=== booth_radix4_mult ===
booth_radix4_mult, clock nets:
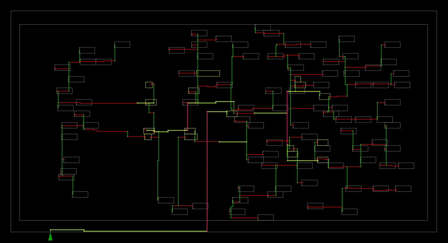
booth_radix4_mult, sizing map:
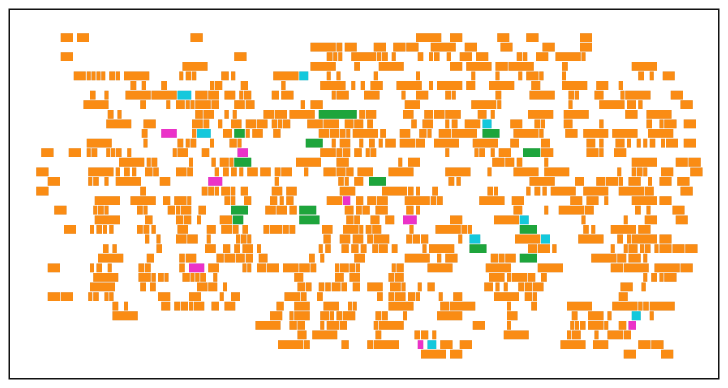
===== src/rtl/booth_radix4_mult.sv =====
// Radix-4 Booth sequential multiplier with built-in start/done controller.
// Two multiplier bits are retired per cycle; operands are extended by two
// bits so that signed and unsigned products share a single recoder.
module booth_radix4_mult #(
    parameter int WIDTH = 16
) (
    input  logic                 clk,
    input  logic                 rst,
    input  logic                 start,
    input  logic                 signed_mode,
    input  logic [WIDTH-1:0]     m_in,
    input  logic [WIDTH-1:0]     q_in,
    output logic                 busy,
    output logic                 done,
    output logic [2*WIDTH-1:0]   product
);

    // Extended operand width, accumulator width, step count and counter width
    localparam int EW = WIDTH + 2;
    localparam int AW = WIDTH + 4;
    localparam int N  = (WIDTH + 2) / 2;
    localparam int CW = $clog2(N + 1);

    typedef enum logic [1:0] {
        IDLE = 2'd0,
        CALC = 2'd1,
        DONE = 2'd2
    } state_t;

    state_t             r_state;
    state_t             w_nextState;

    logic [AW-1:0]      r_a;
    logic [EW-1:0]      r_q;
    logic [EW-1:0]      r_m;
    logic               r_qm1;
    logic [CW-1:0]      r_cnt;
    logic [2*WIDTH-1:0] r_product;

    logic [AW-1:0]      w_mExt;
    logic [AW-1:0]      w_m2;
    logic [AW-1:0]      w_addend;
    logic [AW-1:0]      w_sum;
    logic [AW-1:0]      w_nextA;
    logic [EW-1:0]      w_nextQ;
    logic               w_lastStep;
    logic               w_mSign;
    logic               w_qSign;

    // Multiplicand and its double, sign-extended to accumulator width
    assign w_mExt = {{2{r_m[EW-1]}}, r_m};
    assign w_m2   = {r_m[EW-1], r_m, 1'b0};

    // Extension bit for the incoming operands: sign bit only in signed mode
    assign w_mSign = signed_mode & m_in[WIDTH-1];
    assign w_qSign = signed_mode & q_in[WIDTH-1];

    // Booth digit selection from the two low multiplier bits and the guard bit
    always_comb begin
        w_addend = '0;
        case ({r_q[1:0], r_qm1})
            3'b001, 3'b010: w_addend = w_mExt;
            3'b011:         w_addend = w_m2;
            3'b100:         w_addend = -w_m2;
            3'b101, 3'b110: w_addend = -w_mExt;
            default:        w_addend = '0;
        endcase
    end

    // Add the selected partial product, then shift {A, Q, q_m1} right by two
    assign w_sum      = r_a + w_addend;
    assign w_nextA    = {{2{w_sum[AW-1]}}, w_sum[AW-1:2]};
    assign w_nextQ    = {w_sum[1:0], r_q[EW-1:2]};
    assign w_lastStep = (r_state == CALC) && (r_cnt == CW'(1));

    // State register
    always_ff @(posedge clk) begin
        if (rst) begin
            r_state <= IDLE;
        end else begin
            r_state <= w_nextState;
        end
    end

    // Next-state logic and handshake outputs
    always_comb begin
        w_nextState = r_state;
        busy        = 1'b0;
        done        = 1'b0;
        case (r_state)
            IDLE: begin
                if (start) begin
                    w_nextState = CALC;
                end
            end
            CALC: begin
                busy = 1'b1;
                if (r_cnt == CW'(1)) begin
                    w_nextState = DONE;
                end
            end
            DONE: begin
                busy        = 1'b1;
                done        = 1'b1;
                w_nextState = IDLE;
            end
            default: begin
                w_nextState = IDLE;
            end
        endcase
    end

    // Datapath: load operands on an accepted start, iterate in CALC
    always_ff @(posedge clk) begin
        if (rst) begin
            r_a   <= '0;
            r_q   <= '0;
            r_m   <= '0;
            r_qm1 <= 1'b0;
            r_cnt <= '0;
        end else if (r_state == IDLE && start) begin
            r_a   <= '0;
            r_q   <= {{2{w_qSign}}, q_in};
            r_m   <= {{2{w_mSign}}, m_in};
            r_qm1 <= 1'b0;
            r_cnt <= CW'(N);
        end else if (r_state == CALC) begin
            r_a   <= w_nextA;
            r_q   <= w_nextQ;
            r_qm1 <= r_q[1];
            r_cnt <= r_cnt - CW'(1);
        end
    end

    // Result register: captured from the final shifted {A, Q} and held otherwise
    always_ff @(posedge clk) begin
        if (rst) begin
            r_product <= '0;
        end else if (w_lastStep) begin
            r_product <= {w_nextA[WIDTH-3:0], w_nextQ};
        end
    end

    assign product = r_product;

endmodule

===== config.mk =====
export PLATFORM = sky130hd
export DESIGN_NAME = booth_radix4_mult
export DESIGN_NICKNAME = d
export VERILOG_FILES = /design/src/rtl/booth_radix4_mult.sv
export SDC_FILE = /design/constraint.sdc
export NUM_CORES = 1
export LEC_CHECK = 0
export CAP_MARGIN = 10
export CORE_ASPECT_RATIO = 0.5
export CORE_MARGIN = 4
export CORE_UTILIZATION = 30
export CTS_BUF_LIST = sky130_fd_sc_hd__clkbuf_2 sky130_fd_sc_hd__clkbuf_4 sky130_fd_sc_hd__clkbuf_8
export DETAILED_ROUTE_END_ITERATION = 16
export PLACE_DENSITY_LB_ADDON = 0.12
export RECOVER_POWER = 50
export SLEW_MARGIN = 10
export SYNTH_ARGS = -nofsm -noshare
export SYNTH_HDL_FRONTEND = slang
export SYNTH_SLANG_ARGS = --single-unit

===== constraint.sdc =====
create_clock -name clk -period 9.44 [get_ports clk]
set_input_delay 1.888 -clock clk [delete_from_list [all_inputs] [get_ports clk]]
set_output_delay 1.888 -clock clk [all_outputs]
set_load 0.02 [all_outputs]

==> results.py <==
# Physical implementation metrics
metrics = {
    "global_routing": {
        "grt_max_degree": 76,
        "grt_busiest_layer": "met1",
    },
    "drt": {
        "wl_met1_um": 8760,
        "met2_length_um": 6460,
    },
    "final_layout": {
        "final_layout_size_suffix_gt1_share_pct": 4.09,
    },
    "yosys": {
        "ys_types": 57,
        "synthArstFlopShare_pct": 0,
        "synthesis.nets": 787,
        "simple_gate_share_pct": 21.5,
    },
    "power_and_ir_drop": {
        "p_seq_w": 0.000461,
    },
    "clocking": {
        "cts_resized": 0,
    },
    "run_status": {
        "status": "finished with violations",
        "failed_checks": "max-capacitance violations, max-slew violations",
    },
    "timing": {
        "drv_slew": 81,
    },
    "flow_run": {
        "cap_violations": 2,
    },
}
About 'clock nets' of booth_radix4_mult:
flip-flops: 92
Worst Clk Skew: 0.00922 ns

About 'sizing map' of booth_radix4_mult:
_3 and _4 cells: in cyan, cells 9, most used buf_4. _6 and larger: in green, cells 14, most used clkbuf_8. _2 cells: in magenta, cells 8. _0 and _1 cells: in orange, cells 727, most used nand2_1.
worst setup margin: 4.36 ns
Area Growth Syn to Fin: 18.2%
post-route cell area: 6590 sq um

## worst max-delay path: stages, from the launching register on
cell,delay (ns)
dfxtp_1,0.34
inv_1,0.09
ha_1,0.14
clkbuf_1,2.11
nand2b_1,0.26
nor2_1,0.74
clkbuf_1,0.86
nand4_1,0.21
a31oi_1,0.22
## final cells by class
type	count	area, sq um	area share, %
Clock buffer	10	138	2.09
Clock inverter	6	80.1	1.22
Inverter	12	45.0	0.684
Multi-Input combinational cell	562	3460	52.5
Sequential cell	92	1840	28.0
Tap cell	234	293	4.44
Timing Repair Buffer	76	731	11.1

=== mem_bus_if_flat ===
mem_bus_if_flat, gate families picked out:
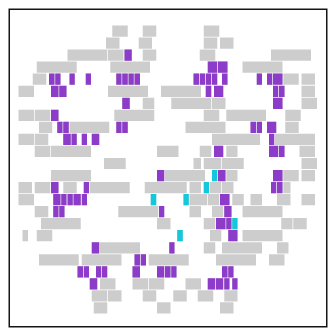
mem_bus_if_flat, clock nets:
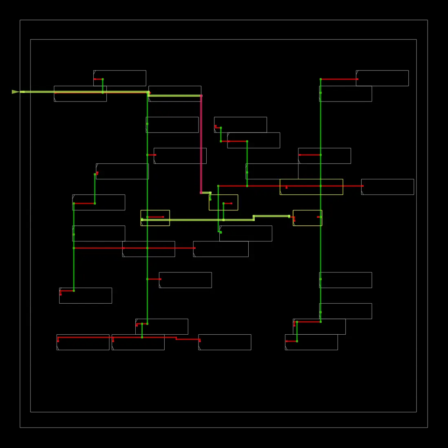
$ cat src/rtl/mem_bus_if_if.sv
// Data-bus bundle between the mem_bus_if master and the data-memory slave.
// The master drives address, write data and strobes; the slave returns rdata/ack.
interface mem_bus_if_if #(
    parameter int ADDR_W = 8,
    parameter int DATA_W = 8
);
    logic [ADDR_W-1:0] bus_addr;
    logic [DATA_W-1:0] bus_wdata;
    logic              bus_rd;
    logic              bus_wr;
    logic [DATA_W-1:0] bus_rdata;
    logic              bus_ack;

    modport master (
        output bus_addr,
        output bus_wdata,
        output bus_rd,
        output bus_wr,
        input  bus_rdata,
        input  bus_ack
    );

    modport slave (
        input  bus_addr,
        input  bus_wdata,
        input  bus_rd,
        input  bus_wr,
        output bus_rdata,
        output bus_ack
    );
endinterface

$ cat src/rtl/mem_bus_if.sv
// mem_bus_if: registered strobe/acknowledge data-bus master for the MiniRISC datapath.
// Define MEM_BUS_TIMEOUT_EN to abort transfers that wait TIMEOUT cycles without ack.
module mem_bus_if #(
    parameter int ADDR_W  = 8,
    parameter int DATA_W  = 8,
    parameter int TIMEOUT = 15
) (
    input  logic              clk,
    input  logic              rst,
    input  logic              req_rd,
    input  logic              req_wr,
    input  logic [ADDR_W-1:0] cpu_addr,
    input  logic [DATA_W-1:0] cpu_wdata,
    output logic [DATA_W-1:0] cpu_rdata,
    output logic              stall,
    output logic              bus_err,
    mem_bus_if_if.master      bus
);

    if (TIMEOUT < 1 || TIMEOUT > 255) begin : g_bad_timeout
        $error("mem_bus_if: TIMEOUT must lie in 1..255");
    end

`ifdef MEM_BUS_TIMEOUT_EN
    typedef enum logic [1:0] {
        IDLE   = 2'd0,
        ACCESS = 2'd1,
        DONE   = 2'd2,
        ERR    = 2'd3
    } state_t;

    localparam logic [7:0] TMO = 8'(TIMEOUT);

    logic [7:0] cnt_q, cnt_d, cnt_inc;
    logic       err_q, err_d;
`else
    typedef enum logic [1:0] {
        IDLE   = 2'd0,
        ACCESS = 2'd1,
        DONE   = 2'd2
    } state_t;
`endif

    state_t            state_q, state_d;
    logic [ADDR_W-1:0] addr_q, addr_d;
    logic [DATA_W-1:0] wdata_q, wdata_d;
    logic [DATA_W-1:0] rdata_q, rdata_d;
    logic              rd_q, rd_d;
    logic              wr_q, wr_d;

    always_comb begin
        state_d = state_q;
        addr_d  = addr_q;
        wdata_d = wdata_q;
        rdata_d = rdata_q;
        rd_d    = rd_q;
        wr_d    = wr_q;
`ifdef MEM_BUS_TIMEOUT_EN
        cnt_d   = cnt_q;
        err_d   = 1'b0;
        cnt_inc = (cnt_q == 8'hFF) ? cnt_q : cnt_q + 8'd1;
`endif
        case (state_q)
            IDLE: begin
                if (req_wr || req_rd) begin
                    addr_d  = cpu_addr;
                    wdata_d = cpu_wdata;
                    wr_d    = req_wr;
                    rd_d    = req_rd & ~req_wr;
                    state_d = ACCESS;
`ifdef MEM_BUS_TIMEOUT_EN
                    cnt_d   = 8'd0;
`endif
                end
            end
            ACCESS: begin
                // An ack always wins over a timeout firing in the same cycle.
                if (bus.bus_ack) begin
                    rd_d    = 1'b0;
                    wr_d    = 1'b0;
                    state_d = DONE;
                    if (rd_q) begin
                        rdata_d = bus.bus_rdata;
                    end
                end
`ifdef MEM_BUS_TIMEOUT_EN
                else begin
                    cnt_d = cnt_inc;
                    if (cnt_inc == TMO) begin
                        rd_d    = 1'b0;
                        wr_d    = 1'b0;
                        err_d   = 1'b1;
                        state_d = ERR;
                        if (rd_q) begin
                            rdata_d = '1;
                        end
                    end
                end
`endif
            end
            DONE: begin
                state_d = IDLE;
            end
`ifdef MEM_BUS_TIMEOUT_EN
            ERR: begin
                state_d = IDLE;
            end
`endif
            default: begin
                state_d = IDLE;
            end
        endcase
    end

    always_ff @(posedge clk or negedge rst) begin
        if (!rst) begin
            state_q <= IDLE;
            addr_q  <= '0;
            wdata_q <= '0;
            rdata_q <= '0;
            rd_q    <= 1'b0;
            wr_q    <= 1'b0;
`ifdef MEM_BUS_TIMEOUT_EN
            cnt_q   <= 8'd0;
            err_q   <= 1'b0;
`endif
        end else begin
            state_q <= state_d;
            addr_q  <= addr_d;
            wdata_q <= wdata_d;
            rdata_q <= rdata_d;
            rd_q    <= rd_d;
            wr_q    <= wr_d;
`ifdef MEM_BUS_TIMEOUT_EN
            cnt_q   <= cnt_d;
            err_q   <= err_d;
`endif
        end
    end

    // Gating with rst keeps stall low while reset is held, even with a request pending.
    assign stall = rst & (((state_q == IDLE) & (req_rd | req_wr)) | (state_q == ACCESS));

    assign cpu_rdata     = rdata_q;
    assign bus.bus_addr  = addr_q;
    assign bus.bus_wdata = wdata_q;
    assign bus.bus_rd    = rd_q;
    assign bus.bus_wr    = wr_q;

`ifdef MEM_BUS_TIMEOUT_EN
    assign bus_err = err_q;
`else
    assign bus_err = 1'b0;
`endif

endmodule

$ cat src/flat_wrapper.sv
// flat-port wrapper written by rule: the top's interface ports become plain ports
module mem_bus_if_flat 
#(
    parameter int ADDR_W  = 8,
    parameter int DATA_W  = 8,
    parameter int TIMEOUT = 15
)
  (clk, rst, req_rd, req_wr, cpu_addr, cpu_wdata, cpu_rdata, stall, bus_err, bus_bus_addr, bus_bus_wdata, bus_bus_rd, bus_bus_wr, bus_bus_rdata, bus_bus_ack);
  mem_bus_if_if #(.ADDR_W(ADDR_W), .DATA_W(DATA_W)) bus_i ();
  input  logic clk;
  input  logic rst;
  input  logic req_rd;
  input  logic req_wr;
  input  logic [ADDR_W-1:0] cpu_addr;
  input  logic [DATA_W-1:0] cpu_wdata;
  output logic [DATA_W-1:0] cpu_rdata;
  output logic stall;
  output logic bus_err;
  output wire logic [$bits(bus_i.bus_addr)-1:0] bus_bus_addr;
  output wire logic [$bits(bus_i.bus_wdata)-1:0] bus_bus_wdata;
  output wire logic [$bits(bus_i.bus_rd)-1:0] bus_bus_rd;
  output wire logic [$bits(bus_i.bus_wr)-1:0] bus_bus_wr;
  input wire logic [$bits(bus_i.bus_rdata)-1:0] bus_bus_rdata;
  input wire logic [$bits(bus_i.bus_ack)-1:0] bus_bus_ack;
  assign bus_bus_addr = bus_i.bus_addr;
  assign bus_bus_wdata = bus_i.bus_wdata;
  assign bus_bus_rd = bus_i.bus_rd;
  assign bus_bus_wr = bus_i.bus_wr;
  assign bus_i.bus_rdata = bus_bus_rdata;
  assign bus_i.bus_ack = bus_bus_ack;
  mem_bus_if #(.ADDR_W(ADDR_W), .DATA_W(DATA_W), .TIMEOUT(TIMEOUT)) u_core (.clk(clk), .rst(rst), .req_rd(req_rd), .req_wr(req_wr), .cpu_addr(cpu_addr), .cpu_wdata(cpu_wdata), .cpu_rdata(cpu_rdata), .stall(stall), .bus_err(bus_err), .bus(bus_i));
endmodule
$ cat config.mk
export PLATFORM = sky130hd
export DESIGN_NAME = mem_bus_if_flat
export DESIGN_NICKNAME = d
export VERILOG_FILES = /design/src/rtl/mem_bus_if_if.sv /design/src/rtl/mem_bus_if.sv /design/src/flat_wrapper.sv
export SDC_FILE = /design/constraint.sdc
export NUM_CORES = 1
export LEC_CHECK = 0
export ABC_AREA = 1
export CORE_MARGIN = 1.5
export CORE_UTILIZATION = 25
export DETAILED_ROUTE_END_ITERATION = 10
export PLACE_DENSITY_LB_ADDON = 0.08
export SYNTH_ARGS = -nofsm -noshare
export SYNTH_HDL_FRONTEND = slang
export SYNTH_SLANG_ARGS = --single-unit
export TNS_END_PERCENT = 10
$ cat constraint.sdc
create_clock -name clk -period 1.4 [get_ports clk]
set_input_delay 0.28 -clock clk [delete_from_list [all_inputs] [get_ports clk]]
set_output_delay 0.28 -clock clk [all_outputs]
set_load 0.005 [all_outputs]
==> results.py <==
# Physical implementation metrics
metrics = {
    "run_status": {
        "status": "finished with violations",
        "failed_checks": "negative setup slack",
    },
    "timing": {
        "setup_viol": 1,
        "timing.final.ws_setup_ns": -0.0430,
        "setup_tns_ns": -0.0430,
        "drv_slew": 0,
        "hold_violations": 0,
    },
    "worst_setup_path": {
        "ff2ff_setup_slack_ns": 0.21,
        "start_kind": "flip-flop",
        "critPathTopFamily": "flip-flops",
        "critPathKind": "flip-flop to primary output",
    },
    "yosys": {
        "synth-area-yosys_sq_um": 1170,
        "syn_inst": 128,
        "synthTopLogicFamily": "simple AND/OR/NAND/NOR gates",
        "ys_sh_adder_pct": 0,
        "synth-seq-area-share_pct": 59.9,
        "ys_cells": 128,
        "yosysMostFrequentCell": "nand2_1",
        "synthArstFlopShare_pct": 100,
    },
    "drt": {
        "highest-signal-layer": "met4",
        "wl_per_cell_um": 12.3,
        "viasPerCell": 4.40,
        "drtIter0Drc": 39,
    },
    "final_layout": {
        "final_cell_mix": "51 x nand2_1, 28 x dlygate4sd2_1, 27 x dfrtp_1",
        "logic_area_sq_um": 400,
        "fillCellCount": 428,
    },
    "floorplan": {
        "core_area_sq_um": 4410,
        "row_count": 24,
    },
    "clocking": {
        "clock_latency_ns": 0.27,
        "htree_levels": 1,
        "tritoncts": "built",
    },
    "place": {
        "dp.cells": 238,
    },
    "power_and_ir_drop": {
        "intPower_w": 0.00244,
        "combPwrFrac_pct": 44.9,
        "p_seq_w": 0.00140,
    },
    "flow_run": {
        "cap_violations": 0,
    },
    "global_routing": {
        "grtUsageMet2_pct": 22.8,
        "antenna_found_initial": 0,
    },
    "hold_path": {
        "hold_class": "input pin to flip-flop",
    },
}
Notes on 'gate families picked out' of mem_bus_if_flat above:
NAND gates: in purple, cells 82, most used nand2_1, where spread over the die. inverters: in cyan, cells 6, most used inv_1, where middle.
Final Instance Count excl. Fillers: 248
combinational share of cell area: 21.2%
Commonest Layout Cell: nand2_1

Notes on 'clock nets' of mem_bus_if_flat above:
flip-flops: 28
Power Clock: 0.000625 W
cts bufs inserted: 3
# clk buffers: 3

[logic make-up (layout without fill, tap and decap cells)]
kind of cell,count (synthesis),in the layout
AND-OR/OR-AND,2,2
AND/OR/NAND/NOR,84,84
flip-flops,28,28
buffers and inverters,13,81
other,1,1
[flip-flops by register name, indices dropped and copies added, names as in the netlist]
register              flops
u_core.bus.bus_wr         1
u_core.bus.bus_addr       8
u_core.state_q            2
u_core.bus.bus_wdata      8
u_core.cpu_rdata          8
u_core.bus.bus_rd         1

=== ps2_kbd_tx ===
$ cat src/rtl/ps2_pkg.sv
// Shared types and helpers for the PS/2 device-side transmitter.
package ps2_pkg;

    // Transmitter FSM states: waiting, clock-high half, clock-low half, inter-frame gap.
    typedef enum logic [1:0] {
        IDLE = 2'd0,
        HIGH = 2'd1,
        LOW  = 2'd2,
        GAP  = 2'd3
    } ps2_tx_state_t;

    // start + 8 data + parity + stop
    localparam int PS2_FRAME_BITS = 11;

    // Odd parity bit for a PS/2 data byte.
    function automatic logic ps2_parity(input logic [7:0] b);
        return ~^b;
    endfunction

endpackage

$ cat src/rtl/ps2_tx_fifo.sv
// Scan-code FIFO, first-word-fall-through: dout always shows the head entry.
// A write while full is accepted only when a read happens in the same cycle.
module ps2_tx_fifo #(
    parameter int DEPTH = 16
) (
    input  logic                       clk_sys,
    input  logic                       reset,
    input  logic [7:0]                 din,
    input  logic                       wr,
    input  logic                       rd,
    output logic [7:0]                 dout,
    output logic [$clog2(DEPTH):0]     count,
    output logic                       full,
    output logic                       empty
);

    localparam int PW = $clog2(DEPTH);

    logic [7:0]    r_mem [DEPTH];
    logic [PW-1:0] r_wr_ptr;
    logic [PW-1:0] r_rd_ptr;
    logic [PW:0]   r_count;
    logic          w_push;
    logic          w_pop;

    assign full   = (r_count == (PW+1)'(DEPTH));
    assign empty  = (r_count == '0);
    assign w_pop  = rd && !empty;
    assign w_push = wr && (!full || w_pop);
    assign dout   = r_mem[r_rd_ptr];
    assign count  = r_count;

    // Storage array: written on every accepted push, never reset.
    always_ff @(posedge clk_sys) begin
        if (w_push) begin
            r_mem[r_wr_ptr] <= din;
        end
    end

    // Pointers and occupancy; a simultaneous push and pop leaves count unchanged.
    always_ff @(posedge clk_sys) begin
        if (reset) begin
            r_wr_ptr <= '0;
            r_rd_ptr <= '0;
            r_count  <= '0;
        end else begin
            if (w_push) begin
                r_wr_ptr <= r_wr_ptr + 1'b1;
            end
            if (w_pop) begin
                r_rd_ptr <= r_rd_ptr + 1'b1;
            end
            case ({w_push, w_pop})
                2'b10:   r_count <= r_count + 1'b1;
                2'b01:   r_count <= r_count - 1'b1;
                default: r_count <= r_count;
            endcase
        end
    end

endmodule

$ cat src/rtl/ps2_kbd_tx.sv
// PS/2 device-side transmitter: queues scan codes and serialises each into an
// 11-bit frame on ps2_kbd_clk/ps2_kbd_data. Data changes at the start of the
// clock-high half of each bit so the receiver sees it stable on the falling edge.
// Handshake: wr is a one-cycle strobe; a byte is accepted when the FIFO is not
// full, or when it is full and the head is popped in that same cycle.
// The inter-frame gap is GAP_CYCLES high cycles: GAP_CYCLES-1 in GAP plus the
// IDLE cycle that follows, so GAP_CYCLES must be at least 2.
module ps2_kbd_tx
    import ps2_pkg::*;
#(
    parameter int HALF_PERIOD = 2000,
    parameter int GAP_CYCLES  = 4000,
    parameter int FIFO_DEPTH  = 16
) (
    input  logic       clk_sys,
    input  logic       reset,
    input  logic [7:0] din,
    input  logic       wr,
    input  logic       inhibit,
    output logic       full,
    output logic       overflow,
    output logic       busy,
    output logic       ps2_kbd_clk,
    output logic       ps2_kbd_data
);

    localparam int          MAX_CNT  = (HALF_PERIOD > GAP_CYCLES) ? HALF_PERIOD : GAP_CYCLES;
    localparam int          CNT_W    = $clog2(MAX_CNT + 1);
    localparam int          CW       = $clog2(FIFO_DEPTH) + 1;
    localparam logic [3:0]  LAST_IDX = 4'(PS2_FRAME_BITS - 1);

    ps2_tx_state_t r_state;
    ps2_tx_state_t w_next;
    logic [CNT_W-1:0] r_cnt;
    logic [3:0]       r_idx;
    logic [10:0]      r_shift;
    logic             r_clk;
    logic             r_data;
    logic             r_overflow;

    logic             w_load;
    logic             w_advance;
    logic             w_pop;
    logic             w_half_done;
    logic             w_gap_done;
    logic [7:0]       w_head;
    logic [CW-1:0]    w_count;
    logic             w_full;
    logic             w_empty;

    ps2_tx_fifo #(
        .DEPTH (FIFO_DEPTH)
    ) u_fifo (
        .clk_sys (clk_sys),
        .reset   (reset),
        .din     (din),
        .wr      (wr),
        .rd      (w_pop),
        .dout    (w_head),
        .count   (w_count),
        .full    (w_full),
        .empty   (w_empty)
    );

    assign w_half_done = (r_cnt == CNT_W'(HALF_PERIOD - 1));
    assign w_gap_done  = (r_cnt == CNT_W'(GAP_CYCLES - 2));

    // Next-state and control strobes; inhibit aborts a running frame without popping.
    always_comb begin
        w_next    = r_state;
        w_load    = 1'b0;
        w_advance = 1'b0;
        w_pop     = 1'b0;
        case (r_state)
            IDLE: begin
                if (!w_empty && !inhibit) begin
                    w_next = HIGH;
                    w_load = 1'b1;
                end
            end
            HIGH: begin
                if (inhibit) begin
                    w_next = GAP;
                end else if (w_half_done) begin
                    w_next = LOW;
                end
            end
            LOW: begin
                if (inhibit) begin
                    w_next = GAP;
                end else if (w_half_done) begin
                    if (r_idx == LAST_IDX) begin
                        w_next = GAP;
                        w_pop  = 1'b1;
                    end else begin
                        w_next    = HIGH;
                        w_advance = 1'b1;
                    end
                end
            end
            GAP: begin
                if (w_gap_done) begin
                    w_next = IDLE;
                end
            end
            default: w_next = IDLE;
        endcase
    end

    // State register.
    always_ff @(posedge clk_sys) begin
        if (reset) begin
            r_state <= IDLE;
        end else begin
            r_state <= w_next;
        end
    end

    // Phase counter: restarts on every state change, held at zero while idle.
    always_ff @(posedge clk_sys) begin
        if (reset) begin
            r_cnt <= '0;
        end else if ((w_next != r_state) || (r_state == IDLE)) begin
            r_cnt <= '0;
        end else begin
            r_cnt <= r_cnt + 1'b1;
        end
    end

    // Bit index and remaining-bits shift register; loaded from the FIFO head at frame start.
    always_ff @(posedge clk_sys) begin
        if (reset) begin
            r_idx   <= '0;
            r_shift <= '1;
        end else if (w_load) begin
            r_idx   <= '0;
            r_shift <= {1'b1, 1'b1, ps2_parity(w_head), w_head};
        end else if (w_advance) begin
            r_idx   <= r_idx + 1'b1;
            r_shift <= {1'b1, r_shift[10:1]};
        end
    end

    // Registered line drivers: clock low only in LOW, data updated on entry to HIGH.
    always_ff @(posedge clk_sys) begin
        if (reset) begin
            r_clk  <= 1'b1;
            r_data <= 1'b1;
        end else begin
            r_clk <= (w_next != LOW);
            if (w_load) begin
                r_data <= 1'b0;
            end else if (w_advance) begin
                r_data <= r_shift[0];
            end else if ((w_next == GAP) || (w_next == IDLE)) begin
                r_data <= 1'b1;
            end
        end
    end

    // Sticky overflow: a write that the FIFO could not accept.
    always_ff @(posedge clk_sys) begin
        if (reset) begin
            r_overflow <= 1'b0;
        end else if (wr && w_full && !w_pop) begin
            r_overflow <= 1'b1;
        end
    end

    assign ps2_kbd_clk  = r_clk;
    assign ps2_kbd_data = r_data;
    assign full         = w_full;
    assign overflow     = r_overflow;
    assign busy         = (r_state != IDLE) || (w_count != '0);

endmodule

$ cat config.mk
export PLATFORM = sky130hd
export DESIGN_NAME = ps2_kbd_tx
export DESIGN_NICKNAME = d
export VERILOG_FILES = /design/src/rtl/ps2_pkg.sv /design/src/rtl/ps2_tx_fifo.sv /design/src/rtl/ps2_kbd_tx.sv
export SDC_FILE = /design/constraint.sdc
export NUM_CORES = 1
export LEC_CHECK = 0
export ABC_AREA = 1
export CAP_MARGIN = 5
export CORE_ASPECT_RATIO = 1.75
export CORE_MARGIN = 1
export CORE_UTILIZATION = 50
export DETAILED_ROUTE_END_ITERATION = 16
export GPL_TIMING_DRIVEN = 0
export PLACE_DENSITY = 0.69
export SYNTH_ARGS = -nofsm -noshare
export SYNTH_HDL_FRONTEND = slang
export SYNTH_HIERARCHICAL = 1
export SYNTH_SLANG_ARGS = --single-unit
$ cat constraint.sdc
create_clock -name clk_sys -period 2.9 [get_ports clk_sys]
set_clock_uncertainty 0.2 [all_clocks]
set_input_delay 0.29 -clock clk_sys [delete_from_list [all_inputs] [get_ports clk_sys]]
set_output_delay 0.29 -clock clk_sys [all_outputs]
set_load 0.05 [all_outputs]
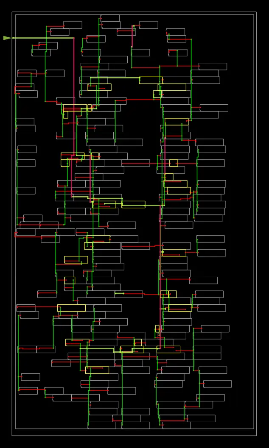
ps2_kbd_tx: clock nets
cts bufs inserted: 17
TritonCTS sink count: 175

==> results.py <==
# Physical implementation metrics
metrics = {
    "run_status": {
        "status": "finished, final reports clean",
    },
    "power_and_ir_drop": {
        "combPwrFrac_pct": 6.8,
        "intPower_w": 0.00415,
        "power_w": 0.00539,
    },
    "yosys": {
        "enable_flop_cells": 128,
        "ys_cells": 754,
        "synthesis.nets": 780,
        "synthArstFlopShare_pct": 0,
    },
    "drt": {
        "wl_met1_um": 6540,
        "drtIter0Drc": 332,
        "met3_length_um": 608,
    },
    "timing": {
        "min_period_ns": 2.83,
        "setup_tns_ns": 0,
    },
    "floorplan": {
        "die_h_um": 167,
    },
    "place": {
        "globalplace.congestion": 0.968,
        "dp.cells": 956,
        "post_dp_cell_area_sq_um": 8180,
    },
    "final_layout": {
        "regMostFlops": "u_fifo/r_mem",
        "final_cell_mix": "128 x edfxtp_1, 104 x inv_1, 90 x nand2_1",
        "dominant_cells": "flip-flops and latches",
        "largest_register_ffs": 128,
    },
    "clocking": {
        "cts_resized": 29,
    },
    "hold_path": {
        "worstHoldPathCells": 1,
        "min_from": "r_cnt[0]$_SDFF_PP0_",
    },
    "worst_setup_path": {
        "start_kind": "flip-flop",
    },
}
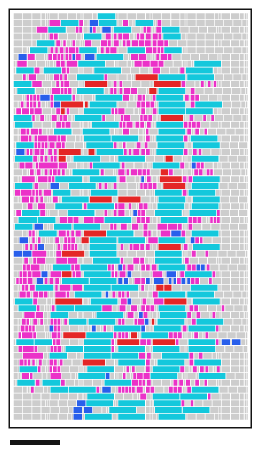
ps2_kbd_tx: placement by cell class
The bar under the picture is 20 um long. Fill, decap, tap and diode cells in grey.
clock drivers and dummy loads: in red, cells 32, share of their area 6.7%. flops: in cyan, cells 175, share of their area 55%. other buffers and delay cells: in blue, cells 50, share of their area 4.2%. combinational and other logic: in magenta, cells 549, share of their area 34%.
Seq/total area: 53.7%
Post-Route Utilization: 58.2%

-- cell families (layout without fill, tap and decap cells) --
group | count (synthesis) | after routing | synth area share [%]
flip-flops | 175 | 175 | 61.5
buffers and inverters | 140 | 192 | 7.56
XOR/XNOR | 19 | 19 | 2.14
adder cells (fa/ha/maj) | 14 | 14 | 2.35
AND/OR/NAND/NOR | 272 | 272 | 16.3
AND-OR/OR-AND | 134 | 134 | 10.2

=== undo_stack_ctrl ===
==> config.mk <==
export PLATFORM = sky130hd
export DESIGN_NAME = undo_stack_ctrl
export DESIGN_NICKNAME = d
export VERILOG_FILES = /design/src/rtl/axa_undo_pkg.sv /design/src/rtl/undo_lifo_mem.sv /design/src/rtl/undo_stack_ctrl.sv
export SDC_FILE = /design/constraint.sdc
export NUM_CORES = 1
export LEC_CHECK = 0
export CAP_MARGIN = 15
export CORE_MARGIN = 1.5
export CORE_UTILIZATION = 28
export DETAILED_ROUTE_END_ITERATION = 7
export GPL_TIMING_DRIVEN = 0
export PLACE_DENSITY = 0.54
export SYNTH_ARGS = -nofsm -noshare
export SYNTH_HDL_FRONTEND = slang
export SYNTH_SLANG_ARGS = --single-unit
==> constraint.sdc <==
create_clock -name clk -period 3.9 [get_ports clk]
set_input_delay 0.585 -clock clk [delete_from_list [all_inputs] [get_ports clk]]
set_output_delay 0.585 -clock clk [all_outputs]
set_load 0.02 [all_outputs]
==> src/rtl/axa_undo_pkg.sv <==
// Shared definitions for the register undo stack.
// Default sizes, FSM encoding and the saved-register record.
package axa_undo_pkg;

    localparam int DEPTH_DEF = 16;
    localparam int DW_DEF    = 16;
    localparam int RW_DEF    = 4;

    typedef enum logic [1:0] {
        ST_IDLE   = 2'd0,
        ST_UNWIND = 2'd1,
        ST_DONE   = 2'd2
    } state_t;

    typedef struct packed {
        logic [RW_DEF-1:0] rg;
        logic [DW_DEF-1:0] data;
    } rec_t;

    function automatic rec_t mk_rec(logic [RW_DEF-1:0] r,
                                    logic [DW_DEF-1:0] d);
        rec_t t;
        t.rg   = r;
        t.data = d;
        return t;
    endfunction

endpackage

==> src/rtl/undo_lifo_mem.sv <==
// Undo-record storage: one synchronous write port,
// one asynchronous read port; contents are not reset.
module undo_lifo_mem #(
    parameter int DEPTH = 16,
    parameter int W     = 20
) (
    input  logic                     clk,
    input  logic                     we,
    input  logic [$clog2(DEPTH)-1:0] waddr,
    input  logic [W-1:0]             wdata,
    input  logic [$clog2(DEPTH)-1:0] raddr,
    output logic [W-1:0]             rdata
);

    logic [W-1:0] mem [DEPTH];

    // write the saved record on an accepted push
    always_ff @(posedge clk) begin
        if (we) mem[waddr] <= wdata;
    end

    assign rdata = mem[raddr];

endmodule

==> src/rtl/undo_stack_ctrl.sv <==
// Undo stack controller: saves overwritten registers and
// replays them newest-first on an unwind request.
module undo_stack_ctrl
    import axa_undo_pkg::*;
#(
    parameter int DEPTH = DEPTH_DEF,
    parameter int DW    = DW_DEF,
    parameter int RW    = RW_DEF
) (
    input  logic          clk,
    input  logic          reset,
    input  logic          push_valid,
    input  logic [RW-1:0] push_reg,
    input  logic [DW-1:0] push_data,
    output logic          push_ready,
    input  logic          unwind_req,
    input  logic [4:0]    unwind_n,
    input  logic          flag_clr,
    output logic          wr_en,
    output logic [RW-1:0] wr_reg,
    output logic [DW-1:0] wr_data,
    output logic          busy,
    output logic          done,
    output logic [4:0]    count,
    output logic          ovf,
    output logic          udf
);

    localparam int AW = $clog2(DEPTH);
    localparam logic [4:0] FULL = 5'(DEPTH);

    state_t state, nstate;

    logic [AW-1:0]    tp;
    logic [4:0]       remaining;
    logic [RW+DW-1:0] rdata;
    logic             push_acc;
    logic             pop;
    logic             underflow;
    logic             full;

    assign full      = (count == FULL);
    assign push_acc  = push_valid && (state == ST_IDLE);
    assign pop       = (state == ST_UNWIND) && (remaining != 5'd0)
                       && (count != 5'd0);
    assign underflow = (state == ST_UNWIND) && (remaining != 5'd0)
                       && (count == 5'd0);

    // when full, tp points at the oldest entry so it is overwritten
    undo_lifo_mem #(
        .DEPTH (DEPTH),
        .W     (RW + DW)
    ) u_mem (
        .clk   (clk),
        .we    (push_acc),
        .waddr (tp),
        .wdata ({push_reg, push_data}),
        .raddr (tp - AW'(1)),
        .rdata (rdata)
    );

    // state register
    always_ff @(posedge clk or posedge reset) begin
        if (reset) state <= ST_IDLE;
        else       state <= nstate;
    end

    // next-state decode
    always_comb begin
        nstate = state;
        unique case (state)
            ST_IDLE: begin
                if (unwind_req)
                    nstate = (unwind_n != 5'd0) ? ST_UNWIND : ST_DONE;
            end
            ST_UNWIND: begin
                if (underflow || remaining == 5'd0)
                    nstate = ST_DONE;
                else if (pop && remaining == 5'd1)
                    nstate = ST_DONE;
            end
            ST_DONE: nstate = ST_IDLE;
            default: nstate = ST_IDLE;
        endcase
    end

    // state-decoded outputs
    always_comb begin
        push_ready = (state == ST_IDLE);
        busy       = (state == ST_UNWIND) || (state == ST_DONE);
    end

    // pointers, counters and the registered restore port
    always_ff @(posedge clk or posedge reset) begin
        if (reset) begin
            tp        <= '0;
            count     <= '0;
            remaining <= '0;
            wr_en     <= 1'b0;
            wr_reg    <= '0;
            wr_data   <= '0;
            done      <= 1'b0;
        end else begin
            if (push_acc) begin
                tp <= tp + AW'(1);
                if (!full) count <= count + 5'd1;
            end
            if (state == ST_IDLE && unwind_req)
                remaining <= unwind_n;
            if (pop) begin
                tp        <= tp - AW'(1);
                count     <= count - 5'd1;
                remaining <= remaining - 5'd1;
                wr_reg    <= rdata[RW+DW-1:DW];
                wr_data   <= rdata[DW-1:0];
            end
            wr_en <= pop;
            done  <= (state == ST_DONE);
        end
    end

    // sticky flags; a new event beats a clear on the same edge
    always_ff @(posedge clk or posedge reset) begin
        if (reset) begin
            ovf <= 1'b0;
            udf <= 1'b0;
        end else begin
            if (push_acc && full) ovf <= 1'b1;
            else if (flag_clr)    ovf <= 1'b0;
            if (underflow)        udf <= 1'b1;
            else if (flag_clr)    udf <= 1'b0;
        end
    end

endmodule

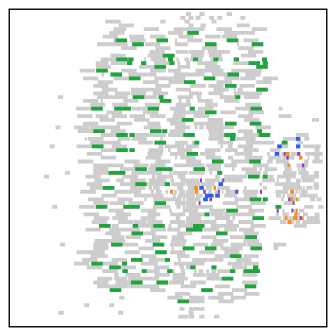
undo_stack_ctrl: gate families picked out
XOR/XNOR gates: in blue, cells 9. multiplexers: in green, cells 122, most used mux4_2. NOR gates: in orange, cells 17, where right middle. NAND gates: in purple, cells 17, most used nand2_1, where right middle.

==> results.py <==
# Physical implementation metrics
metrics = {
    "run_status": {
        "status": "finished, final reports clean",
    },
    "power_and_ir_drop": {
        "power_w": 0.0134,
        "pg_comb_w": 0.00491,
        "seqPwrFrac_pct": 36.2,
        "p_sw_share_pct": 32.1,
    },
    "yosys": {
        "synth-area-yosys_sq_um": 14100,
        "top_area_cell": "edfxtp_1",
        "simple_gate_share_pct": 2.36,
        "synthArstFlopShare_pct": 11.1,
        "syn_inst": 674,
        "flop_cell": "edfxtp_1",
    },
    "timing": {
        "relSlewSlack_pct": 25.2,
        "skew_ns": 0.0170,
        "drv_slew": 0,
    },
    "final_layout": {
        "final_cell_mix": "320 x edfxtp_1, 80 x mux4_2, 60 x clkdlybuf4s50_1",
        "nNetsFinal": 833,
        "sh_comb_area_pct": 19.0,
        "design.seq.count": 360,
        "fillCellCount": 4693,
        "buffers": 108,
    },
    "drt": {
        "viasPerCell": 4.56,
        "wl_per_cell_um": 21.2,
        "wl_um": 31600,
        "num_vias": 6804,
    },
    "worst_setup_path": {
        "crit_path_start": "tp[0]$_DFFE_PP0P_",
        "endpoint": "wr_data[8]$_DFFE_PP0P_",
        "cp_common_cell": "buf_2",
        "path_max_fanout": 10,
    },
    "floorplan": {
        "core_area_sq_um": 49900,
    },
    "place": {
        "dp.cells": 1419,
    },
    "global_routing": {
        "antenna_found_initial": 0,
    },
    "flow_run": {
        "cap_violations": 0,
    },
    "clocking": {
        "clk_pin_slew_ns": 0.06,
    },
    "hold_path": {
        "hold_class": "input pin to async pin",
    },
}
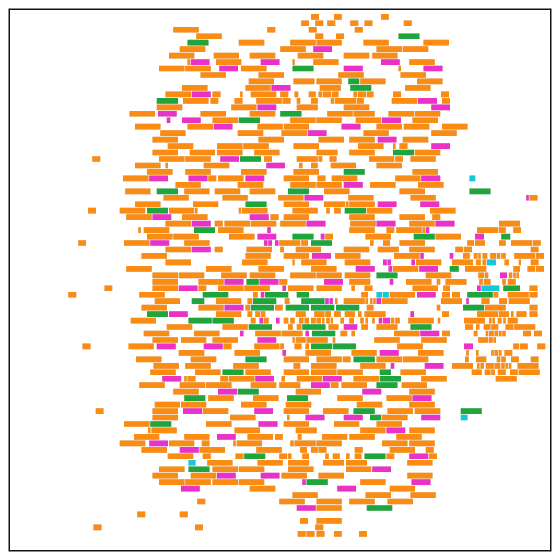
undo_stack_ctrl: sizing map
_0 and _1 cells: in orange, cells 632, most used edfxtp_1. _6 and larger: in green, cells 65, most used clkbuf_16. _2 cells: in magenta, cells 116, most used mux4_2. _3 and _4 cells: in cyan, cells 7.
Area Growth Syn to Fin: 22.1%
worst setup margin: 0.343 ns

==> through the flow <==
stage	utilization [%]	hold WS, ns	setup slack (ns)
global placement	31.1	0.486	-0.146
CTS	34.3	0.316	0.0246
detailed placement	31.8	0.507	-0.194
global route	34.5	0.328	0.132
finish	34.5	0.333	0.343
floorplan	-	0.490	1.15
==> cells in the mapped netlist, types with 6 or more instances <==
master	instances
inv_1	10
and2_1	13
and3_1	6
dfrtp_1	40
mux2i_1	40
mux4_2	80
edfxtp_1	320
a2bb2oi_1	20
nand2_1	11
ha_1	12
clkbuf_1	9
a21oi_1	8
buf_2	17
o21ai_0	29

=== adc_serial_rx ===
adc_serial_rx, gate families picked out:
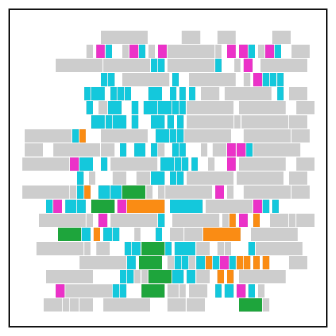
adc_serial_rx, sizing map:
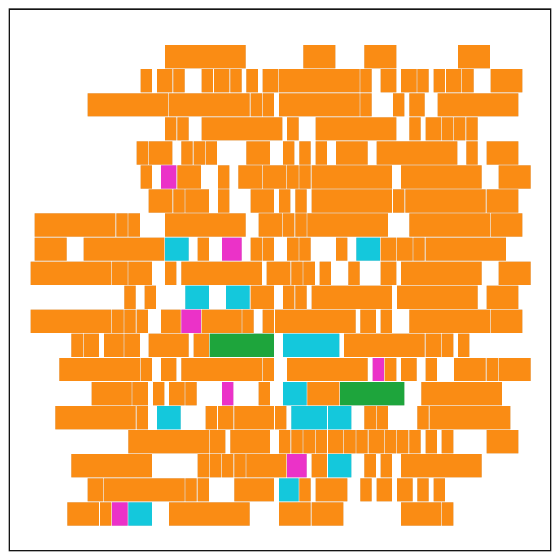
[config.mk]
export PLATFORM = sky130hd
export DESIGN_NAME = adc_serial_rx
export DESIGN_NICKNAME = d
export VERILOG_FILES = /design/src/rtl/adc_pkg.sv /design/src/rtl/sync_edge_det.sv /design/src/rtl/adc_serial_rx.sv
export SDC_FILE = /design/constraint.sdc
export NUM_CORES = 1
export LEC_CHECK = 0
export ABC_AREA = 1
export CORE_MARGIN = 2
export CORE_UTILIZATION = 58
export CTS_CLUSTER_DIAMETER = 150
export DETAILED_ROUTE_END_ITERATION = 10
export HOLD_SLACK_MARGIN = 0.06
export PLACE_DENSITY = 0.83
export SYNTH_ARGS = -nofsm -noshare
export SYNTH_HDL_FRONTEND = slang
export SYNTH_SLANG_ARGS = --single-unit
[constraint.sdc]
create_clock -name clk -period 2.65 [get_ports clk]
set_input_delay 0.795 -clock clk [delete_from_list [all_inputs] [get_ports clk]]
set_output_delay 0.795 -clock clk [all_outputs]
set_load 0.02 [all_outputs]
[src/rtl/adc_pkg.sv]
// Shared definitions for the serial ADC receiver: FSM encoding, default
// frame geometry and a constant-width helper.
package adc_pkg;

  typedef enum logic [1:0] {
    ST_IDLE  = 2'd0,
    ST_SHIFT = 2'd1,
    ST_DONE  = 2'd2,
    ST_GAP   = 2'd3
  } adc_state_t;

  localparam int DEF_DATA_W      = 12;
  localparam int DEF_LEAD_BITS   = 4;
  localparam int DEF_GAP_EDGES   = 2;
  localparam int DEF_TIMEOUT_CYC = 1024;

  // Ceiling log2; counter widths are sized as clog2(max_value + 1).
  function automatic int clog2(input int value);
    int result;
    int v;
    result = 0;
    v      = value - 1;
    while (v > 0) begin
      result = result + 1;
      v      = v >> 1;
    end
    return result;
  endfunction

endpackage

[src/rtl/sync_edge_det.sv]
// Two-flop synchroniser for an asynchronous clock-like input, with a third
// flop so a single-cycle rising-edge strobe can be produced in the clk domain.
module sync_edge_det (
  input  logic clk,
  input  logic rst,
  input  logic din,
  output logic rise
);

  logic sync_1;
  logic sync_2;
  logic prev;

  always_ff @(posedge clk or negedge rst) begin
    if (!rst) begin
      sync_1 <= 1'b0;
      sync_2 <= 1'b0;
      prev   <= 1'b0;
    end else begin
      sync_1 <= din;
      sync_2 <= sync_1;
      prev   <= sync_2;
    end
  end

  assign rise = sync_2 & ~prev;

endmodule

[src/rtl/adc_serial_rx.sv]
// Serial ADC frame receiver: frames a conversion with cs_n, shifts in
// MSB-first data on sclk rises and presents a tagged parallel sample.
// Optional sclk-stall abort is built when ADC_SERIAL_RX_TIMEOUT_EN is defined.
module adc_serial_rx
  import adc_pkg::*;
#(
  parameter int DATA_W    = DEF_DATA_W,
  parameter int LEAD_BITS = DEF_LEAD_BITS,
  parameter int GAP_EDGES = DEF_GAP_EDGES
`ifdef ADC_SERIAL_RX_TIMEOUT_EN
  ,
  parameter int TIMEOUT_CYC = DEF_TIMEOUT_CYC
`endif
) (
  input  logic              clk,
  input  logic              rst,
  input  logic              en,
  input  logic              adc_sclk,
  input  logic              adc_chsel,
  input  logic              adc_dout,
  output logic              adc_cs_n,
  output logic              adc_ch,
  output logic [DATA_W-1:0] sample,
  output logic              sample_ch,
  output logic              sample_valid,
  output logic              busy,
  output logic              err
);

  localparam int FRAME_BITS = LEAD_BITS + DATA_W;
  localparam int CNT_W      = clog2(FRAME_BITS + 1);
  localparam int GAP_W      = clog2(GAP_EDGES + 1);

  localparam logic [CNT_W-1:0] LEAD_CNT = CNT_W'(LEAD_BITS);
  localparam logic [CNT_W-1:0] LAST_BIT = CNT_W'(FRAME_BITS - 1);
  localparam logic [GAP_W-1:0] GAP_LAST = GAP_W'(GAP_EDGES - 1);

  adc_state_t        state;
  adc_state_t        state_nxt;
  logic [CNT_W-1:0]  bit_cnt;
  logic [CNT_W-1:0]  bit_cnt_nxt;
  logic [GAP_W-1:0]  gap_cnt;
  logic [GAP_W-1:0]  gap_cnt_nxt;
  logic [DATA_W-1:0] shift_reg;
  logic [DATA_W-1:0] shift_nxt;
  logic [DATA_W-1:0] sample_q;
  logic [DATA_W-1:0] sample_nxt;
  logic              ch_q;
  logic              ch_nxt;
  logic              sample_ch_q;
  logic              sample_ch_nxt;

  logic              sclk_rise;
  logic              dout_sync_1;
  logic              dout_sync_2;

  sync_edge_det u_sclk_sync (
    .clk  (clk),
    .rst  (rst),
    .din  (adc_sclk),
    .rise (sclk_rise)
  );

  // Data gets the same two-flop latency as sclk, so the bit read in the
  // rise cycle is the one the ADC presented at that sclk edge.
  always_ff @(posedge clk or negedge rst) begin
    if (!rst) begin
      dout_sync_1 <= 1'b0;
      dout_sync_2 <= 1'b0;
    end else begin
      dout_sync_1 <= adc_dout;
      dout_sync_2 <= dout_sync_1;
    end
  end

`ifdef ADC_SERIAL_RX_TIMEOUT_EN
  localparam int TMO_W = clog2(TIMEOUT_CYC + 1);
  localparam logic [TMO_W-1:0] TMO_LIMIT = TMO_W'(TIMEOUT_CYC);

  logic [TMO_W-1:0] tmo_cnt;
  logic [TMO_W-1:0] tmo_nxt;
  logic             tmo_hit;

  // Counts clk cycles since the last sclk rise; only meaningful inside SHIFT.
  always_comb begin
    tmo_nxt = '0;
    if ((state == ST_SHIFT) && !sclk_rise) begin
      tmo_nxt = tmo_cnt + 1'b1;
    end
  end

  always_ff @(posedge clk or negedge rst) begin
    if (!rst) begin
      tmo_cnt <= '0;
    end else begin
      tmo_cnt <= tmo_nxt;
    end
  end

  assign tmo_hit = (state == ST_SHIFT) && (tmo_cnt == TMO_LIMIT);
  assign err     = tmo_hit;
`else
  assign err = 1'b0;
`endif

  always_comb begin
    state_nxt     = state;
    bit_cnt_nxt   = bit_cnt;
    gap_cnt_nxt   = gap_cnt;
    shift_nxt     = shift_reg;
    sample_nxt    = sample_q;
    ch_nxt        = ch_q;
    sample_ch_nxt = sample_ch_q;

    case (state)
      ST_IDLE: begin
        if (sclk_rise && en) begin
          ch_nxt      = adc_chsel;
          bit_cnt_nxt = '0;
          shift_nxt   = '0;
          state_nxt   = ST_SHIFT;
        end
      end

      ST_SHIFT: begin
`ifdef ADC_SERIAL_RX_TIMEOUT_EN
        if (tmo_hit) begin
          state_nxt   = ST_GAP;
          gap_cnt_nxt = '0;
        end else
`endif
        if (sclk_rise) begin
          bit_cnt_nxt = bit_cnt + 1'b1;
          if (bit_cnt >= LEAD_CNT) begin
            shift_nxt = {shift_reg[DATA_W-2:0], dout_sync_2};
          end
          // Capture on the final bit so sample and its strobe appear together.
          if (bit_cnt == LAST_BIT) begin
            sample_nxt    = {shift_reg[DATA_W-2:0], dout_sync_2};
            sample_ch_nxt = ch_q;
            state_nxt     = ST_DONE;
          end
        end
      end

      ST_DONE: begin
        gap_cnt_nxt = '0;
        state_nxt   = ST_GAP;
      end

      ST_GAP: begin
        if (sclk_rise) begin
          if (gap_cnt == GAP_LAST) begin
            state_nxt = ST_IDLE;
          end else begin
            gap_cnt_nxt = gap_cnt + 1'b1;
          end
        end
      end

      default: begin
        state_nxt = ST_IDLE;
      end
    endcase
  end

  always_ff @(posedge clk or negedge rst) begin
    if (!rst) begin
      state       <= ST_IDLE;
      bit_cnt     <= '0;
      gap_cnt     <= '0;
      shift_reg   <= '0;
      sample_q    <= '0;
      ch_q        <= 1'b0;
      sample_ch_q <= 1'b0;
    end else begin
      state       <= state_nxt;
      bit_cnt     <= bit_cnt_nxt;
      gap_cnt     <= gap_cnt_nxt;
      shift_reg   <= shift_nxt;
      sample_q    <= sample_nxt;
      ch_q        <= ch_nxt;
      sample_ch_q <= sample_ch_nxt;
    end
  end

  assign adc_cs_n     = (state != ST_SHIFT);
  assign busy         = (state == ST_SHIFT);
  assign sample_valid = (state == ST_DONE);
  assign adc_ch       = ch_q;
  assign sample       = sample_q;
  assign sample_ch    = sample_ch_q;

endmodule

==> results.py <==
# Physical implementation metrics
metrics = {
    "drt": {
        "num_vias": 1351,
    },
    "timing": {
        "hold_violations": 0,
        "setup_tns_ns": 0,
        "skew_ns": 0.0119,
    },
    "final_layout": {
        "dominant_cells": "flip-flops and latches",
        "design.seq.count": 39,
        "largest_register_ffs": 12,
        "fillCellCount": 244,
        "nNetsFinal": 250,
        "final_cell_mix": "64 x nand2_1, 39 x dfrtp_1, 28 x inv_1",
    },
    "global_routing": {
        "antenna_found_initial": 0,
        "grt_util_all_layers_pct": 19.5,
        "grt_pass1_wl_um": 5310,
        "grt-ovfl-total": 0,
    },
    "clocking": {
        "cts_sinks": 39,
    },
    "yosys": {
        "top_area_share_pct": 51.7,
        "topCellsByArea": "dfrtp_1 52%, nand2_1 13%, inv_1 5.6%",
        "ys_sh_adder_pct": 5.31,
        "ys_ff": 39,
        "syn_inst": 213,
        "synthXorXnorAreaFrac_pct": 0,
        "synth-area-yosys_sq_um": 1890,
    },
    "run_status": {
        "status": "finished, final reports clean",
    },
    "worst_setup_path": {
        "path_depth": 3,
        "ff2ff_setup_slack_ns": 0.93,
    },
}
About 'gate families picked out' of adc_serial_rx:
adder and majority cells: in green, cells 8, most used ha_1, where bottom middle. inverting AOI/OAI gates: in magenta, cells 21, most used o21ai_0. NAND gates: in cyan, cells 91, most used nand2_1. NOR gates: in orange, cells 14, most used nor2_1.
Final Instance Count excl. Fillers: 281
Commonest Layout Cell: nand2_1

About 'sizing map' of adc_serial_rx:
_0 and _1 cells: in orange, cells 216, most used nand2_1. _3 and _4 cells: in cyan, cells 12, most used clkbuf_4. _2 cells: in magenta, cells 7, most used nand2_2. _6 and larger: in green, cells 2, most used nor2_8.
Area Growth Syn to Fin: 14.6%
Non-clk bufs: 24
post-route cell area: 2160 sq um
worst setup margin: 0.139 ns

==> synth_stat cells, drive strengths merged <==
library cell and n:
nand2 68, nor2 14, ha 8, nand3 9, nand4 2, dfrtp 39
a21oi 3, buf 8, nand3b 12, inv 31, o21ai 18, conb 1
==> power by group <==
part | internal (W) | total (W) | switching (W)
Combinational | 0.000219 | 0.000602 | 0.000383
Clock | 0.000101 | 0.000298 | 0.000197
Sequential | 0.000661 | 0.000721 | 0.0000595

=== br_resolve ===
br_resolve, clock nets:
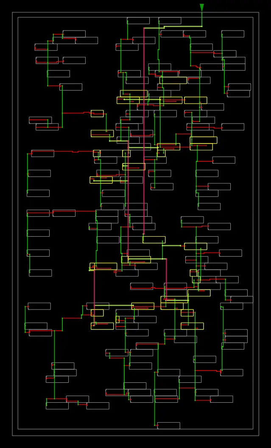
br_resolve, placement by cell class:
The bar under the picture is 20 um long. Fill, decap, tap and diode cells in grey.
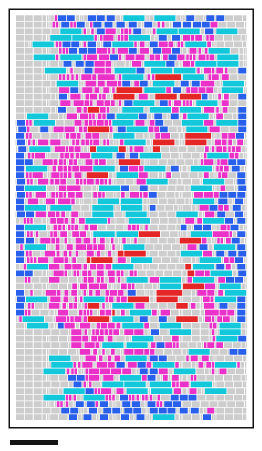
br_resolve, gate families picked out:
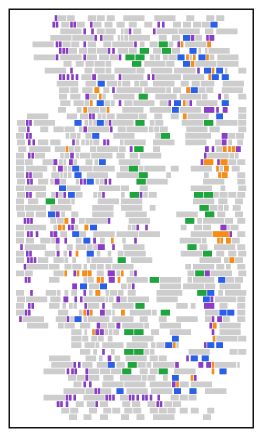
[src/rtl/mips_br_pkg.sv]
// Shared encodings for branch resolution: op codes, compare codes, FSM states.
// Also holds the target-address helper used by the resolve stage.
package mips_br_pkg;

  localparam logic [2:0] BR_NONE = 3'b000;
  localparam logic [2:0] BR_BEQ  = 3'b001;
  localparam logic [2:0] BR_BNE  = 3'b010;
  localparam logic [2:0] BR_BLEZ = 3'b011;
  localparam logic [2:0] BR_BGTZ = 3'b100;
  localparam logic [2:0] BR_BLTZ = 3'b101;
  localparam logic [2:0] BR_BGEZ = 3'b110;
  localparam logic [2:0] BR_RSVD = 3'b111;

  localparam logic [1:0] CMP_EQ = 2'b00;
  localparam logic [1:0] CMP_GT = 2'b10;
  localparam logic [1:0] CMP_LT = 2'b01;

  typedef enum logic [1:0] {
    IDLE  = 2'd0,
    SLOT  = 2'd1,
    REDIR = 2'd2
  } br_state_t;

  function automatic logic is_branch(input logic [2:0] op);
    return (op != BR_NONE) && (op != BR_RSVD);
  endfunction

  // Word offset relative to the delay-slot PC; overflow wraps silently.
  function automatic logic [31:0] br_target(input logic [31:0] pc, input logic [15:0] off);
    return pc + 32'd4 + {{14{off[15]}}, off, 2'b00};
  endfunction

endpackage

[src/rtl/br_cond.sv]
// Branch condition decode: (op, compare code, rs sign) -> taken.
// Purely combinational, zero latency, no flow control.
module br_cond
  import mips_br_pkg::*;
(
  input  logic [2:0] op,
  input  logic [1:0] cmp,
  input  logic       sign,
  output logic       taken
);

  logic z;

  assign z = (cmp == CMP_EQ);

  always_comb begin
    taken = 1'b0;
    case (op)
      BR_BEQ:  taken = z;
      BR_BNE:  taken = !z;
      BR_BLEZ: taken = sign | z;
      BR_BGTZ: taken = !sign & !z;
      BR_BLTZ: taken = sign;
      BR_BGEZ: taken = !sign;
      default: taken = 1'b0;
    endcase
  end

endmodule

[src/rtl/br_resolve.sv]
// Branch resolve stage: decides taken/target, tracks the delay slot, pulses a fetch redirect.
// Latency 1 cycle into a one-entry slot; in_ready = !out_valid | out_ready, outputs hold under stall.
module br_resolve
  import mips_br_pkg::*;
#(
  parameter int CNT_W = 16
) (
  input  logic             clk,
  input  logic             rst,
  input  logic             flush,
  input  logic             in_valid,
  output logic             in_ready,
  input  logic [2:0]       in_op,
  input  logic [1:0]       in_cmp,
  input  logic             in_rs_sign,
  input  logic [31:0]      in_pc,
  input  logic [15:0]      in_offset,
  output logic             out_valid,
  input  logic             out_ready,
  output logic             out_taken,
  output logic [31:0]      out_target,
  output logic [31:0]      out_pc,
  output logic             redirect_vld,
  output logic [31:0]      redirect_pc,
  output logic [CNT_W-1:0] br_cnt,
  output logic [CNT_W-1:0] tk_cnt
);

  localparam logic [CNT_W-1:0] CNT_ONE = CNT_W'(1);

  br_state_t   state_q;
  br_state_t   state_nxt;
  logic [31:0] tgt_q;
  logic        br_q;
  logic        xfer;
  logic        load;
  logic        cond_taken;
  logic        slot_load;

  assign in_ready = !out_valid | out_ready;
  assign xfer     = out_valid & out_ready;
  assign load     = in_valid & in_ready & !flush;

  br_cond u_cond (
    .op    (in_op),
    .cmp   (in_cmp),
    .sign  (in_rs_sign),
    .taken (cond_taken)
  );

  always_ff @(posedge clk or posedge rst) begin
    if (rst) begin
      state_q <= IDLE;
    end else begin
      state_q <= state_nxt;
    end
  end

  always_comb begin
    state_nxt = state_q;
    if (flush) begin
      state_nxt = IDLE;
    end else begin
      case (state_q)
        IDLE, REDIR: state_nxt = (xfer && out_taken) ? SLOT : IDLE;
        SLOT:        if (xfer) state_nxt = REDIR;
        default:     state_nxt = IDLE;
      endcase
    end
  end

  always_comb begin
    redirect_vld = (state_q == REDIR) && !flush;
    redirect_pc  = (state_q == REDIR) ? tgt_q : 32'd0;
  end

  // An entry loaded in the same cycle its taken predecessor leaves is already
  // the delay slot, so the slot test looks at the state the FSM is heading into.
  assign slot_load = (state_nxt == SLOT);

  always_ff @(posedge clk or posedge rst) begin
    if (rst) begin
      out_valid  <= 1'b0;
      out_taken  <= 1'b0;
      out_target <= 32'd0;
      out_pc     <= 32'd0;
      br_q       <= 1'b0;
    end else if (flush) begin
      out_valid <= 1'b0;
    end else if (load) begin
      out_valid  <= 1'b1;
      out_taken  <= cond_taken & !slot_load;
      out_target <= br_target(in_pc, in_offset);
      out_pc     <= in_pc;
      br_q       <= is_branch(in_op);
    end else if (xfer) begin
      out_valid <= 1'b0;
    end
  end

  always_ff @(posedge clk or posedge rst) begin
    if (rst) begin
      tgt_q <= 32'd0;
    end else if (!flush && xfer && out_taken && (state_q != SLOT)) begin
      tgt_q <= out_target;
    end
  end

  always_ff @(posedge clk or posedge rst) begin
    if (rst) begin
      br_cnt <= '0;
      tk_cnt <= '0;
    end else if (!flush && xfer && br_q) begin
      if (br_cnt != '1) br_cnt <= br_cnt + CNT_ONE;
      if (out_taken && (tk_cnt != '1)) tk_cnt <= tk_cnt + CNT_ONE;
    end
  end

endmodule

[config.mk]
export PLATFORM = sky130hd
export DESIGN_NAME = br_resolve
export DESIGN_NICKNAME = d
export VERILOG_FILES = /design/src/rtl/mips_br_pkg.sv /design/src/rtl/br_cond.sv /design/src/rtl/br_resolve.sv
export SDC_FILE = /design/constraint.sdc
export NUM_CORES = 1
export LEC_CHECK = 0
export CAP_MARGIN = 20
export CORE_ASPECT_RATIO = 1.75
export CORE_MARGIN = 2
export CORE_UTILIZATION = 45
export DETAILED_ROUTE_END_ITERATION = 7
export PLACE_DENSITY = 0.83
export SLEW_MARGIN = 15
export SYNTH_ARGS = -nofsm -noshare
export SYNTH_HDL_FRONTEND = slang
export SYNTH_SLANG_ARGS = --single-unit
[constraint.sdc]
create_clock -name clk -period 4.34 [get_ports clk]
set_input_delay 0.651 -clock clk [delete_from_list [all_inputs] [get_ports clk]]
set_output_delay 0.651 -clock clk [all_outputs]
set_load 0.02 [all_outputs]
==> results.py <==
# Physical implementation metrics
metrics = {
    "run_status": {
        "status": "finished, final reports clean",
    },
    "global_routing": {
        "grt_pass1_wl_um": 31900,
        "grtUsageMet2_pct": 42.1,
        "grt_pass1_vias": 6374,
    },
    "yosys": {
        "yosysWarnings": 0,
        "syn_inst": 760,
        "ys_types": 58,
        "enable_flop_cells": 0,
        "topCellsByArea": "dfrtp_1 44%, ha_1 10%, nand2_1 8.2%",
        "ys_ff": 131,
        "yosysMostFrequentCell": "nand2_1",
        "flop_cell": "dfrtp_1",
    },
    "worst_setup_path": {
        "cp-end-kind": "flip-flop",
        "cp_slowest_cell": "clkdlybuf4s50_1",
        "path_cells": "clkdlybuf4s50_1, ha_1, ha_1, fa_1, a21oi_2, nor2_1, o311a_1, and4bb_4, o21ai_2, a211o_1, o211ai_1",
        "ff2ff_setup_slack_ns": 2.25,
        "cp.arrival_ns": 3.52,
        "rr_worst_depth": 6,
        "start_kind": "input pin",
    },
    "drt": {
        "wl_um": 19200,
        "drtIter0Drc": 232,
        "highest-signal-layer": "met4",
        "met2_length_um": 10500,
        "wl_met1_um": 7340,
    },
    "place": {
        "post_dp_cell_area_sq_um": 9470,
        "portBuffers": 190,
        "dp_hpwl_um": 14300,
        "globalplace.congestion": 0.907,
    },
    "timing": {
        "max_freq_ghz": 0.313,
        "drv_slew": 0,
        "relSlewSlack_pct": 31.8,
        "min_period_over_period_pct": 73.6,
    },
    "floorplan": {
        "fp_util_pct": 45.5,
        "die_h_um": 173,
    },
    "power_and_ir_drop": {
        "power.group.top": "registers",
        "leakage_nw": 4.64,
        "pg_clk_w": 0.00156,
        "combPwrFrac_pct": 27.5,
        "power_w": 0.00445,
    },
    "clocking": {
        "clock-root-buffer": "clkbuf_16",
        "htree_levels": 4,
    },
    "final_layout": {
        "syn_to_final_growth_pct": 37.1,
        "nNetsFinal": 1068,
    },
}
Notes on 'clock nets' of br_resolve above:
TritonCTS sink count: 131
flip-flops: 131
Worst Clk Skew: 0.00903 ns
# clk buffers: 21
cts bufs inserted: 17

Notes on 'placement by cell class' of br_resolve above:
clock drivers and dummy loads: in red, cells 32, share of their area 6.5%. combinational and other logic: in magenta, cells 604, share of their area 41%. flops: in cyan, cells 131, share of their area 33%. other buffers and delay cells: in blue, cells 195, share of their area 20%.
row count: 62
post-route cell area: 10100 sq um

Notes on 'gate families picked out' of br_resolve above:
XOR/XNOR gates: in blue, cells 51, most used xnor2_1. multiplexers: in green, cells 36, most used mux2_2. NOR gates: in orange, cells 57, most used nor2_1, where spread over the die. NAND gates: in purple, cells 201, most used nand2_1, where spread over the die.
Final Instance Count excl. Fillers: 1154
combinational share of cell area: 39.0%
Commonest Layout Cell: clkdlybuf4s50_1

==> cell type report <==
| type | instances | area, sq um |
|---|---|---|
| clock inverter | 11 | 174 |
| sequential | 131 | 3280 |
| inverter | 18 | 72.6 |
| tap | 192 | 240 |
| multi-input combinational | 586 | 3940 |
| timing repair buffer | 195 | 1940 |
| clock buffer | 21 | 470 |
| fill | 1317 | 6090 |
==> critical path: cells and delay by family <==
kind	cells	cell delay (ns)
AND-OR/OR-AND	5	1.03
buffers and inverters	1	0.43
AND/OR/NAND/NOR	2	0.43
adder cells (fa/ha/maj)	3	0.98

=== sprite_compositor ===
sprite_compositor, M2 wires:
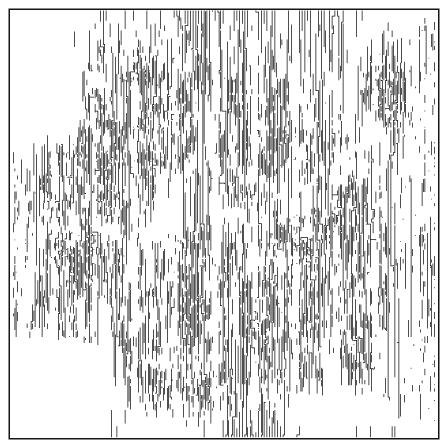
sprite_compositor, gate families picked out:
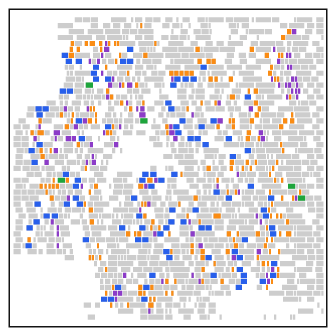
### src/rtl/sprite_compositor.sv
// sprite_compositor: per-pixel ROM address generator and priority layer mixer for a VGA scan
// Ports: Clk, Reset (sync, active-high); DrawX/DrawY/de current scan pixel; frame_tick one pulse per frame;
//   bird/pipe/gap/coin positions; *_addr registered ROM read addresses; *_q ROM data (1-cycle reads);
//   pix_idx/pix_layer/pix_valid mixed pixel, 3 cycles behind DrawX/DrawY/de.
module sprite_compositor #(
  parameter int BG_X0 = 120,
  parameter int BG_Y0 = 40,
  parameter int BG_W = 400,
  parameter int BG_H = 400,
  parameter int BIRD_W = 20,
  parameter int BIRD_H = 16,
  parameter int BIRD_FRAMES = 3,
  parameter int ANIM_DIV = 4,
  parameter int PIPE_W = 50,
  parameter int EDGE_OVH = 5,
  parameter int EDGE_H = 12,
  parameter int COIN_W = 16,
  parameter int COIN_H = 16
) (
  input  logic        Clk,
  input  logic        Reset,
  input  logic [9:0]  DrawX,
  input  logic [9:0]  DrawY,
  input  logic        de,
  input  logic        frame_tick,
  input  logic [9:0]  bird_x,
  input  logic [9:0]  bird_y,
  input  logic [10:0] pipe_x,
  input  logic [9:0]  gap_top,
  input  logic [9:0]  gap_bot,
  input  logic [9:0]  coin_x,
  input  logic [9:0]  coin_y,
  input  logic        coin_en,
  output logic [18:0] bg_addr,
  output logic [18:0] bird_addr,
  output logic [18:0] line_addr,
  output logic [18:0] edge_addr,
  output logic [18:0] coin_addr,
  input  logic [3:0]  bg_q,
  input  logic [3:0]  bird_q,
  input  logic [3:0]  line_q,
  input  logic [3:0]  edge_q,
  input  logic [3:0]  coin_q,
  output logic [3:0]  pix_idx,
  output logic [2:0]  pix_layer,
  output logic        pix_valid
);
  localparam int EDGE_W = PIPE_W + 2 * EDGE_OVH;
  logic [1:0] anim_cnt, frame;
  logic [10:0] bgx, bgy, bdx, bdy, cdx, cdy;
  logic [12:0] x, y, dx, ex, gt, gb, lt, bt, ly;
  logic body_y, top_lip, bot_lip;
  logic [4:0] hit, hit1, hit2;
  logic de1, de2;
  logic [18:0] bg_a, bird_a, line_a, edge_a, coin_a;
  logic [2:0] layer_n;
  logic [3:0] idx_n;
  // Differences are one bit wider than their operands so the top bit flags "left/above the sprite".
  // Pipe maths runs in 13 bits so X minus a negative pipe_x plus the lip overhang never wraps.
  always_comb begin
    bgx = {1'b0, DrawX} - 11'(BG_X0);
    bgy = {1'b0, DrawY} - 11'(BG_Y0);
    bdx = {1'b0, DrawX} - {1'b0, bird_x};
    bdy = {1'b0, DrawY} - {1'b0, bird_y};
    cdx = {1'b0, DrawX} - {1'b0, coin_x};
    cdy = {1'b0, DrawY} - {1'b0, coin_y};
    x = {3'b0, DrawX};
    y = {3'b0, DrawY};
    dx = x - {{2{pipe_x[10]}}, pipe_x};
    ex = dx + 13'(EDGE_OVH);
    gt = {3'b0, gap_top};
    gb = {3'b0, gap_bot};
    lt = gt - 13'(EDGE_H);
    bt = gb + 13'(EDGE_H);
    // A negative lip top means the top lip is clipped at row 0 and there is no body above it.
    body_y = (!lt[12] && y < lt) || y >= bt;
    top_lip = (lt[12] || y >= lt) && y < gt;
    bot_lip = y >= gb && y < bt;
    ly = top_lip ? y - lt : y - gb;
    hit[0] = !bgx[10] && bgx < 11'(BG_W) && !bgy[10] && bgy < 11'(BG_H);
    hit[1] = !dx[12] && dx < 13'(PIPE_W) && body_y;
    hit[2] = !ex[12] && ex < 13'(EDGE_W) && (top_lip || bot_lip);
    hit[3] = coin_en && !cdx[10] && cdx < 11'(COIN_W) && !cdy[10] && cdy < 11'(COIN_H);
    hit[4] = !bdx[10] && bdx < 11'(BIRD_W) && !bdy[10] && bdy < 11'(BIRD_H);
    bg_a = 19'(bgy) * 19'(BG_W) + 19'(bgx);
    bird_a = 19'(frame) * 19'(BIRD_W * BIRD_H) + 19'(bdy) * 19'(BIRD_W) + 19'(bdx);
    line_a = 19'(dx);
    edge_a = (ly >= 13'(EDGE_H / 2) ? 19'(EDGE_W) : 19'd0) + 19'(ex);
    coin_a = 19'(cdy) * 19'(COIN_W) + 19'(cdx);
  end
  // Sprite index 0 is transparent and falls through; background index 0 is drawn.
  always_comb begin
    layer_n = !de2 ? 3'd0 :
              (hit2[4] && bird_q != 4'd0) ? 3'd5 :
              (hit2[3] && coin_q != 4'd0) ? 3'd4 :
              (hit2[2] && edge_q != 4'd0) ? 3'd3 :
              (hit2[1] && line_q != 4'd0) ? 3'd2 :
              hit2[0] ? 3'd1 : 3'd0;
    idx_n = layer_n == 3'd5 ? bird_q :
            layer_n == 3'd4 ? coin_q :
            layer_n == 3'd3 ? edge_q :
            layer_n == 3'd2 ? line_q :
            layer_n == 3'd1 ? bg_q : 4'd0;
  end
  always_ff @(posedge Clk) begin
    if (Reset) begin
      bg_addr <= '0;
      bird_addr <= '0;
      line_addr <= '0;
      edge_addr <= '0;
      coin_addr <= '0;
      hit1 <= '0;
      hit2 <= '0;
      de1 <= 1'b0;
      de2 <= 1'b0;
      pix_idx <= '0;
      pix_layer <= '0;
      pix_valid <= 1'b0;
      anim_cnt <= '0;
      frame <= '0;
    end else begin
      bg_addr <= hit[0] ? bg_a : '0;
      line_addr <= hit[1] ? line_a : '0;
      edge_addr <= hit[2] ? edge_a : '0;
      coin_addr <= hit[3] ? coin_a : '0;
      bird_addr <= hit[4] ? bird_a : '0;
      hit1 <= hit;
      hit2 <= hit1;
      de1 <= de;
      de2 <= de1;
      pix_idx <= idx_n;
      pix_layer <= layer_n;
      pix_valid <= de2;
      if (frame_tick) begin
        anim_cnt <= anim_cnt == 2'(ANIM_DIV - 1) ? 2'd0 : anim_cnt + 2'd1;
        if (anim_cnt == 2'(ANIM_DIV - 1))
          frame <= frame == 2'(BIRD_FRAMES - 1) ? 2'd0 : frame + 2'd1;
      end
    end
  end
endmodule

### config.mk
export PLATFORM = sky130hd
export DESIGN_NAME = sprite_compositor
export DESIGN_NICKNAME = d
export VERILOG_FILES = /design/src/rtl/sprite_compositor.sv
export SDC_FILE = /design/constraint.sdc
export NUM_CORES = 1
export LEC_CHECK = 0
export CAP_MARGIN = 5
export CORE_UTILIZATION = 50
export DETAILED_ROUTE_END_ITERATION = 16
export GPL_ROUTABILITY_DRIVEN = 0
export PLACE_DENSITY = 0.84
export SLEW_MARGIN = 20
export SYNTH_ARGS = -nofsm -noshare
export SYNTH_HDL_FRONTEND = slang
export SYNTH_SLANG_ARGS = --single-unit
export TNS_END_PERCENT = 5
### constraint.sdc
create_clock -name Clk -period 7.2 [get_ports Clk]
set_input_delay 1.44 -clock Clk [delete_from_list [all_inputs] [get_ports Clk]]
set_output_delay 1.44 -clock Clk [all_outputs]
set_load 0.005 [all_outputs]
==> results.py <==
# Physical implementation metrics
metrics = {
    "run_status": {
        "status": "finished, final reports clean",
    },
    "worst_setup_path": {
        "path_depth": 22,
        "ff2ff_setup_slack_ns": 4.72,
        "path_cells": "clkdlybuf4s50_1, inv_1, ha_1, inv_1, fa_1, nor2b_1, o21a_1, o211a_1, o31ai_1, xnor2_1, or4_1, or4_1, o41a_1, ha_1, inv_1, fa_1, inv_1, a21o_1, a21oi_1, xor2_1, xnor2_1, nor3_1",
    },
    "drt": {
        "wl_per_cell_um": 15.7,
        "wl_met1_um": 11400,
        "met2_length_um": 12900,
    },
    "clocking": {
        "htree_levels": 3,
    },
    "power_and_ir_drop": {
        "pg_clk_w": 0.000489,
        "power_w": 0.00278,
        "seqPwrFrac_pct": 21.1,
        "combPwrFrac_pct": 61.3,
        "leakage_nw": 5.87,
    },
    "hold_path": {
        "worstHoldPathCells": 1,
    },
    "timing": {
        "min_period_over_period_pct": 84.9,
        "timing.final.ws_setup_ns": 1.09,
    },
    "global_routing": {
        "use_met3_pct": 4.57,
        "antenna_found_initial": 0,
        "grt-ovfl-total": 0,
    },
    "yosys": {
        "synthTopLogicFamily": "adder cells",
        "ys_sh_adder_pct": 26.4,
        "ys_cells": 1226,
        "ys_ff": 102,
        "syn_area_sq_um": 10200,
    },
    "floorplan": {
        "row_count": 51,
    },
    "final_layout": {
        "design.seq.count": 102,
        "sh_seq_area_pct": 15.9,
        "buffers": 209,
    },
    "place": {
        "place_ws_ns": 0.758,
    },
}
Notes on 'M2 wires' of sprite_compositor above:
The layer carries 12900 um of wire. The longest straight run is 79.9 um.

Notes on 'gate families picked out' of sprite_compositor above:
multiplexers: in green, cells 5, most used mux2i_1. NOR gates: in orange, cells 202, most used nor2_1, where spread over the die. NAND gates: in purple, cells 96, most used nand2_1, where spread over the die. XOR/XNOR gates: in blue, cells 101, most used xnor2_1, where spread over the die.
Final Instance Count excl. Fillers: 1723
Commonest Layout Cell: clkdlybuf4s50_1
combinational share of cell area: 58.9%

flip-flops by register name, indices dropped and copies added, names as in the netlist:
signal     count
bg_addr       19
pix_valid      1
de1            1
coin_addr     16
pix_idx        4
hit1           5
bird_addr     17
pix_layer      3
de2            1
anim_cnt       2
frame          2
hit2           5
edge_addr     14
line_addr     12
through the flow:
stage	area, sq um	hold WS, ns	std cells	util [%]
after floorplan	10300	0.414	1259	-
after global placement	12500	0.417	1706	63.5
after detailed placement	12500	0.425	1706	63.5
after CTS	12800	0.444	1722	65.0
after global routing	12800	0.454	1722	65.0
final	12800	0.441	1723	65.0

=== matrix_stream_buf ===
matrix_stream_buf, placement by cell class:
The bar under the picture is 20 um long. Fill, decap, tap and diode cells in grey.
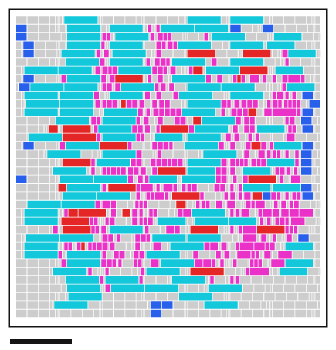
matrix_stream_buf, clock nets:
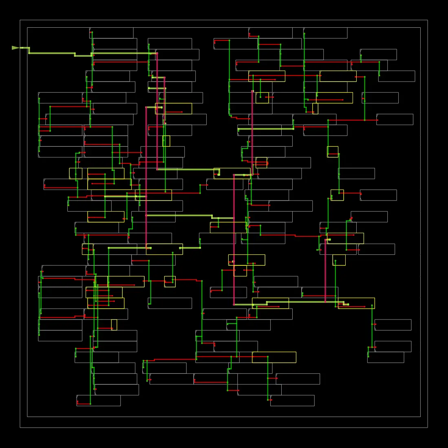
matrix_stream_buf, M2 wires:
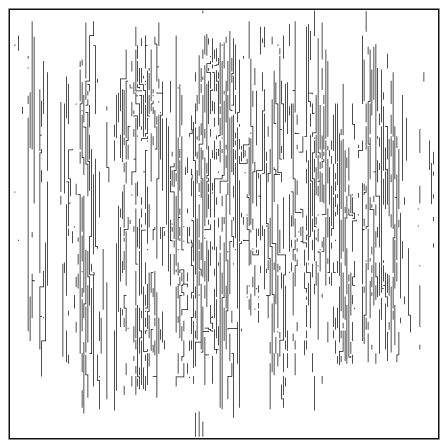
===== config.mk =====
export PLATFORM = sky130hd
export DESIGN_NAME = matrix_stream_buf
export DESIGN_NICKNAME = d
export VERILOG_FILES = /design/src/rtl/matrix_stream_buf.sv
export SDC_FILE = /design/constraint.sdc
export NUM_CORES = 1
export LEC_CHECK = 0
export ABC_AREA = 1
export CORE_MARGIN = 1.5
export CORE_UTILIZATION = 53
export CTS_BUF_LIST = sky130_fd_sc_hd__clkbuf_16
export DETAILED_ROUTE_END_ITERATION = 8
export PLACE_DENSITY = 0.72
export SYNTH_ARGS = -nofsm -noshare
export SYNTH_HDL_FRONTEND = slang
export SYNTH_SLANG_ARGS = --single-unit

===== constraint.sdc =====
create_clock -name clk -period 6.3 [get_ports clk]
set_input_delay 0.63 -clock clk [delete_from_list [all_inputs] [get_ports clk]]
set_output_delay 0.63 -clock clk [all_outputs]
set_load 0.005 [all_outputs]

===== src/rtl/matrix_stream_buf.sv =====
// matrix_stream_buf: buffers one NROW x NCOL matrix from a row-major element
// stream and replays it in row-major or column-major order, chosen per frame.
//
// Ports:
//   clk, rst          clock, asynchronous active-low reset
//   i_valid/i_ready   input element handshake
//   i_data            input element, row-major
//   i_tp              frame order, sampled on first accepted element
//   o_valid/o_ready   output element handshake
//   o_data            output element (registered)
//   o_line_last       last element of an output line
//   o_frame_last      last element of the frame
//   busy              frame in progress (FILL or DRAIN)

module matrix_stream_buf #(
  parameter int DW   = 8,
  parameter int NROW = 3,
  parameter int NCOL = 4
) (
  input  logic          clk,
  input  logic          rst,
  input  logic          i_valid,
  output logic          i_ready,
  input  logic [DW-1:0] i_data,
  input  logic          i_tp,
  output logic          o_valid,
  input  logic          o_ready,
  output logic [DW-1:0] o_data,
  output logic          o_line_last,
  output logic          o_frame_last,
  output logic          busy
);

  localparam int N  = NROW * NCOL;
  localparam int RW = (NROW > 1) ? $clog2(NROW) : 1;
  localparam int CW = (NCOL > 1) ? $clog2(NCOL) : 1;
  localparam int AW = (N > 1) ? $clog2(N) : 1;

  localparam logic [RW-1:0] RMAX = RW'(NROW - 1);
  localparam logic [CW-1:0] CMAX = CW'(NCOL - 1);

  typedef enum logic [1:0] {
    IDLE,
    FILL,
    DRAIN
  } state_t;

  state_t        state;
  logic [RW-1:0] r;
  logic [CW-1:0] c;
  logic          tp_q;

  logic [DW-1:0] mem [N];

  logic          in_hs;
  logic          out_hs;
  logic          at_last;
  logic          tp_now;

  logic [RW-1:0] rm_r;
  logic [CW-1:0] rm_c;
  logic [RW-1:0] cm_r;
  logic [CW-1:0] cm_c;
  logic [RW-1:0] nr;
  logic [CW-1:0] nc;

  logic [DW-1:0] first_data;
  logic          first_line;
  logic          first_frame;
  logic [DW-1:0] next_data;
  logic          next_line;
  logic          next_frame;

  function automatic logic [AW-1:0] idx(
    input logic [RW-1:0] pr,
    input logic [CW-1:0] pc
  );
    int lin;
    lin = int'(pr) * NCOL + int'(pc);
    return AW'(lin);
  endfunction

  assign i_ready = (state != DRAIN);
  assign in_hs   = i_valid && i_ready;
  assign out_hs  = o_valid && o_ready;
  assign at_last = (r == RMAX) && (c == CMAX);

  // Order is latched on the first element; that element arrives in IDLE.
  assign tp_now = (state == IDLE) ? i_tp : tp_q;

  // Successor positions in both scan orders.
  always_comb begin
    rm_r = r;
    rm_c = c + CW'(1);
    if (c == CMAX) begin
      rm_c = '0;
      rm_r = r + RW'(1);
    end
    cm_c = c;
    cm_r = r + RW'(1);
    if (r == RMAX) begin
      cm_r = '0;
      cm_c = c + CW'(1);
    end
    nr = tp_q ? cm_r : rm_r;
    nc = tp_q ? cm_c : rm_c;
  end

  // Element (0,0) preloaded on entry to DRAIN. A 1x1 frame enters DRAIN on
  // the same edge that writes its only element, so bypass the array.
  always_comb begin
    first_data  = (N == 1) ? i_data : mem[0];
    first_line  = tp_now ? (NROW == 1) : (NCOL == 1);
    first_frame = (N == 1);
  end

  always_comb begin
    next_data  = mem[idx(nr, nc)];
    next_line  = tp_q ? (nr == RMAX) : (nc == CMAX);
    next_frame = (nr == RMAX) && (nc == CMAX);
  end

  always_ff @(posedge clk) begin
    if (in_hs) begin
      mem[idx(r, c)] <= i_data;
    end
  end

  always_ff @(posedge clk or negedge rst) begin
    if (!rst) begin
      state        <= IDLE;
      r            <= '0;
      c            <= '0;
      tp_q         <= 1'b0;
      o_valid      <= 1'b0;
      o_data       <= '0;
      o_line_last  <= 1'b0;
      o_frame_last <= 1'b0;
      busy         <= 1'b0;
    end else begin
      unique case (state)
        IDLE, FILL: begin
          if (in_hs) begin
            busy <= 1'b1;
            if (state == IDLE) begin
              tp_q <= i_tp;
            end
            if (at_last) begin
              state        <= DRAIN;
              r            <= '0;
              c            <= '0;
              o_valid      <= 1'b1;
              o_data       <= first_data;
              o_line_last  <= first_line;
              o_frame_last <= first_frame;
            end else begin
              state <= FILL;
              r     <= rm_r;
              c     <= rm_c;
            end
          end
        end
        DRAIN: begin
          if (out_hs) begin
            if (o_frame_last) begin
              state        <= IDLE;
              r            <= '0;
              c            <= '0;
              o_valid      <= 1'b0;
              o_data       <= '0;
              o_line_last  <= 1'b0;
              o_frame_last <= 1'b0;
              busy         <= 1'b0;
            end else begin
              r            <= nr;
              c            <= nc;
              o_data       <= next_data;
              o_line_last  <= next_line;
              o_frame_last <= next_frame;
            end
          end
        end
        default: begin
          state <= IDLE;
        end
      endcase
    end
  end

endmodule


==> results.py <==
# Physical implementation metrics
metrics = {
    "clocking": {
        "cts_resized": 0,
        "htree_levels": 4,
        "post-cts-setup-buffers": 0,
        "cts_buffer_depth": 2,
    },
    "power_and_ir_drop": {
        "power.group.top": "combinational logic",
        "p_per_area_nw_per_um2": 560,
        "p_sw_share_pct": 42.3,
        "seqPwrFrac_pct": 29.9,
    },
    "worst_setup_path": {
        "critPathKind": "flip-flop to flip-flop",
        "r2r_end": "o_data[4]$_DFFE_PN0P_",
        "worstPathRequired_ns": 6.64,
        "cpPeakStageDelay_ns": 0.57,
        "crit_path_start": "c[0]$_DFFE_PN0P_",
    },
    "yosys": {
        "synth-seq-area-share_pct": 64.0,
        "synthAoiAreaFrac_pct": 4.88,
        "synthXorXnorAreaFrac_pct": 0.167,
        "mux_area_share_pct": 0,
        "top_area_share_pct": 54.9,
        "enable_flop_cells": 96,
    },
    "timing": {
        "max_freq_ghz": 0.352,
        "tightest_slew_ns": 1.09,
        "holdWs_ns": 0.485,
        "rsz0062_at_grt": "false",
    },
    "final_layout": {
        "buffers": 26,
        "logic_area_sq_um": 1530,
        "comb.multi_input.count": 298,
        "nNetsFinal": 537,
    },
    "global_routing": {
        "grtUsageMet2_pct": 41.3,
        "grt_util_all_layers_pct": 27.7,
    },
    "floorplan": {
        "die_h_um": 103,
        "tapCellCount": 133,
    },
    "drt": {
        "highest-signal-layer": "met4",
    },
    "run_status": {
        "status": "finished, final reports clean",
    },
}
About 'placement by cell class' of matrix_stream_buf:
clock drivers and dummy loads: in red, cells 32, share of their area 9.8%. other buffers and delay cells: in blue, cells 26, share of their area 4.3%. flops: in cyan, cells 115, share of their area 56%. combinational and other logic: in magenta, cells 356, share of their area 29%.
core area: 9680 sq um
Seq/total area: 54.9%

About 'clock nets' of matrix_stream_buf:
cts bufs inserted: 17
Worst Clk Skew: 0.00936 ns

About 'M2 wires' of matrix_stream_buf:
450 nets have wire on it. The layer holds 46% of the routed length. The layer carries 6160 um of wire. The wires run mostly vertical. The longest straight run is 51.0 um.
via count: 3856
Total Routed Length: 13400 um

## stage by stage
| step | worst slack, ns | power [W] | cell area, sq um | utilization (%) |
|---|---|---|---|---|
| 2_1_floorplan | 4.27 | 0.00209 | 5250 | - |
| 3_3_place_gp | 3.52 | 0.00242 | 5530 | 57.1 |
| 3_5_place_dp | 3.40 | 0.00244 | 5530 | 57.1 |
| 4_1_cts | 3.51 | 0.00339 | 6110 | 63.1 |
| 5_1_grt | 3.22 | 0.00362 | 6110 | 63.1 |
| 6_report | 3.46 | 0.00343 | 6110 | 63.1 |

=== cpu_mc_core_flat ===
cpu_mc_core_flat, gate families picked out:
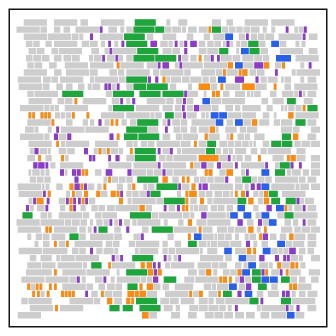
cpu_mc_core_flat, placement by cell class:
The bar under the picture is 20 um long. Fill, decap, tap and diode cells in grey.
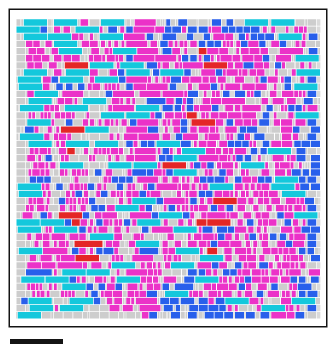
File: src/rtl/cpu_mc_if.sv
// cpu_mc_if: bundle of the control, instruction-fetch and data-memory
// signals of the multi-cycle core.
// Ports / signals:
//   start, start_pc            run request and entry PC (host -> core)
//   imem_addr / imem_data      instruction fetch (data valid one cycle later)
//   dmem_addr / dmem_wdata     data address and store data
//   dmem_we                    one-cycle store strobe
//   dmem_rdata                 load data (valid one cycle after the address)
//   busy, done                 run status
// Modports: master = the core, slave = host plus memories.
interface cpu_mc_if #(
  parameter int D  = 12,
  parameter int W  = 8,
  parameter int RA = 3
);
  localparam int IW = 3 + 2 * RA;

  logic          start;
  logic [D-1:0]  start_pc;
  logic [D-1:0]  imem_addr;
  logic [IW-1:0] imem_data;
  logic [W-1:0]  dmem_addr;
  logic [W-1:0]  dmem_wdata;
  logic          dmem_we;
  logic [W-1:0]  dmem_rdata;
  logic          busy;
  logic          done;

  modport master (
    input  start, start_pc, imem_data, dmem_rdata,
    output imem_addr, dmem_addr, dmem_wdata, dmem_we, busy, done
  );

  modport slave (
    output start, start_pc, imem_data, dmem_rdata,
    input  imem_addr, dmem_addr, dmem_wdata, dmem_we, busy, done
  );
endinterface

File: src/rtl/cpu_mc_core.sv
// cpu_mc_core: small multi-cycle accumulator-free register machine.
// Every instruction goes FETCH -> EXEC, loads add a MEM cycle.
// Instruction format: op[IW-1:IW-3], ra[2*RA-1:RA], rb[RA-1:0].
// Ports:
//   clk    rising-edge clock
//   rst_n  asynchronous active-low reset
//   bus    cpu_mc_if.master (start/start_pc in, imem/dmem buses, busy/done out)
module cpu_mc_core #(
  parameter int D      = 12,
  parameter int W      = 8,
  parameter int RA     = 3,
  parameter int END_PC = 128
) (
  input logic      clk,
  input logic      rst_n,
  cpu_mc_if.master bus
);
  localparam int IW = 3 + 2 * RA;
  localparam int NREG = 2 ** RA;
  localparam logic [D-1:0] EndPc = D'(END_PC);

  localparam logic [2:0] OpAdd = 3'd0;
  localparam logic [2:0] OpSub = 3'd1;
  localparam logic [2:0] OpAnd = 3'd2;
  localparam logic [2:0] OpXor = 3'd3;
  localparam logic [2:0] OpLdi = 3'd4;
  localparam logic [2:0] OpLd  = 3'd5;
  localparam logic [2:0] OpSt  = 3'd6;
  localparam logic [2:0] OpBrz = 3'd7;

  typedef enum logic [2:0] {IDLE, FETCH, EXEC, MEM, DONE} state_e;

  state_e         state_q;
  logic [D-1:0]   pc_q;
  logic [W-1:0]   regs_q [NREG];
  logic [W-1:0]   dAddr_q;
  logic [RA-1:0]  ldDst_q;

  logic [2:0]     op;
  logic [RA-1:0]  ra;
  logic [RA-1:0]  rb;
  logic [W-1:0]   valA;
  logic [W-1:0]   valB;
  logic [W-1:0]   aluRes;
  logic [D-1:0]   pcInc;
  logic [D-1:0]   pcBr;
  logic [D-1:0]   pcNext;
  logic           isHalt;
  logic           isExec;

  // The instruction memory answers one cycle after FETCH, so during EXEC the
  // fields are decoded straight from imem_data.
  assign op   = bus.imem_data[IW-1:IW-3];
  assign ra   = bus.imem_data[2*RA-1:RA];
  assign rb   = bus.imem_data[RA-1:0];
  assign valA = regs_q[ra];
  assign valB = regs_q[rb];

  assign pcInc  = pc_q + 1'b1;
  assign pcBr   = pc_q + {{(D-RA){rb[RA-1]}}, rb};
  assign pcNext = (op == OpBrz && valA == '0) ? pcBr : pcInc;
  // A taken branch with zero offset would spin forever; treat it as HALT.
  assign isHalt = (op == OpBrz) && (rb == '0) && (valA == '0);

  // ALU result for the register-writing ops executed in EXEC.
  always_comb begin
    aluRes = '0;
    case (op)
      OpAdd:   aluRes = valA + valB;
      OpSub:   aluRes = valA - valB;
      OpAnd:   aluRes = valA & valB;
      OpXor:   aluRes = valA ^ valB;
      OpLdi:   aluRes = W'(rb);
      default: aluRes = '0;
    endcase
  end

  // The data address is driven during EXEC so a registered memory returns
  // load data in MEM; outside EXEC the last address is held. Status outputs
  // are decoded from the state register only.
  assign isExec         = (state_q == EXEC);
  assign bus.imem_addr  = pc_q;
  assign bus.dmem_we    = isExec && (op == OpSt);
  assign bus.dmem_addr  = (isExec && (op == OpLd || op == OpSt)) ? valB : dAddr_q;
  assign bus.dmem_wdata = bus.dmem_we ? valA : '0;
  assign bus.busy       = (state_q == FETCH) || (state_q == EXEC) || (state_q == MEM);
  assign bus.done       = (state_q == DONE);

  // Control FSM, PC and register file.
  always_ff @(posedge clk or negedge rst_n) begin
    if (!rst_n) begin
      state_q <= IDLE;
      pc_q    <= '0;
      dAddr_q <= '0;
      ldDst_q <= '0;
      for (int i = 0; i < NREG; i++) regs_q[i] <= '0;
    end else begin
      case (state_q)
        IDLE: begin
          if (bus.start) begin
            pc_q    <= bus.start_pc;
            state_q <= FETCH;
          end
        end
        FETCH: state_q <= EXEC;
        EXEC: begin
          if (op == OpLd) begin
            dAddr_q <= valB;
            ldDst_q <= ra;
            state_q <= MEM;
          end else if (isHalt) begin
            state_q <= DONE;
          end else begin
            if (op == OpSt) dAddr_q <= valB;
            else if (op != OpBrz) regs_q[ra] <= aluRes;
            pc_q    <= pcNext;
            state_q <= (pcNext == EndPc) ? DONE : FETCH;
          end
        end
        MEM: begin
          regs_q[ldDst_q] <= bus.dmem_rdata;
          pc_q            <= pcInc;
          state_q         <= (pcInc == EndPc) ? DONE : FETCH;
        end
        DONE: begin
          // Leaving DONE needs start low, so a held start cannot re-launch.
          if (!bus.start) state_q <= IDLE;
        end
        default: state_q <= IDLE;
      endcase
    end
  end
endmodule

File: src/flat_wrapper.sv
// flat-port wrapper written by rule: the top's interface ports become plain ports
module cpu_mc_core_flat 
#(
  parameter int D      = 12,
  parameter int W      = 8,
  parameter int RA     = 3,
  parameter int END_PC = 128
)
  (clk, rst_n, bus_start, bus_start_pc, bus_imem_data, bus_dmem_rdata, bus_imem_addr, bus_dmem_addr, bus_dmem_wdata, bus_dmem_we, bus_busy, bus_done);
  cpu_mc_if #(.D(D), .W(W), .RA(RA)) bus_i ();
  input logic clk;
  input logic rst_n;
  input wire logic [$bits(bus_i.start)-1:0] bus_start;
  input wire logic [$bits(bus_i.start_pc)-1:0] bus_start_pc;
  input wire logic [$bits(bus_i.imem_data)-1:0] bus_imem_data;
  input wire logic [$bits(bus_i.dmem_rdata)-1:0] bus_dmem_rdata;
  output wire logic [$bits(bus_i.imem_addr)-1:0] bus_imem_addr;
  output wire logic [$bits(bus_i.dmem_addr)-1:0] bus_dmem_addr;
  output wire logic [$bits(bus_i.dmem_wdata)-1:0] bus_dmem_wdata;
  output wire logic [$bits(bus_i.dmem_we)-1:0] bus_dmem_we;
  output wire logic [$bits(bus_i.busy)-1:0] bus_busy;
  output wire logic [$bits(bus_i.done)-1:0] bus_done;
  assign bus_i.start = bus_start;
  assign bus_i.start_pc = bus_start_pc;
  assign bus_i.imem_data = bus_imem_data;
  assign bus_i.dmem_rdata = bus_dmem_rdata;
  assign bus_imem_addr = bus_i.imem_addr;
  assign bus_dmem_addr = bus_i.dmem_addr;
  assign bus_dmem_wdata = bus_i.dmem_wdata;
  assign bus_dmem_we = bus_i.dmem_we;
  assign bus_busy = bus_i.busy;
  assign bus_done = bus_i.done;
  cpu_mc_core #(.D(D), .W(W), .RA(RA), .END_PC(END_PC)) u_core (.clk(clk), .rst_n(rst_n), .bus(bus_i));
endmodule
File: config.mk
export PLATFORM = sky130hd
export DESIGN_NAME = cpu_mc_core_flat
export DESIGN_NICKNAME = d
export VERILOG_FILES = /design/src/rtl/cpu_mc_if.sv /design/src/rtl/cpu_mc_core.sv /design/src/flat_wrapper.sv
export SDC_FILE = /design/constraint.sdc
export NUM_CORES = 1
export LEC_CHECK = 0
export CAP_MARGIN = 25
export CORE_MARGIN = 2
export CORE_UTILIZATION = 54
export CTS_CLUSTER_SIZE = 28
export DETAILED_ROUTE_END_ITERATION = 7
export PLACE_DENSITY = 0.74
export SLEW_MARGIN = 25
export SYNTH_ARGS = -nofsm -noshare
export SYNTH_HDL_FRONTEND = slang
export SYNTH_SLANG_ARGS = --single-unit
File: constraint.sdc
create_clock -name clk -period 3.35 [get_ports clk]
set_input_delay 0.5025 -clock clk [delete_from_list [all_inputs] [get_ports clk]]
set_output_delay 0.5025 -clock clk [all_outputs]
set_load 0.005 [all_outputs]
==> results.py <==
# Physical implementation metrics
metrics = {
    "worst_setup_path": {
        "path_max_fanout": 7,
        "critPathKind": "flip-flop to flip-flop",
        "cpPeakStageDelay_ns": 0.52,
    },
    "drt": {
        "met3_length_um": 2260,
        "highest-signal-layer": "met4",
        "viasPerCell": 6.42,
        "drc": 0,
    },
    "flow_run": {
        "cap_violations": 0,
    },
    "final_layout": {
        "dominant_cells": "combinational gates",
        "design.seq.count": 90,
        "sh_seq_area_pct": 22.2,
        "stdcell_count": 1244,
        "antenna_cells": 0,
        "regArea_sq_um": 2250,
        "comb.multi_input.count": 683,
        "buffers": 249,
        "syn_to_final_growth_pct": 38.5,
        "largest_register_ffs": 64,
    },
    "run_status": {
        "failed_checks": "negative setup slack",
        "status": "finished with violations",
    },
    "place": {
        "place_ws_ns": -0.969,
        "dp_hpwl_um": 20000,
    },
    "yosys": {
        "ys_cells": 854,
        "syn_area_sq_um": 7310,
        "yosysWarnings": 0,
        "yosysMostFrequentCell": "nand2_1",
        "synthArstFlopShare_pct": 100,
        "topCellsByArea": "dfrtp_1 31%, mux4_2 7.7%, nand2_1 5.2%",
    },
    "power_and_ir_drop": {
        "intPower_w": 0.00501,
        "power.group.top": "combinational logic",
    },
    "timing": {
        "setup_viol": 8,
        "timing.final.ws_setup_ns": -0.128,
        "min_period_ns": 3.48,
    },
    "clocking": {
        "htree_levels": 3,
        "cts_hold_buffers": 0,
        "clock_latency_ns": 0.36,
        "clk_pin_slew_ns": 0.07,
    },
    "global_routing": {
        "grt-ovfl-total": 0,
        "grt_busiest_layer": "met2",
    },
}
Notes on 'gate families picked out' of cpu_mc_core_flat above:
NOR gates: in orange, cells 142, most used nor2_1, where spread over the die. XOR/XNOR gates: in blue, cells 31, most used xnor2_1, where a vertical strip on the right. multiplexers: in green, cells 69, most used mux4_2. NAND gates: in purple, cells 140, most used nand2_1, where spread over the die.

Notes on 'placement by cell class' of cpu_mc_core_flat above:
other buffers and delay cells: in blue, cells 249, share of their area 22%. flops: in cyan, cells 90, share of their area 23%. clock drivers and dummy loads: in red, cells 16, share of their area 3.2%. combinational and other logic: in magenta, cells 713, share of their area 52%.
row count: 42
post-route cell area: 10100 sq um

[logic make-up (layout without fill, tap and decap cells)]
group / count (synthesis) / count (layout) / synth area share (%)
DFF: 90 / 90 / 30.8
buffers and inverters: 81 / 295 / 4.41
xor gates and xnor gates: 31 / 31 / 3.71
AOI/OAI and AO/OA: 241 / 241 / 21.7
muxes: 69 / 69 / 14.2
and+or+nand+nor: 312 / 312 / 19.8
adders and majority gates: 30 / 30 / 5.34
[what timing repair did]
item                                    CTS  global route
setup buffers                             7             4
pin swaps                                22            22
gates resized                            63            47
cloned                                    0             0
endpoints found under the setup margin   80            62
hold endpoints to repair                  0             0

=== apb_master_bridge ===
File: src/rtl/apb_master_bridge.sv
// Single-outstanding APB4 requester: valid/ready command in, one APB transfer out, valid/ready response back.
// Latency: accept -> SETUP -> ACCESS (+wait states, bounded by TIMEOUT_CYCLES) -> RESP; req_ready only in IDLE, RESP holds until rsp_ready.
module apb_master_bridge #(
    parameter int ADDR_WIDTH     = 32,
    parameter int DATA_WIDTH     = 32,
    parameter int TIMEOUT_CYCLES = 16
) (
    input  logic                    PCLK,
    input  logic                    PRESETn,
    input  logic                    req_valid,
    output logic                    req_ready,
    input  logic [ADDR_WIDTH-1:0]   req_addr,
    input  logic                    req_write,
    input  logic [DATA_WIDTH-1:0]   req_wdata,
    input  logic [DATA_WIDTH/8-1:0] req_strb,
    output logic                    rsp_valid,
    input  logic                    rsp_ready,
    output logic [DATA_WIDTH-1:0]   rsp_rdata,
    output logic                    rsp_slverr,
    output logic                    rsp_timeout,
    output logic                    PSEL,
    output logic                    PENABLE,
    output logic                    PWRITE,
    output logic [ADDR_WIDTH-1:0]   PADDR,
    output logic [DATA_WIDTH-1:0]   PWDATA,
    output logic [DATA_WIDTH/8-1:0] PSTRB,
    input  logic                    PREADY,
    input  logic                    PSLVERR,
    input  logic [DATA_WIDTH-1:0]   PRDATA
);

    localparam int SW = DATA_WIDTH / 8;
    localparam int CW = (TIMEOUT_CYCLES > 0) ? $clog2(TIMEOUT_CYCLES + 1) : 1;
    localparam logic [CW-1:0] CNT_LAST = CW'((TIMEOUT_CYCLES > 0) ? TIMEOUT_CYCLES - 1 : 0);

    typedef enum logic [1:0] {IDLE, SETUP, ACCESS, RESP} state_e;

    state_e                state_q, state_d;
    logic [ADDR_WIDTH-1:0] paddr_q, paddr_d;
    logic                  pwrite_q, pwrite_d;
    logic [DATA_WIDTH-1:0] pwdata_q, pwdata_d;
    logic [SW-1:0]         pstrb_q, pstrb_d;
    logic [CW-1:0]         cnt_q, cnt_d;
    logic [DATA_WIDTH-1:0] rdata_q, rdata_d;
    logic                  slverr_q, slverr_d;
    logic                  timeout_q, timeout_d;
    logic                  timeout_hit;

    // PREADY=1 on the last allowed edge takes priority over the abort.
    assign timeout_hit = (TIMEOUT_CYCLES != 0) && !PREADY && (cnt_q == CNT_LAST);

    always_ff @(posedge PCLK or negedge PRESETn) begin
        if (!PRESETn) state_q <= IDLE;
        else          state_q <= state_d;
    end

    always_comb begin
        state_d = state_q;
        case (state_q)
            IDLE:    if (req_valid) state_d = SETUP;
            SETUP:   state_d = ACCESS;
            ACCESS:  if (PREADY || timeout_hit) state_d = RESP;
            RESP:    if (rsp_ready) state_d = IDLE;
            default: state_d = IDLE;
        endcase
    end

    always_comb begin
        req_ready = (state_q == IDLE);
        rsp_valid = (state_q == RESP);
        PSEL      = (state_q == SETUP) || (state_q == ACCESS);
        PENABLE   = (state_q == ACCESS);
    end

    always_comb begin
        paddr_d   = paddr_q;
        pwrite_d  = pwrite_q;
        pwdata_d  = pwdata_q;
        pstrb_d   = pstrb_q;
        cnt_d     = cnt_q;
        rdata_d   = rdata_q;
        slverr_d  = slverr_q;
        timeout_d = timeout_q;
        case (state_q)
            IDLE: begin
                if (req_valid) begin
                    paddr_d  = req_addr;
                    pwrite_d = req_write;
                    pwdata_d = req_write ? req_wdata : '0;
                    pstrb_d  = req_write ? req_strb : '0;
                    cnt_d    = '0;
                end
            end
            ACCESS: begin
                if (PREADY) begin
                    rdata_d   = pwrite_q ? '0 : PRDATA;
                    slverr_d  = PSLVERR;
                    timeout_d = 1'b0;
                end else if (timeout_hit) begin
                    rdata_d   = '0;
                    slverr_d  = 1'b1;
                    timeout_d = 1'b1;
                end else if (cnt_q != {CW{1'b1}}) begin
                    cnt_d = cnt_q + CW'(1);
                end
            end
            default: ;
        endcase
    end

    always_ff @(posedge PCLK or negedge PRESETn) begin
        if (!PRESETn) begin
            paddr_q   <= '0;
            pwrite_q  <= 1'b0;
            pwdata_q  <= '0;
            pstrb_q   <= '0;
            cnt_q     <= '0;
            rdata_q   <= '0;
            slverr_q  <= 1'b0;
            timeout_q <= 1'b0;
        end else begin
            paddr_q   <= paddr_d;
            pwrite_q  <= pwrite_d;
            pwdata_q  <= pwdata_d;
            pstrb_q   <= pstrb_d;
            cnt_q     <= cnt_d;
            rdata_q   <= rdata_d;
            slverr_q  <= slverr_d;
            timeout_q <= timeout_d;
        end
    end

    assign PADDR       = paddr_q;
    assign PWRITE      = pwrite_q;
    assign PWDATA      = pwdata_q;
    assign PSTRB       = pstrb_q;
    assign rsp_rdata   = rdata_q;
    assign rsp_slverr  = slverr_q;
    assign rsp_timeout = timeout_q;

endmodule

File: config.mk
export PLATFORM = sky130hd
export DESIGN_NAME = apb_master_bridge
export DESIGN_NICKNAME = d
export VERILOG_FILES = /design/src/rtl/apb_master_bridge.sv
export SDC_FILE = /design/constraint.sdc
export NUM_CORES = 1
export LEC_CHECK = 0
export CORE_MARGIN = 5
export CORE_UTILIZATION = 41
export CTS_CLUSTER_SIZE = 25
export DETAILED_ROUTE_END_ITERATION = 16
export PLACE_DENSITY = 0.81
export SETUP_SLACK_MARGIN = 0.2
export SLEW_MARGIN = 20
export SYNTH_ARGS = -nofsm -noshare
export SYNTH_HDL_FRONTEND = slang
export SYNTH_SLANG_ARGS = --single-unit
File: constraint.sdc
create_clock -name PCLK -period 2.62 [get_ports PCLK]
set_clock_uncertainty 0.1 [all_clocks]
set_input_delay 0.524 -clock PCLK [delete_from_list [all_inputs] [get_ports PCLK]]
set_output_delay 0.524 -clock PCLK [all_outputs]
set_load 0.01 [all_outputs]
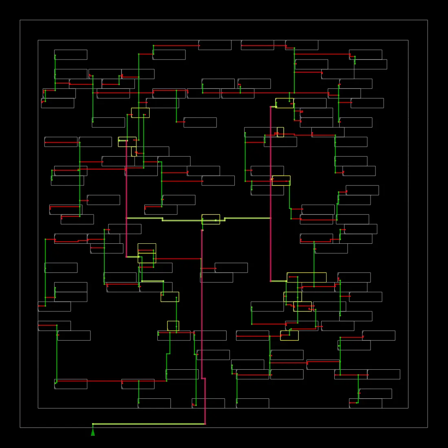
apb_master_bridge: clock nets
TritonCTS sink count: 110
flip-flops: 110

==> results.py <==
# Physical implementation metrics
metrics = {
    "run_status": {
        "status": "finished, final reports clean",
    },
    "floorplan": {
        "core_area_sq_um": 10700,
        "dieArea_sq_um": 13100,
        "die_w_um": 114,
    },
    "yosys": {
        "yosys-top-cells-count": "139 x nand2_1, 110 x dfrtp_1, 73 x o21ai_0, 34 x mux2_2, 17 x clkbuf_1",
        "yosysMostFrequentCell": "nand2_1",
        "ys_ff": 110,
        "synthAoiAreaFrac_pct": 10.1,
        "top_area_cell": "dfrtp_1",
        "synthesis.nets": 548,
        "synth.avg_cell_area_sq_um": 10.3,
        "synthArstFlopShare_pct": 100,
    },
    "power_and_ir_drop": {
        "power.group.top": "combinational logic",
        "combPwrFrac_pct": 48.6,
        "pg_clk_w": 0.00103,
    },
    "worst_setup_path": {
        "regToRegStartpoint": "cnt_q[0]$_DFFE_PN0P_",
        "crit_buf_inv": 2,
        "ff2ff_setup_slack_ns": 0.40,
        "path_depth": 3,
    },
    "global_routing": {
        "grt_util_all_layers_pct": 18.3,
        "grt_max_degree": 59,
        "grtUsageMet1_pct": 20.3,
    },
    "hold_path": {
        "worstHoldPathCells": 2,
        "hold_end": "rsp_rdata[27]$_DFFE_PN0P_",
    },
    "final_layout": {
        "regArea_sq_um": 2750,
        "comb.multi_input.count": 290,
        "final_area_sq_um": 7040,
        "mostFrequentLayoutCell": "clkdlybuf4s50_1",
        "final_cell_mix": "212 x clkdlybuf4s50_1, 138 x nand2_1, 110 x dfrtp_1",
        "logic_area_sq_um": 1610,
        "buffers": 224,
        "dominant_cells": "flip-flops and latches",
        "sh_comb_area_pct": 22.9,
    },
    "drt": {
        "dr.pass1.iters": 4,
        "num_vias": 3820,
    },
    "clocking": {
        "cts_resized": 1,
        "cts_hold_buffers": 1,
        "tritoncts": "built",
    },
    "place": {
        "globalplace.congestion": 0.818,
        "post_dp_cell_area_sq_um": 6820,
    },
    "timing": {
        "holdWs_ns": 0.383,
    },
}
==> how the worst max path moves through the flow <==
| stage | start | to | slack [ns] |
|---|---|---|---|
| finish | state_q[0]$_DFFE_PN0P_ | req_ready | 0.30 |
| global route | state_q[1]$_DFFE_PN0P_ | PSEL | 0.21 |
| CTS | state_q[0]$_DFFE_PN0P_ | req_ready | 0.22 |
| detailed placement | PREADY | cnt_q[4]$_DFFE_PN0P_ | 0.34 |
| global placement | PREADY | cnt_q[4]$_DFFE_PN0P_ | 0.38 |
| floorplan | cnt_q[0]$_DFFE_PN0P_ | cnt_q[4]$_DFFE_PN0P_ | 0.65 |

=== speaker_driver ===
speaker_driver, M2 wires:
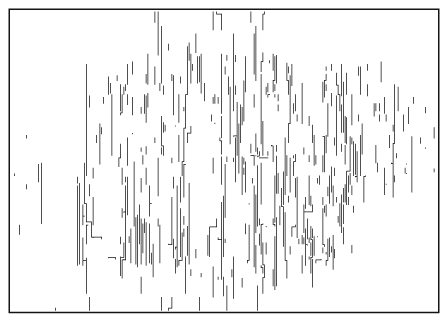
speaker_driver, gate families picked out:
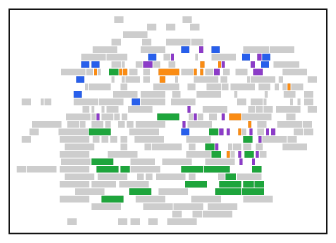
## src/rtl/speaker_driver.sv

```systemverilog
// ---------------------------------------------------------------------------
// speaker_driver
//
// Purpose:
//   Buffers signed 16-bit audio samples in a small circular FIFO and plays
//   them out as a single-bit PWM stream. Each PWM period is 2^PWM_BITS
//   cycles long. One sample is consumed per period, in the boundary cycle
//   where the counter equals its all-ones value. The popped sample is
//   attenuated by an arithmetic right shift of (7 - vol_in). It is then
//   reduced to an 8-bit offset-binary duty level, which takes effect from
//   counter value 0 of the next period.
//
// Optional feature:
//   NOISE_SHAPE_EN - when defined, the 8 bits discarded during reduction are
//   kept as a residue. The residue is added back, with saturation, into the
//   next popped sample. This is first-order error feedback. When the macro
//   is undefined, plain truncation is used and no residue register exists.
//
// Ports:
//   clk_in        in   system clock, single domain
//   rst_in        in   asynchronous active-high reset
//   ready_in      in   one-cycle strobe qualifying signal_in
//   signal_in     in   16-bit two's-complement audio sample
//   enable_in     in   0 = mute (level forced to midscale at the boundary)
//   vol_in        in   3-bit volume, attenuation shift = 7 - vol_in
//   pwm_out       out  registered PWM bit (1 = release pad, 0 = drive low)
//   level_out     out  offset-binary duty level currently being played
//   overflow_out  out  sticky: an incoming sample was dropped (FIFO full)
//   underrun_out  out  sticky: a period boundary found the FIFO empty
// ---------------------------------------------------------------------------
module speaker_driver #(
  parameter int FIFO_DEPTH = 4,
  parameter int PWM_BITS   = 8
) (
  input  logic        clk_in,
  input  logic        rst_in,
  input  logic        ready_in,
  input  logic [15:0] signal_in,
  input  logic        enable_in,
  input  logic [2:0]  vol_in,
  output logic        pwm_out,
  output logic [7:0]  level_out,
  output logic        overflow_out,
  output logic        underrun_out
);

  localparam int AW = (FIFO_DEPTH > 1) ? $clog2(FIFO_DEPTH) : 1;
  // The compare width covers both the counter and the 8-bit level, so that
  // the duty comparison never truncates either operand.
  localparam int CW = (PWM_BITS > 8) ? PWM_BITS : 8;
  localparam logic [AW:0] FULL_COUNT = (AW + 1)'(FIFO_DEPTH);

  // -------------------------------------------------------------------------
  // Storage and state
  // -------------------------------------------------------------------------
  logic [15:0]         r_mem [FIFO_DEPTH];
  logic [AW-1:0]       r_wr_ptr;
  logic [AW-1:0]       r_rd_ptr;
  logic [AW:0]         r_count;
  logic [PWM_BITS-1:0] r_cnt;
  logic [7:0]          r_level;
  logic                r_pwm;
  logic                r_overflow;
  logic                r_underrun;

  // -------------------------------------------------------------------------
  // FIFO control
  // -------------------------------------------------------------------------
  logic        w_boundary;
  logic        w_empty;
  logic        w_full;
  logic        w_pop;
  logic        w_push;
  logic        w_drop;
  logic [15:0] w_rd_data;

  assign w_boundary = (r_cnt == {PWM_BITS{1'b1}});
  assign w_empty    = (r_count == '0);
  assign w_full     = (r_count == FULL_COUNT);

  // Pop and push both look at the count from before this cycle. A sample
  // written into an empty FIFO on a boundary cycle is therefore not popped
  // until the following boundary (no write-through). A push into a full FIFO
  // is accepted when the same cycle also pops, because that frees a slot.
  assign w_pop     = w_boundary && !w_empty;
  assign w_push    = ready_in && (!w_full || w_pop);
  assign w_drop    = ready_in && w_full && !w_pop;
  assign w_rd_data = r_mem[r_rd_ptr];

  // The sample memory carries no reset. Its contents are only reachable
  // through the pointers and count, and those are cleared by reset.
  always_ff @(posedge clk_in) begin
    if (w_push) begin
      r_mem[r_wr_ptr] <= signal_in;
    end
  end

  always_ff @(posedge clk_in or posedge rst_in) begin
    if (rst_in) begin
      r_wr_ptr <= '0;
      r_rd_ptr <= '0;
      r_count  <= '0;
    end else begin
      if (w_push) begin
        r_wr_ptr <= r_wr_ptr + AW'(1);
      end
      if (w_pop) begin
        r_rd_ptr <= r_rd_ptr + AW'(1);
      end
      unique case ({w_push, w_pop})
        2'b10:   r_count <= r_count + (AW + 1)'(1);
        2'b01:   r_count <= r_count - (AW + 1)'(1);
        default: r_count <= r_count;
      endcase
    end
  end

  // -------------------------------------------------------------------------
  // Attenuation and reduction to an 8-bit level
  // -------------------------------------------------------------------------
  logic [2:0]         w_shift;
  logic signed [15:0] w_scaled;
  logic [7:0]         w_s8;
  logic [7:0]         w_level_next;

  assign w_shift  = 3'd7 - vol_in;
  assign w_scaled = $signed(w_rd_data) >>> w_shift;

`ifdef NOISE_SHAPE_EN
  logic [7:0]  r_residue;
  logic [16:0] w_sum_wide;
  logic [15:0] w_sum;
  logic        w_sat;

  // The residue is non-negative and the scaled value is at least -32768.
  // The sum therefore only ever overflows in the positive direction.
  assign w_sum_wide = {w_scaled[15], w_scaled} + {9'h000, r_residue};
  assign w_sat      = (w_sum_wide[16:15] == 2'b01);
  assign w_sum      = w_sat ? 16'h7FFF : w_sum_wide[15:0];
  assign w_s8       = w_sum[15:8];

  always_ff @(posedge clk_in or posedge rst_in) begin
    if (rst_in) begin
      r_residue <= 8'h00;
    end else if (w_boundary) begin
      if (!enable_in) begin
        r_residue <= 8'h00;
      end else if (w_pop) begin
        r_residue <= w_sum[7:0];
      end
    end
  end
`else
  assign w_s8 = 8'(w_scaled >>> 8);
`endif

  // Convert from two's complement to offset binary: -128 -> 0x00, 0 -> 0x80.
  assign w_level_next = {~w_s8[7], w_s8[6:0]};

  // -------------------------------------------------------------------------
  // PWM counter, level register, output and sticky flags
  // -------------------------------------------------------------------------
  always_ff @(posedge clk_in or posedge rst_in) begin
    if (rst_in) begin
      r_cnt      <= '0;
      r_level    <= 8'h80;
      r_pwm      <= 1'b0;
      r_overflow <= 1'b0;
      r_underrun <= 1'b0;
    end else begin
      r_cnt <= r_cnt + PWM_BITS'(1);
      // The compare uses the level in force during this cycle. In the
      // boundary cycle the counter is all-ones, so the first cycle of every
      // period is low, and each period is high for exactly level_out cycles.
      r_pwm <= (CW'(r_cnt) < CW'(r_level));
      // Mute is applied at every boundary, even when the FIFO is empty, so
      // the output goes to midscale within one period of enable_in dropping.
      if (w_boundary) begin
        if (!enable_in) begin
          r_level <= 8'h80;
        end else if (w_pop) begin
          r_level <= w_level_next;
        end
      end
      if (w_drop) begin
        r_overflow <= 1'b1;
      end
      if (w_boundary && w_empty) begin
        r_underrun <= 1'b1;
      end
    end
  end

  assign pwm_out      = r_pwm;
  assign level_out    = r_level;
  assign overflow_out = r_overflow;
  assign underrun_out = r_underrun;

endmodule
```

## config.mk

```make
export PLATFORM = sky130hd
export DESIGN_NAME = speaker_driver
export DESIGN_NICKNAME = d
export VERILOG_FILES = /design/src/rtl/speaker_driver.sv
export SDC_FILE = /design/constraint.sdc
export NUM_CORES = 1
export LEC_CHECK = 0
export CAP_MARGIN = 20
export CORE_ASPECT_RATIO = 0.7
export CORE_UTILIZATION = 31
export CTS_CLUSTER_DIAMETER = 40
export DETAILED_ROUTE_END_ITERATION = 7
export PLACE_DENSITY = 0.53
export SYNTH_ARGS = -nofsm -noshare
export SYNTH_HDL_FRONTEND = slang
export SYNTH_SLANG_ARGS = --single-unit
export TNS_END_PERCENT = 20
```

## constraint.sdc

```tcl
create_clock -name clk_in -period 2.2 [get_ports clk_in]
set_input_delay 0.22 -clock clk_in [delete_from_list [all_inputs] [get_ports clk_in]]
set_output_delay 0.22 -clock clk_in [all_outputs]
set_load 0.03 [all_outputs]
```

==> results.py <==
# Physical implementation metrics
metrics = {
    "run_status": {
        "status": "finished, final reports clean",
    },
    "timing": {
        "min_period_ns": 2.03,
        "timing.final.ws_setup_ns": 0.168,
    },
    "drt": {
        "dr.pass1.iters": 4,
        "drc": 0,
        "antenna_left": 0,
    },
    "worst_setup_path": {
        "crit_path_start": "r_cnt[0]$_DFF_PP0_",
        "endpoint": "r_count[2]$_DFFE_PP0P_",
        "critPathTopFamily": "adder cells",
    },
    "yosys": {
        "synth.avg_cell_area_sq_um": 14.3,
        "flop_cell": "edfxtp_1",
        "yosys-top-cells-count": "32 x edfxtp_1, 25 x dfrtp_1, 17 x nand2_1, 16 x inv_1, 13 x ha_1",
        "ys_ff": 58,
        "mux_area_share_pct": 14.1,
        "yosysMostFrequentCell": "edfxtp_1",
    },
    "power_and_ir_drop": {
        "irDropWorstVdd_mv": 0.437,
        "seqPwrFrac_pct": 40.6,
        "leakage_nw": 1.46,
    },
    "place": {
        "portBuffers": 25,
        "dp_hpwl_um": 4160,
        "globalplace.congestion": 0.708,
        "dp.cells": 358,
    },
    "hold_path": {
        "hold_class": "input pin to async pin",
    },
    "clocking": {
        "cts_sinks": 58,
        "cts_hold_buffers": 0,
        "tritoncts": "built",
    },
    "final_layout": {
        "final_layout_size_suffix_gt1_share_pct": 26.0,
        "final_cell_mix": "32 x edfxtp_1, 25 x clkdlybuf4s50_1, 24 x buf_4",
    },
    "floorplan": {
        "row_count": 28,
    },
    "global_routing": {
        "grtUsageMet1_pct": 18.9,
    },
}
Notes on 'M2 wires' of speaker_driver above:
The longest straight run is 29.9 um. The layer holds 41% of the routed length. The layer carries 2240 um of wire. The wires run mostly vertical. 238 nets have wire on it.

Notes on 'gate families picked out' of speaker_driver above:
NAND gates: in purple, cells 24, most used nand2_1. XOR/XNOR gates: in blue, cells 12. multiplexers: in green, cells 23, most used mux4_2. NOR gates: in orange, cells 14, most used nor2_1.
Final Instance Count excl. Fillers: 374
combinational share of cell area: 29.8%
Commonest Layout Cell: edfxtp_1

## state kept, by name (all words and copies together), names as in the netlist
signal / count
r_mem: 32
r_rd_ptr: 2
overflow_out: 1
r_wr_ptr: 2
underrun_out: 1
level_out: 8
r_cnt: 8
pwm_out: 1
r_count: 3
## layout make-up
cell class,count,area [sq um]
clock inverter,7,101
clock buffer,9,225
inverter,16,60.1
sequential,58,1620
fill,820,4870
multi-input combinational,115,1100
tap,120,150
timing repair buffer,49,430

=== shift_add_mult_ctrl ===
shift_add_mult_ctrl, sizing map:
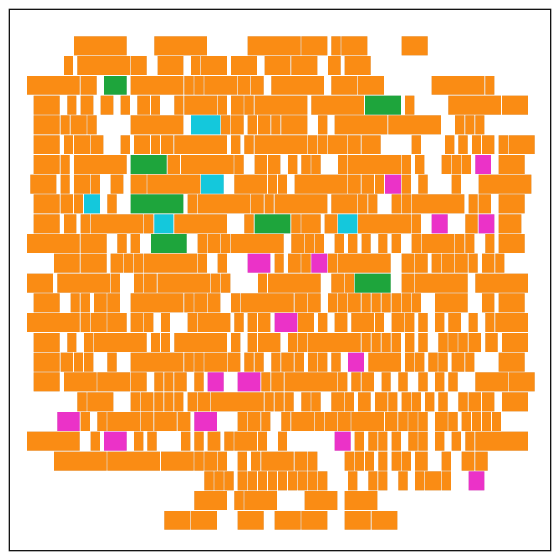
shift_add_mult_ctrl, M2 wires:
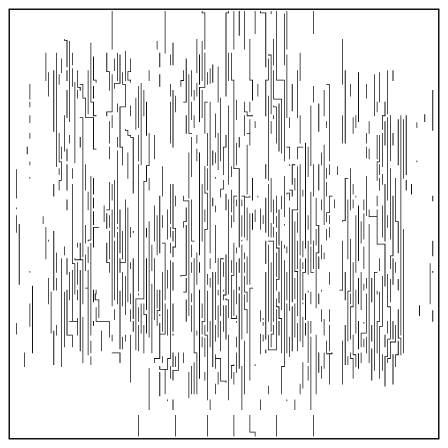
==> src/rtl/shift_add_mult_ctrl.sv <==
// Control and accumulate stage of a sequential shift-and-add multiplier.
// Drives the upstream multiplicand shift register and accumulates a 2W product.
module shift_add_mult_ctrl #(
    parameter int unsigned WORD_LENGTH = 8,
    parameter int unsigned WORD        = WORD_LENGTH * 2
) (
    input  logic                   clk,
    input  logic                   reset,
    input  logic                   start,
    input  logic [WORD_LENGTH-1:0] multiplier,
    input  logic [WORD-1:0]        multiplicand_shifted,
    output logic                   sr_load,
    output logic                   sr_shift,
    output logic [WORD-1:0]        product,
    output logic                   busy,
    output logic                   done
);

    localparam int unsigned CNT_W = (WORD_LENGTH > 1) ? $clog2(WORD_LENGTH) : 1;
    localparam logic [CNT_W-1:0] CNT_LAST = CNT_W'(WORD_LENGTH - 1);

    typedef enum logic [1:0] {
        S_IDLE,
        S_LOAD,
        S_RUN,
        S_DONE
    } state_t;

    state_t                 state_q, state_d;
    logic [WORD-1:0]        acc_q, acc_d;
    logic [WORD-1:0]        product_q, product_d;
    logic [WORD_LENGTH-1:0] b_q, b_d;
    logic [CNT_W-1:0]       cnt_q, cnt_d;
    logic                   sr_load_q, sr_load_d;
    logic                   sr_shift_q, sr_shift_d;
    logic                   busy_q, busy_d;
    logic                   done_q, done_d;

    // Next-state and datapath; outputs are decoded from the next state so they
    // register in step with the state they describe.
    always_comb begin
        state_d   = state_q;
        acc_d     = acc_q;
        product_d = product_q;
        b_d       = b_q;
        cnt_d     = cnt_q;

        case (state_q)
            S_IDLE: begin
                if (start) begin
                    b_d     = multiplier;
                    acc_d   = '0;
                    cnt_d   = '0;
                    state_d = S_LOAD;
                end
            end
            S_LOAD: state_d = S_RUN;
            S_RUN: begin
                if (b_q[0]) begin
                    acc_d = acc_q + multiplicand_shifted;
                end
                b_d   = b_q >> 1;
                cnt_d = cnt_q + CNT_W'(1);
                // Final add folds straight into the published product.
                if (cnt_q == CNT_LAST) begin
                    product_d = acc_d;
                    state_d   = S_DONE;
                end
            end
            S_DONE: state_d = S_IDLE;
            default: state_d = S_IDLE;
        endcase

        sr_load_d  = (state_d == S_LOAD);
        sr_shift_d = (state_d == S_RUN);
        busy_d     = (state_d != S_IDLE);
        done_d     = (state_d == S_DONE);
    end

    always_ff @(posedge clk) begin
        if (reset) begin
            state_q    <= S_IDLE;
            acc_q      <= '0;
            product_q  <= '0;
            b_q        <= '0;
            cnt_q      <= '0;
            sr_load_q  <= 1'b0;
            sr_shift_q <= 1'b0;
            busy_q     <= 1'b0;
            done_q     <= 1'b0;
        end else begin
            state_q    <= state_d;
            acc_q      <= acc_d;
            product_q  <= product_d;
            b_q        <= b_d;
            cnt_q      <= cnt_d;
            sr_load_q  <= sr_load_d;
            sr_shift_q <= sr_shift_d;
            busy_q     <= busy_d;
            done_q     <= done_d;
        end
    end

    assign sr_load  = sr_load_q;
    assign sr_shift = sr_shift_q;
    assign product  = product_q;
    assign busy     = busy_q;
    assign done     = done_q;

endmodule

==> config.mk <==
export PLATFORM = sky130hd
export DESIGN_NAME = shift_add_mult_ctrl
export DESIGN_NICKNAME = d
export VERILOG_FILES = /design/src/rtl/shift_add_mult_ctrl.sv
export SDC_FILE = /design/constraint.sdc
export NUM_CORES = 1
export LEC_CHECK = 0
export ABC_AREA = 1
export CAP_MARGIN = 20
export CORE_MARGIN = 2
export CORE_UTILIZATION = 60
export CTS_BUF_LIST = sky130_fd_sc_hd__clkbuf_8
export DETAILED_ROUTE_END_ITERATION = 7
export GPL_ROUTABILITY_DRIVEN = 0
export PLACE_DENSITY = 0.95
export SLEW_MARGIN = 20
export SYNTH_ARGS = -nofsm -noshare
export SYNTH_HDL_FRONTEND = slang
export SYNTH_SLANG_ARGS = --single-unit
export TNS_END_PERCENT = 30
==> constraint.sdc <==
create_clock -name clk -period 4.1 [get_ports clk]
set_input_delay 0.41 -clock clk [delete_from_list [all_inputs] [get_ports clk]]
set_output_delay 0.41 -clock clk [all_outputs]
set_load 0.02 [all_outputs]
==> results.py <==
# Physical implementation metrics
metrics = {
    "timing": {
        "min_period_over_period_pct": 55.6,
        "relSlewSlack_pct": 48.0,
        "timing.final.ws_setup_ns": 1.82,
        "setup_tns_ns": 0,
    },
    "hold_path": {
        "worstHoldPathCells": 2,
        "hold_end": "b_q[7]$_SDFFE_PP0P_",
    },
    "yosys": {
        "yosysWarnings": 0,
        "synth.avg_cell_area_sq_um": 6.57,
        "synthArstFlopShare_pct": 0,
    },
    "worst_setup_path": {
        "critPathTopFamily": "buffers and inverters",
        "critPathKind": "flip-flop to flip-flop",
        "path_cells": "inv_1, ha_1, nand2_1, clkinv_1, o21ai_0, a21o_1, inv_1",
        "cpPeakStageDelay_ns": 0.59,
        "regToRegStartpoint": "state_q[0]$_SDFF_PP0_",
    },
    "final_layout": {
        "final_cell_mix": "149 x nand2_1, 57 x inv_1, 49 x dfxtp_1",
    },
    "run_status": {
        "status": "finished, final reports clean",
    },
    "clocking": {
        "cts_resized": 0,
        "clock-root-buffer": "clkbuf_8",
        "post-cts-setup-buffers": 0,
    },
    "drt": {
        "drc": 0,
    },
}
Notes on 'sizing map' of shift_add_mult_ctrl above:
_6 and larger: in green, cells 7, most used clkbuf_8. _0 and _1 cells: in orange, cells 464, most used nand2_1. _3 and _4 cells: in cyan, cells 5. _2 cells: in magenta, cells 15, most used or2_2.

Notes on 'M2 wires' of shift_add_mult_ctrl above:
The wires run mostly vertical. The layer holds 49% of the routed length. 428 nets have wire on it. The longest straight run is 38.1 um. The layer carries 3500 um of wire.

-- per-layer routing --
layer	GRT usage [%]	share of wire, %	up-vias
li1	-	-	1500
met1	31.5	40	1292
met2	49.2	49	120
met3	4.61	5.7	31
met4	13.7	4.3	0
met5	0	0	-
-- final cells by class --
type                       count  share of cell area, %
tap                           67                   2.38
sequential                    49                   27.9
multi-input combinational    329                   47.6
clock inverter                 3                  0.427
inverter                      58                   6.40
clock buffer                   5                   1.96
timing repair buffer          47                   13.3


==> layout pictures side by side <==
Gate families picked out.
image #1
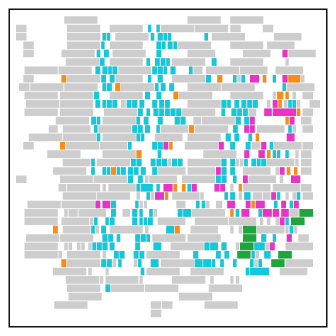
image #2
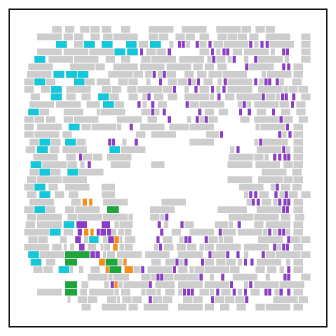
image #3
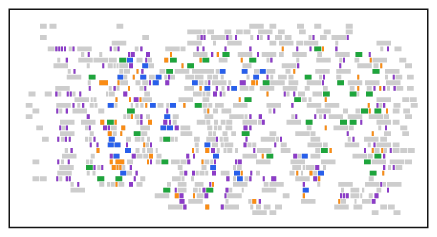
image #4
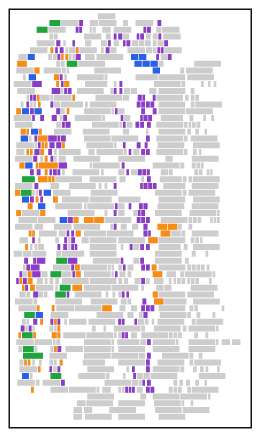
image #5
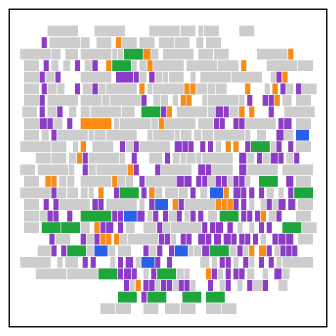
The one with the fewest cells is image #5.
ps2_kbd_tx -> image #4
matrix_stream_buf -> image #1
shift_add_mult_ctrl -> image #5
apb_master_bridge -> image #2
booth_radix4_mult -> image #3


==> layout pictures side by side <==
Clock nets.
Plate I
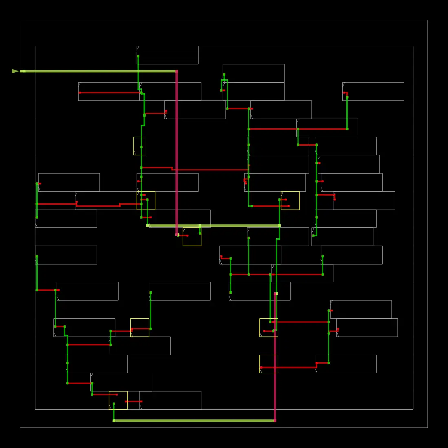
Plate II
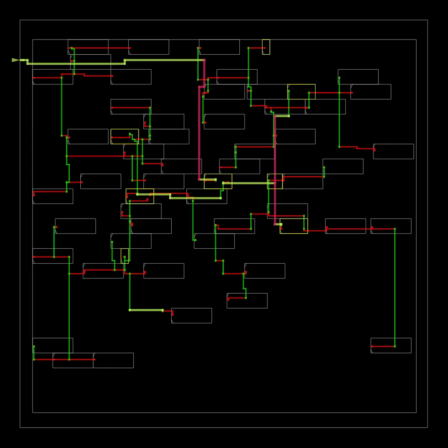
Plate III
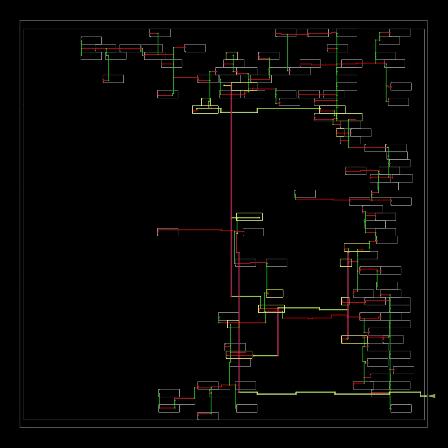
Plate IV
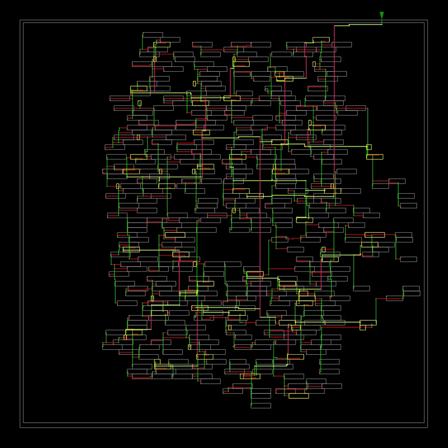
Plate V
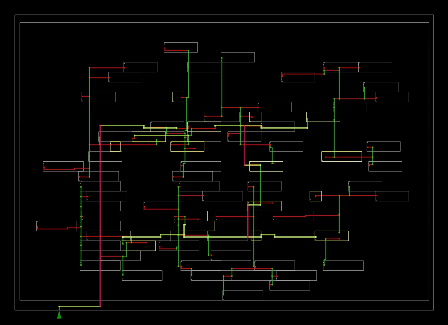
Plate VI
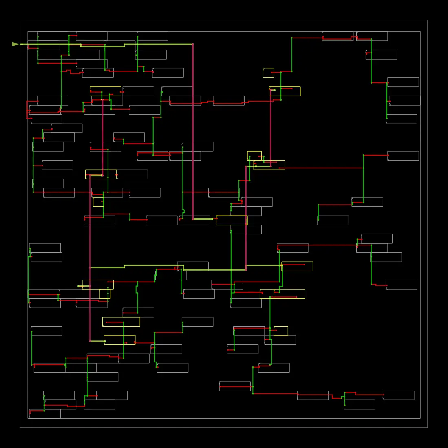
Plate IV comes from undo_stack_ctrl.
Plate III comes from sprite_compositor.
Plate VI comes from cpu_mc_core_flat.
Plate II comes from shift_add_mult_ctrl.
Plate I comes from adc_serial_rx.
Plate V comes from speaker_driver.
The one with the most sequential cells is Plate IV.
The one with the most clock buffers is Plate IV.

Power is estimated from default activity; no workload was simulated.
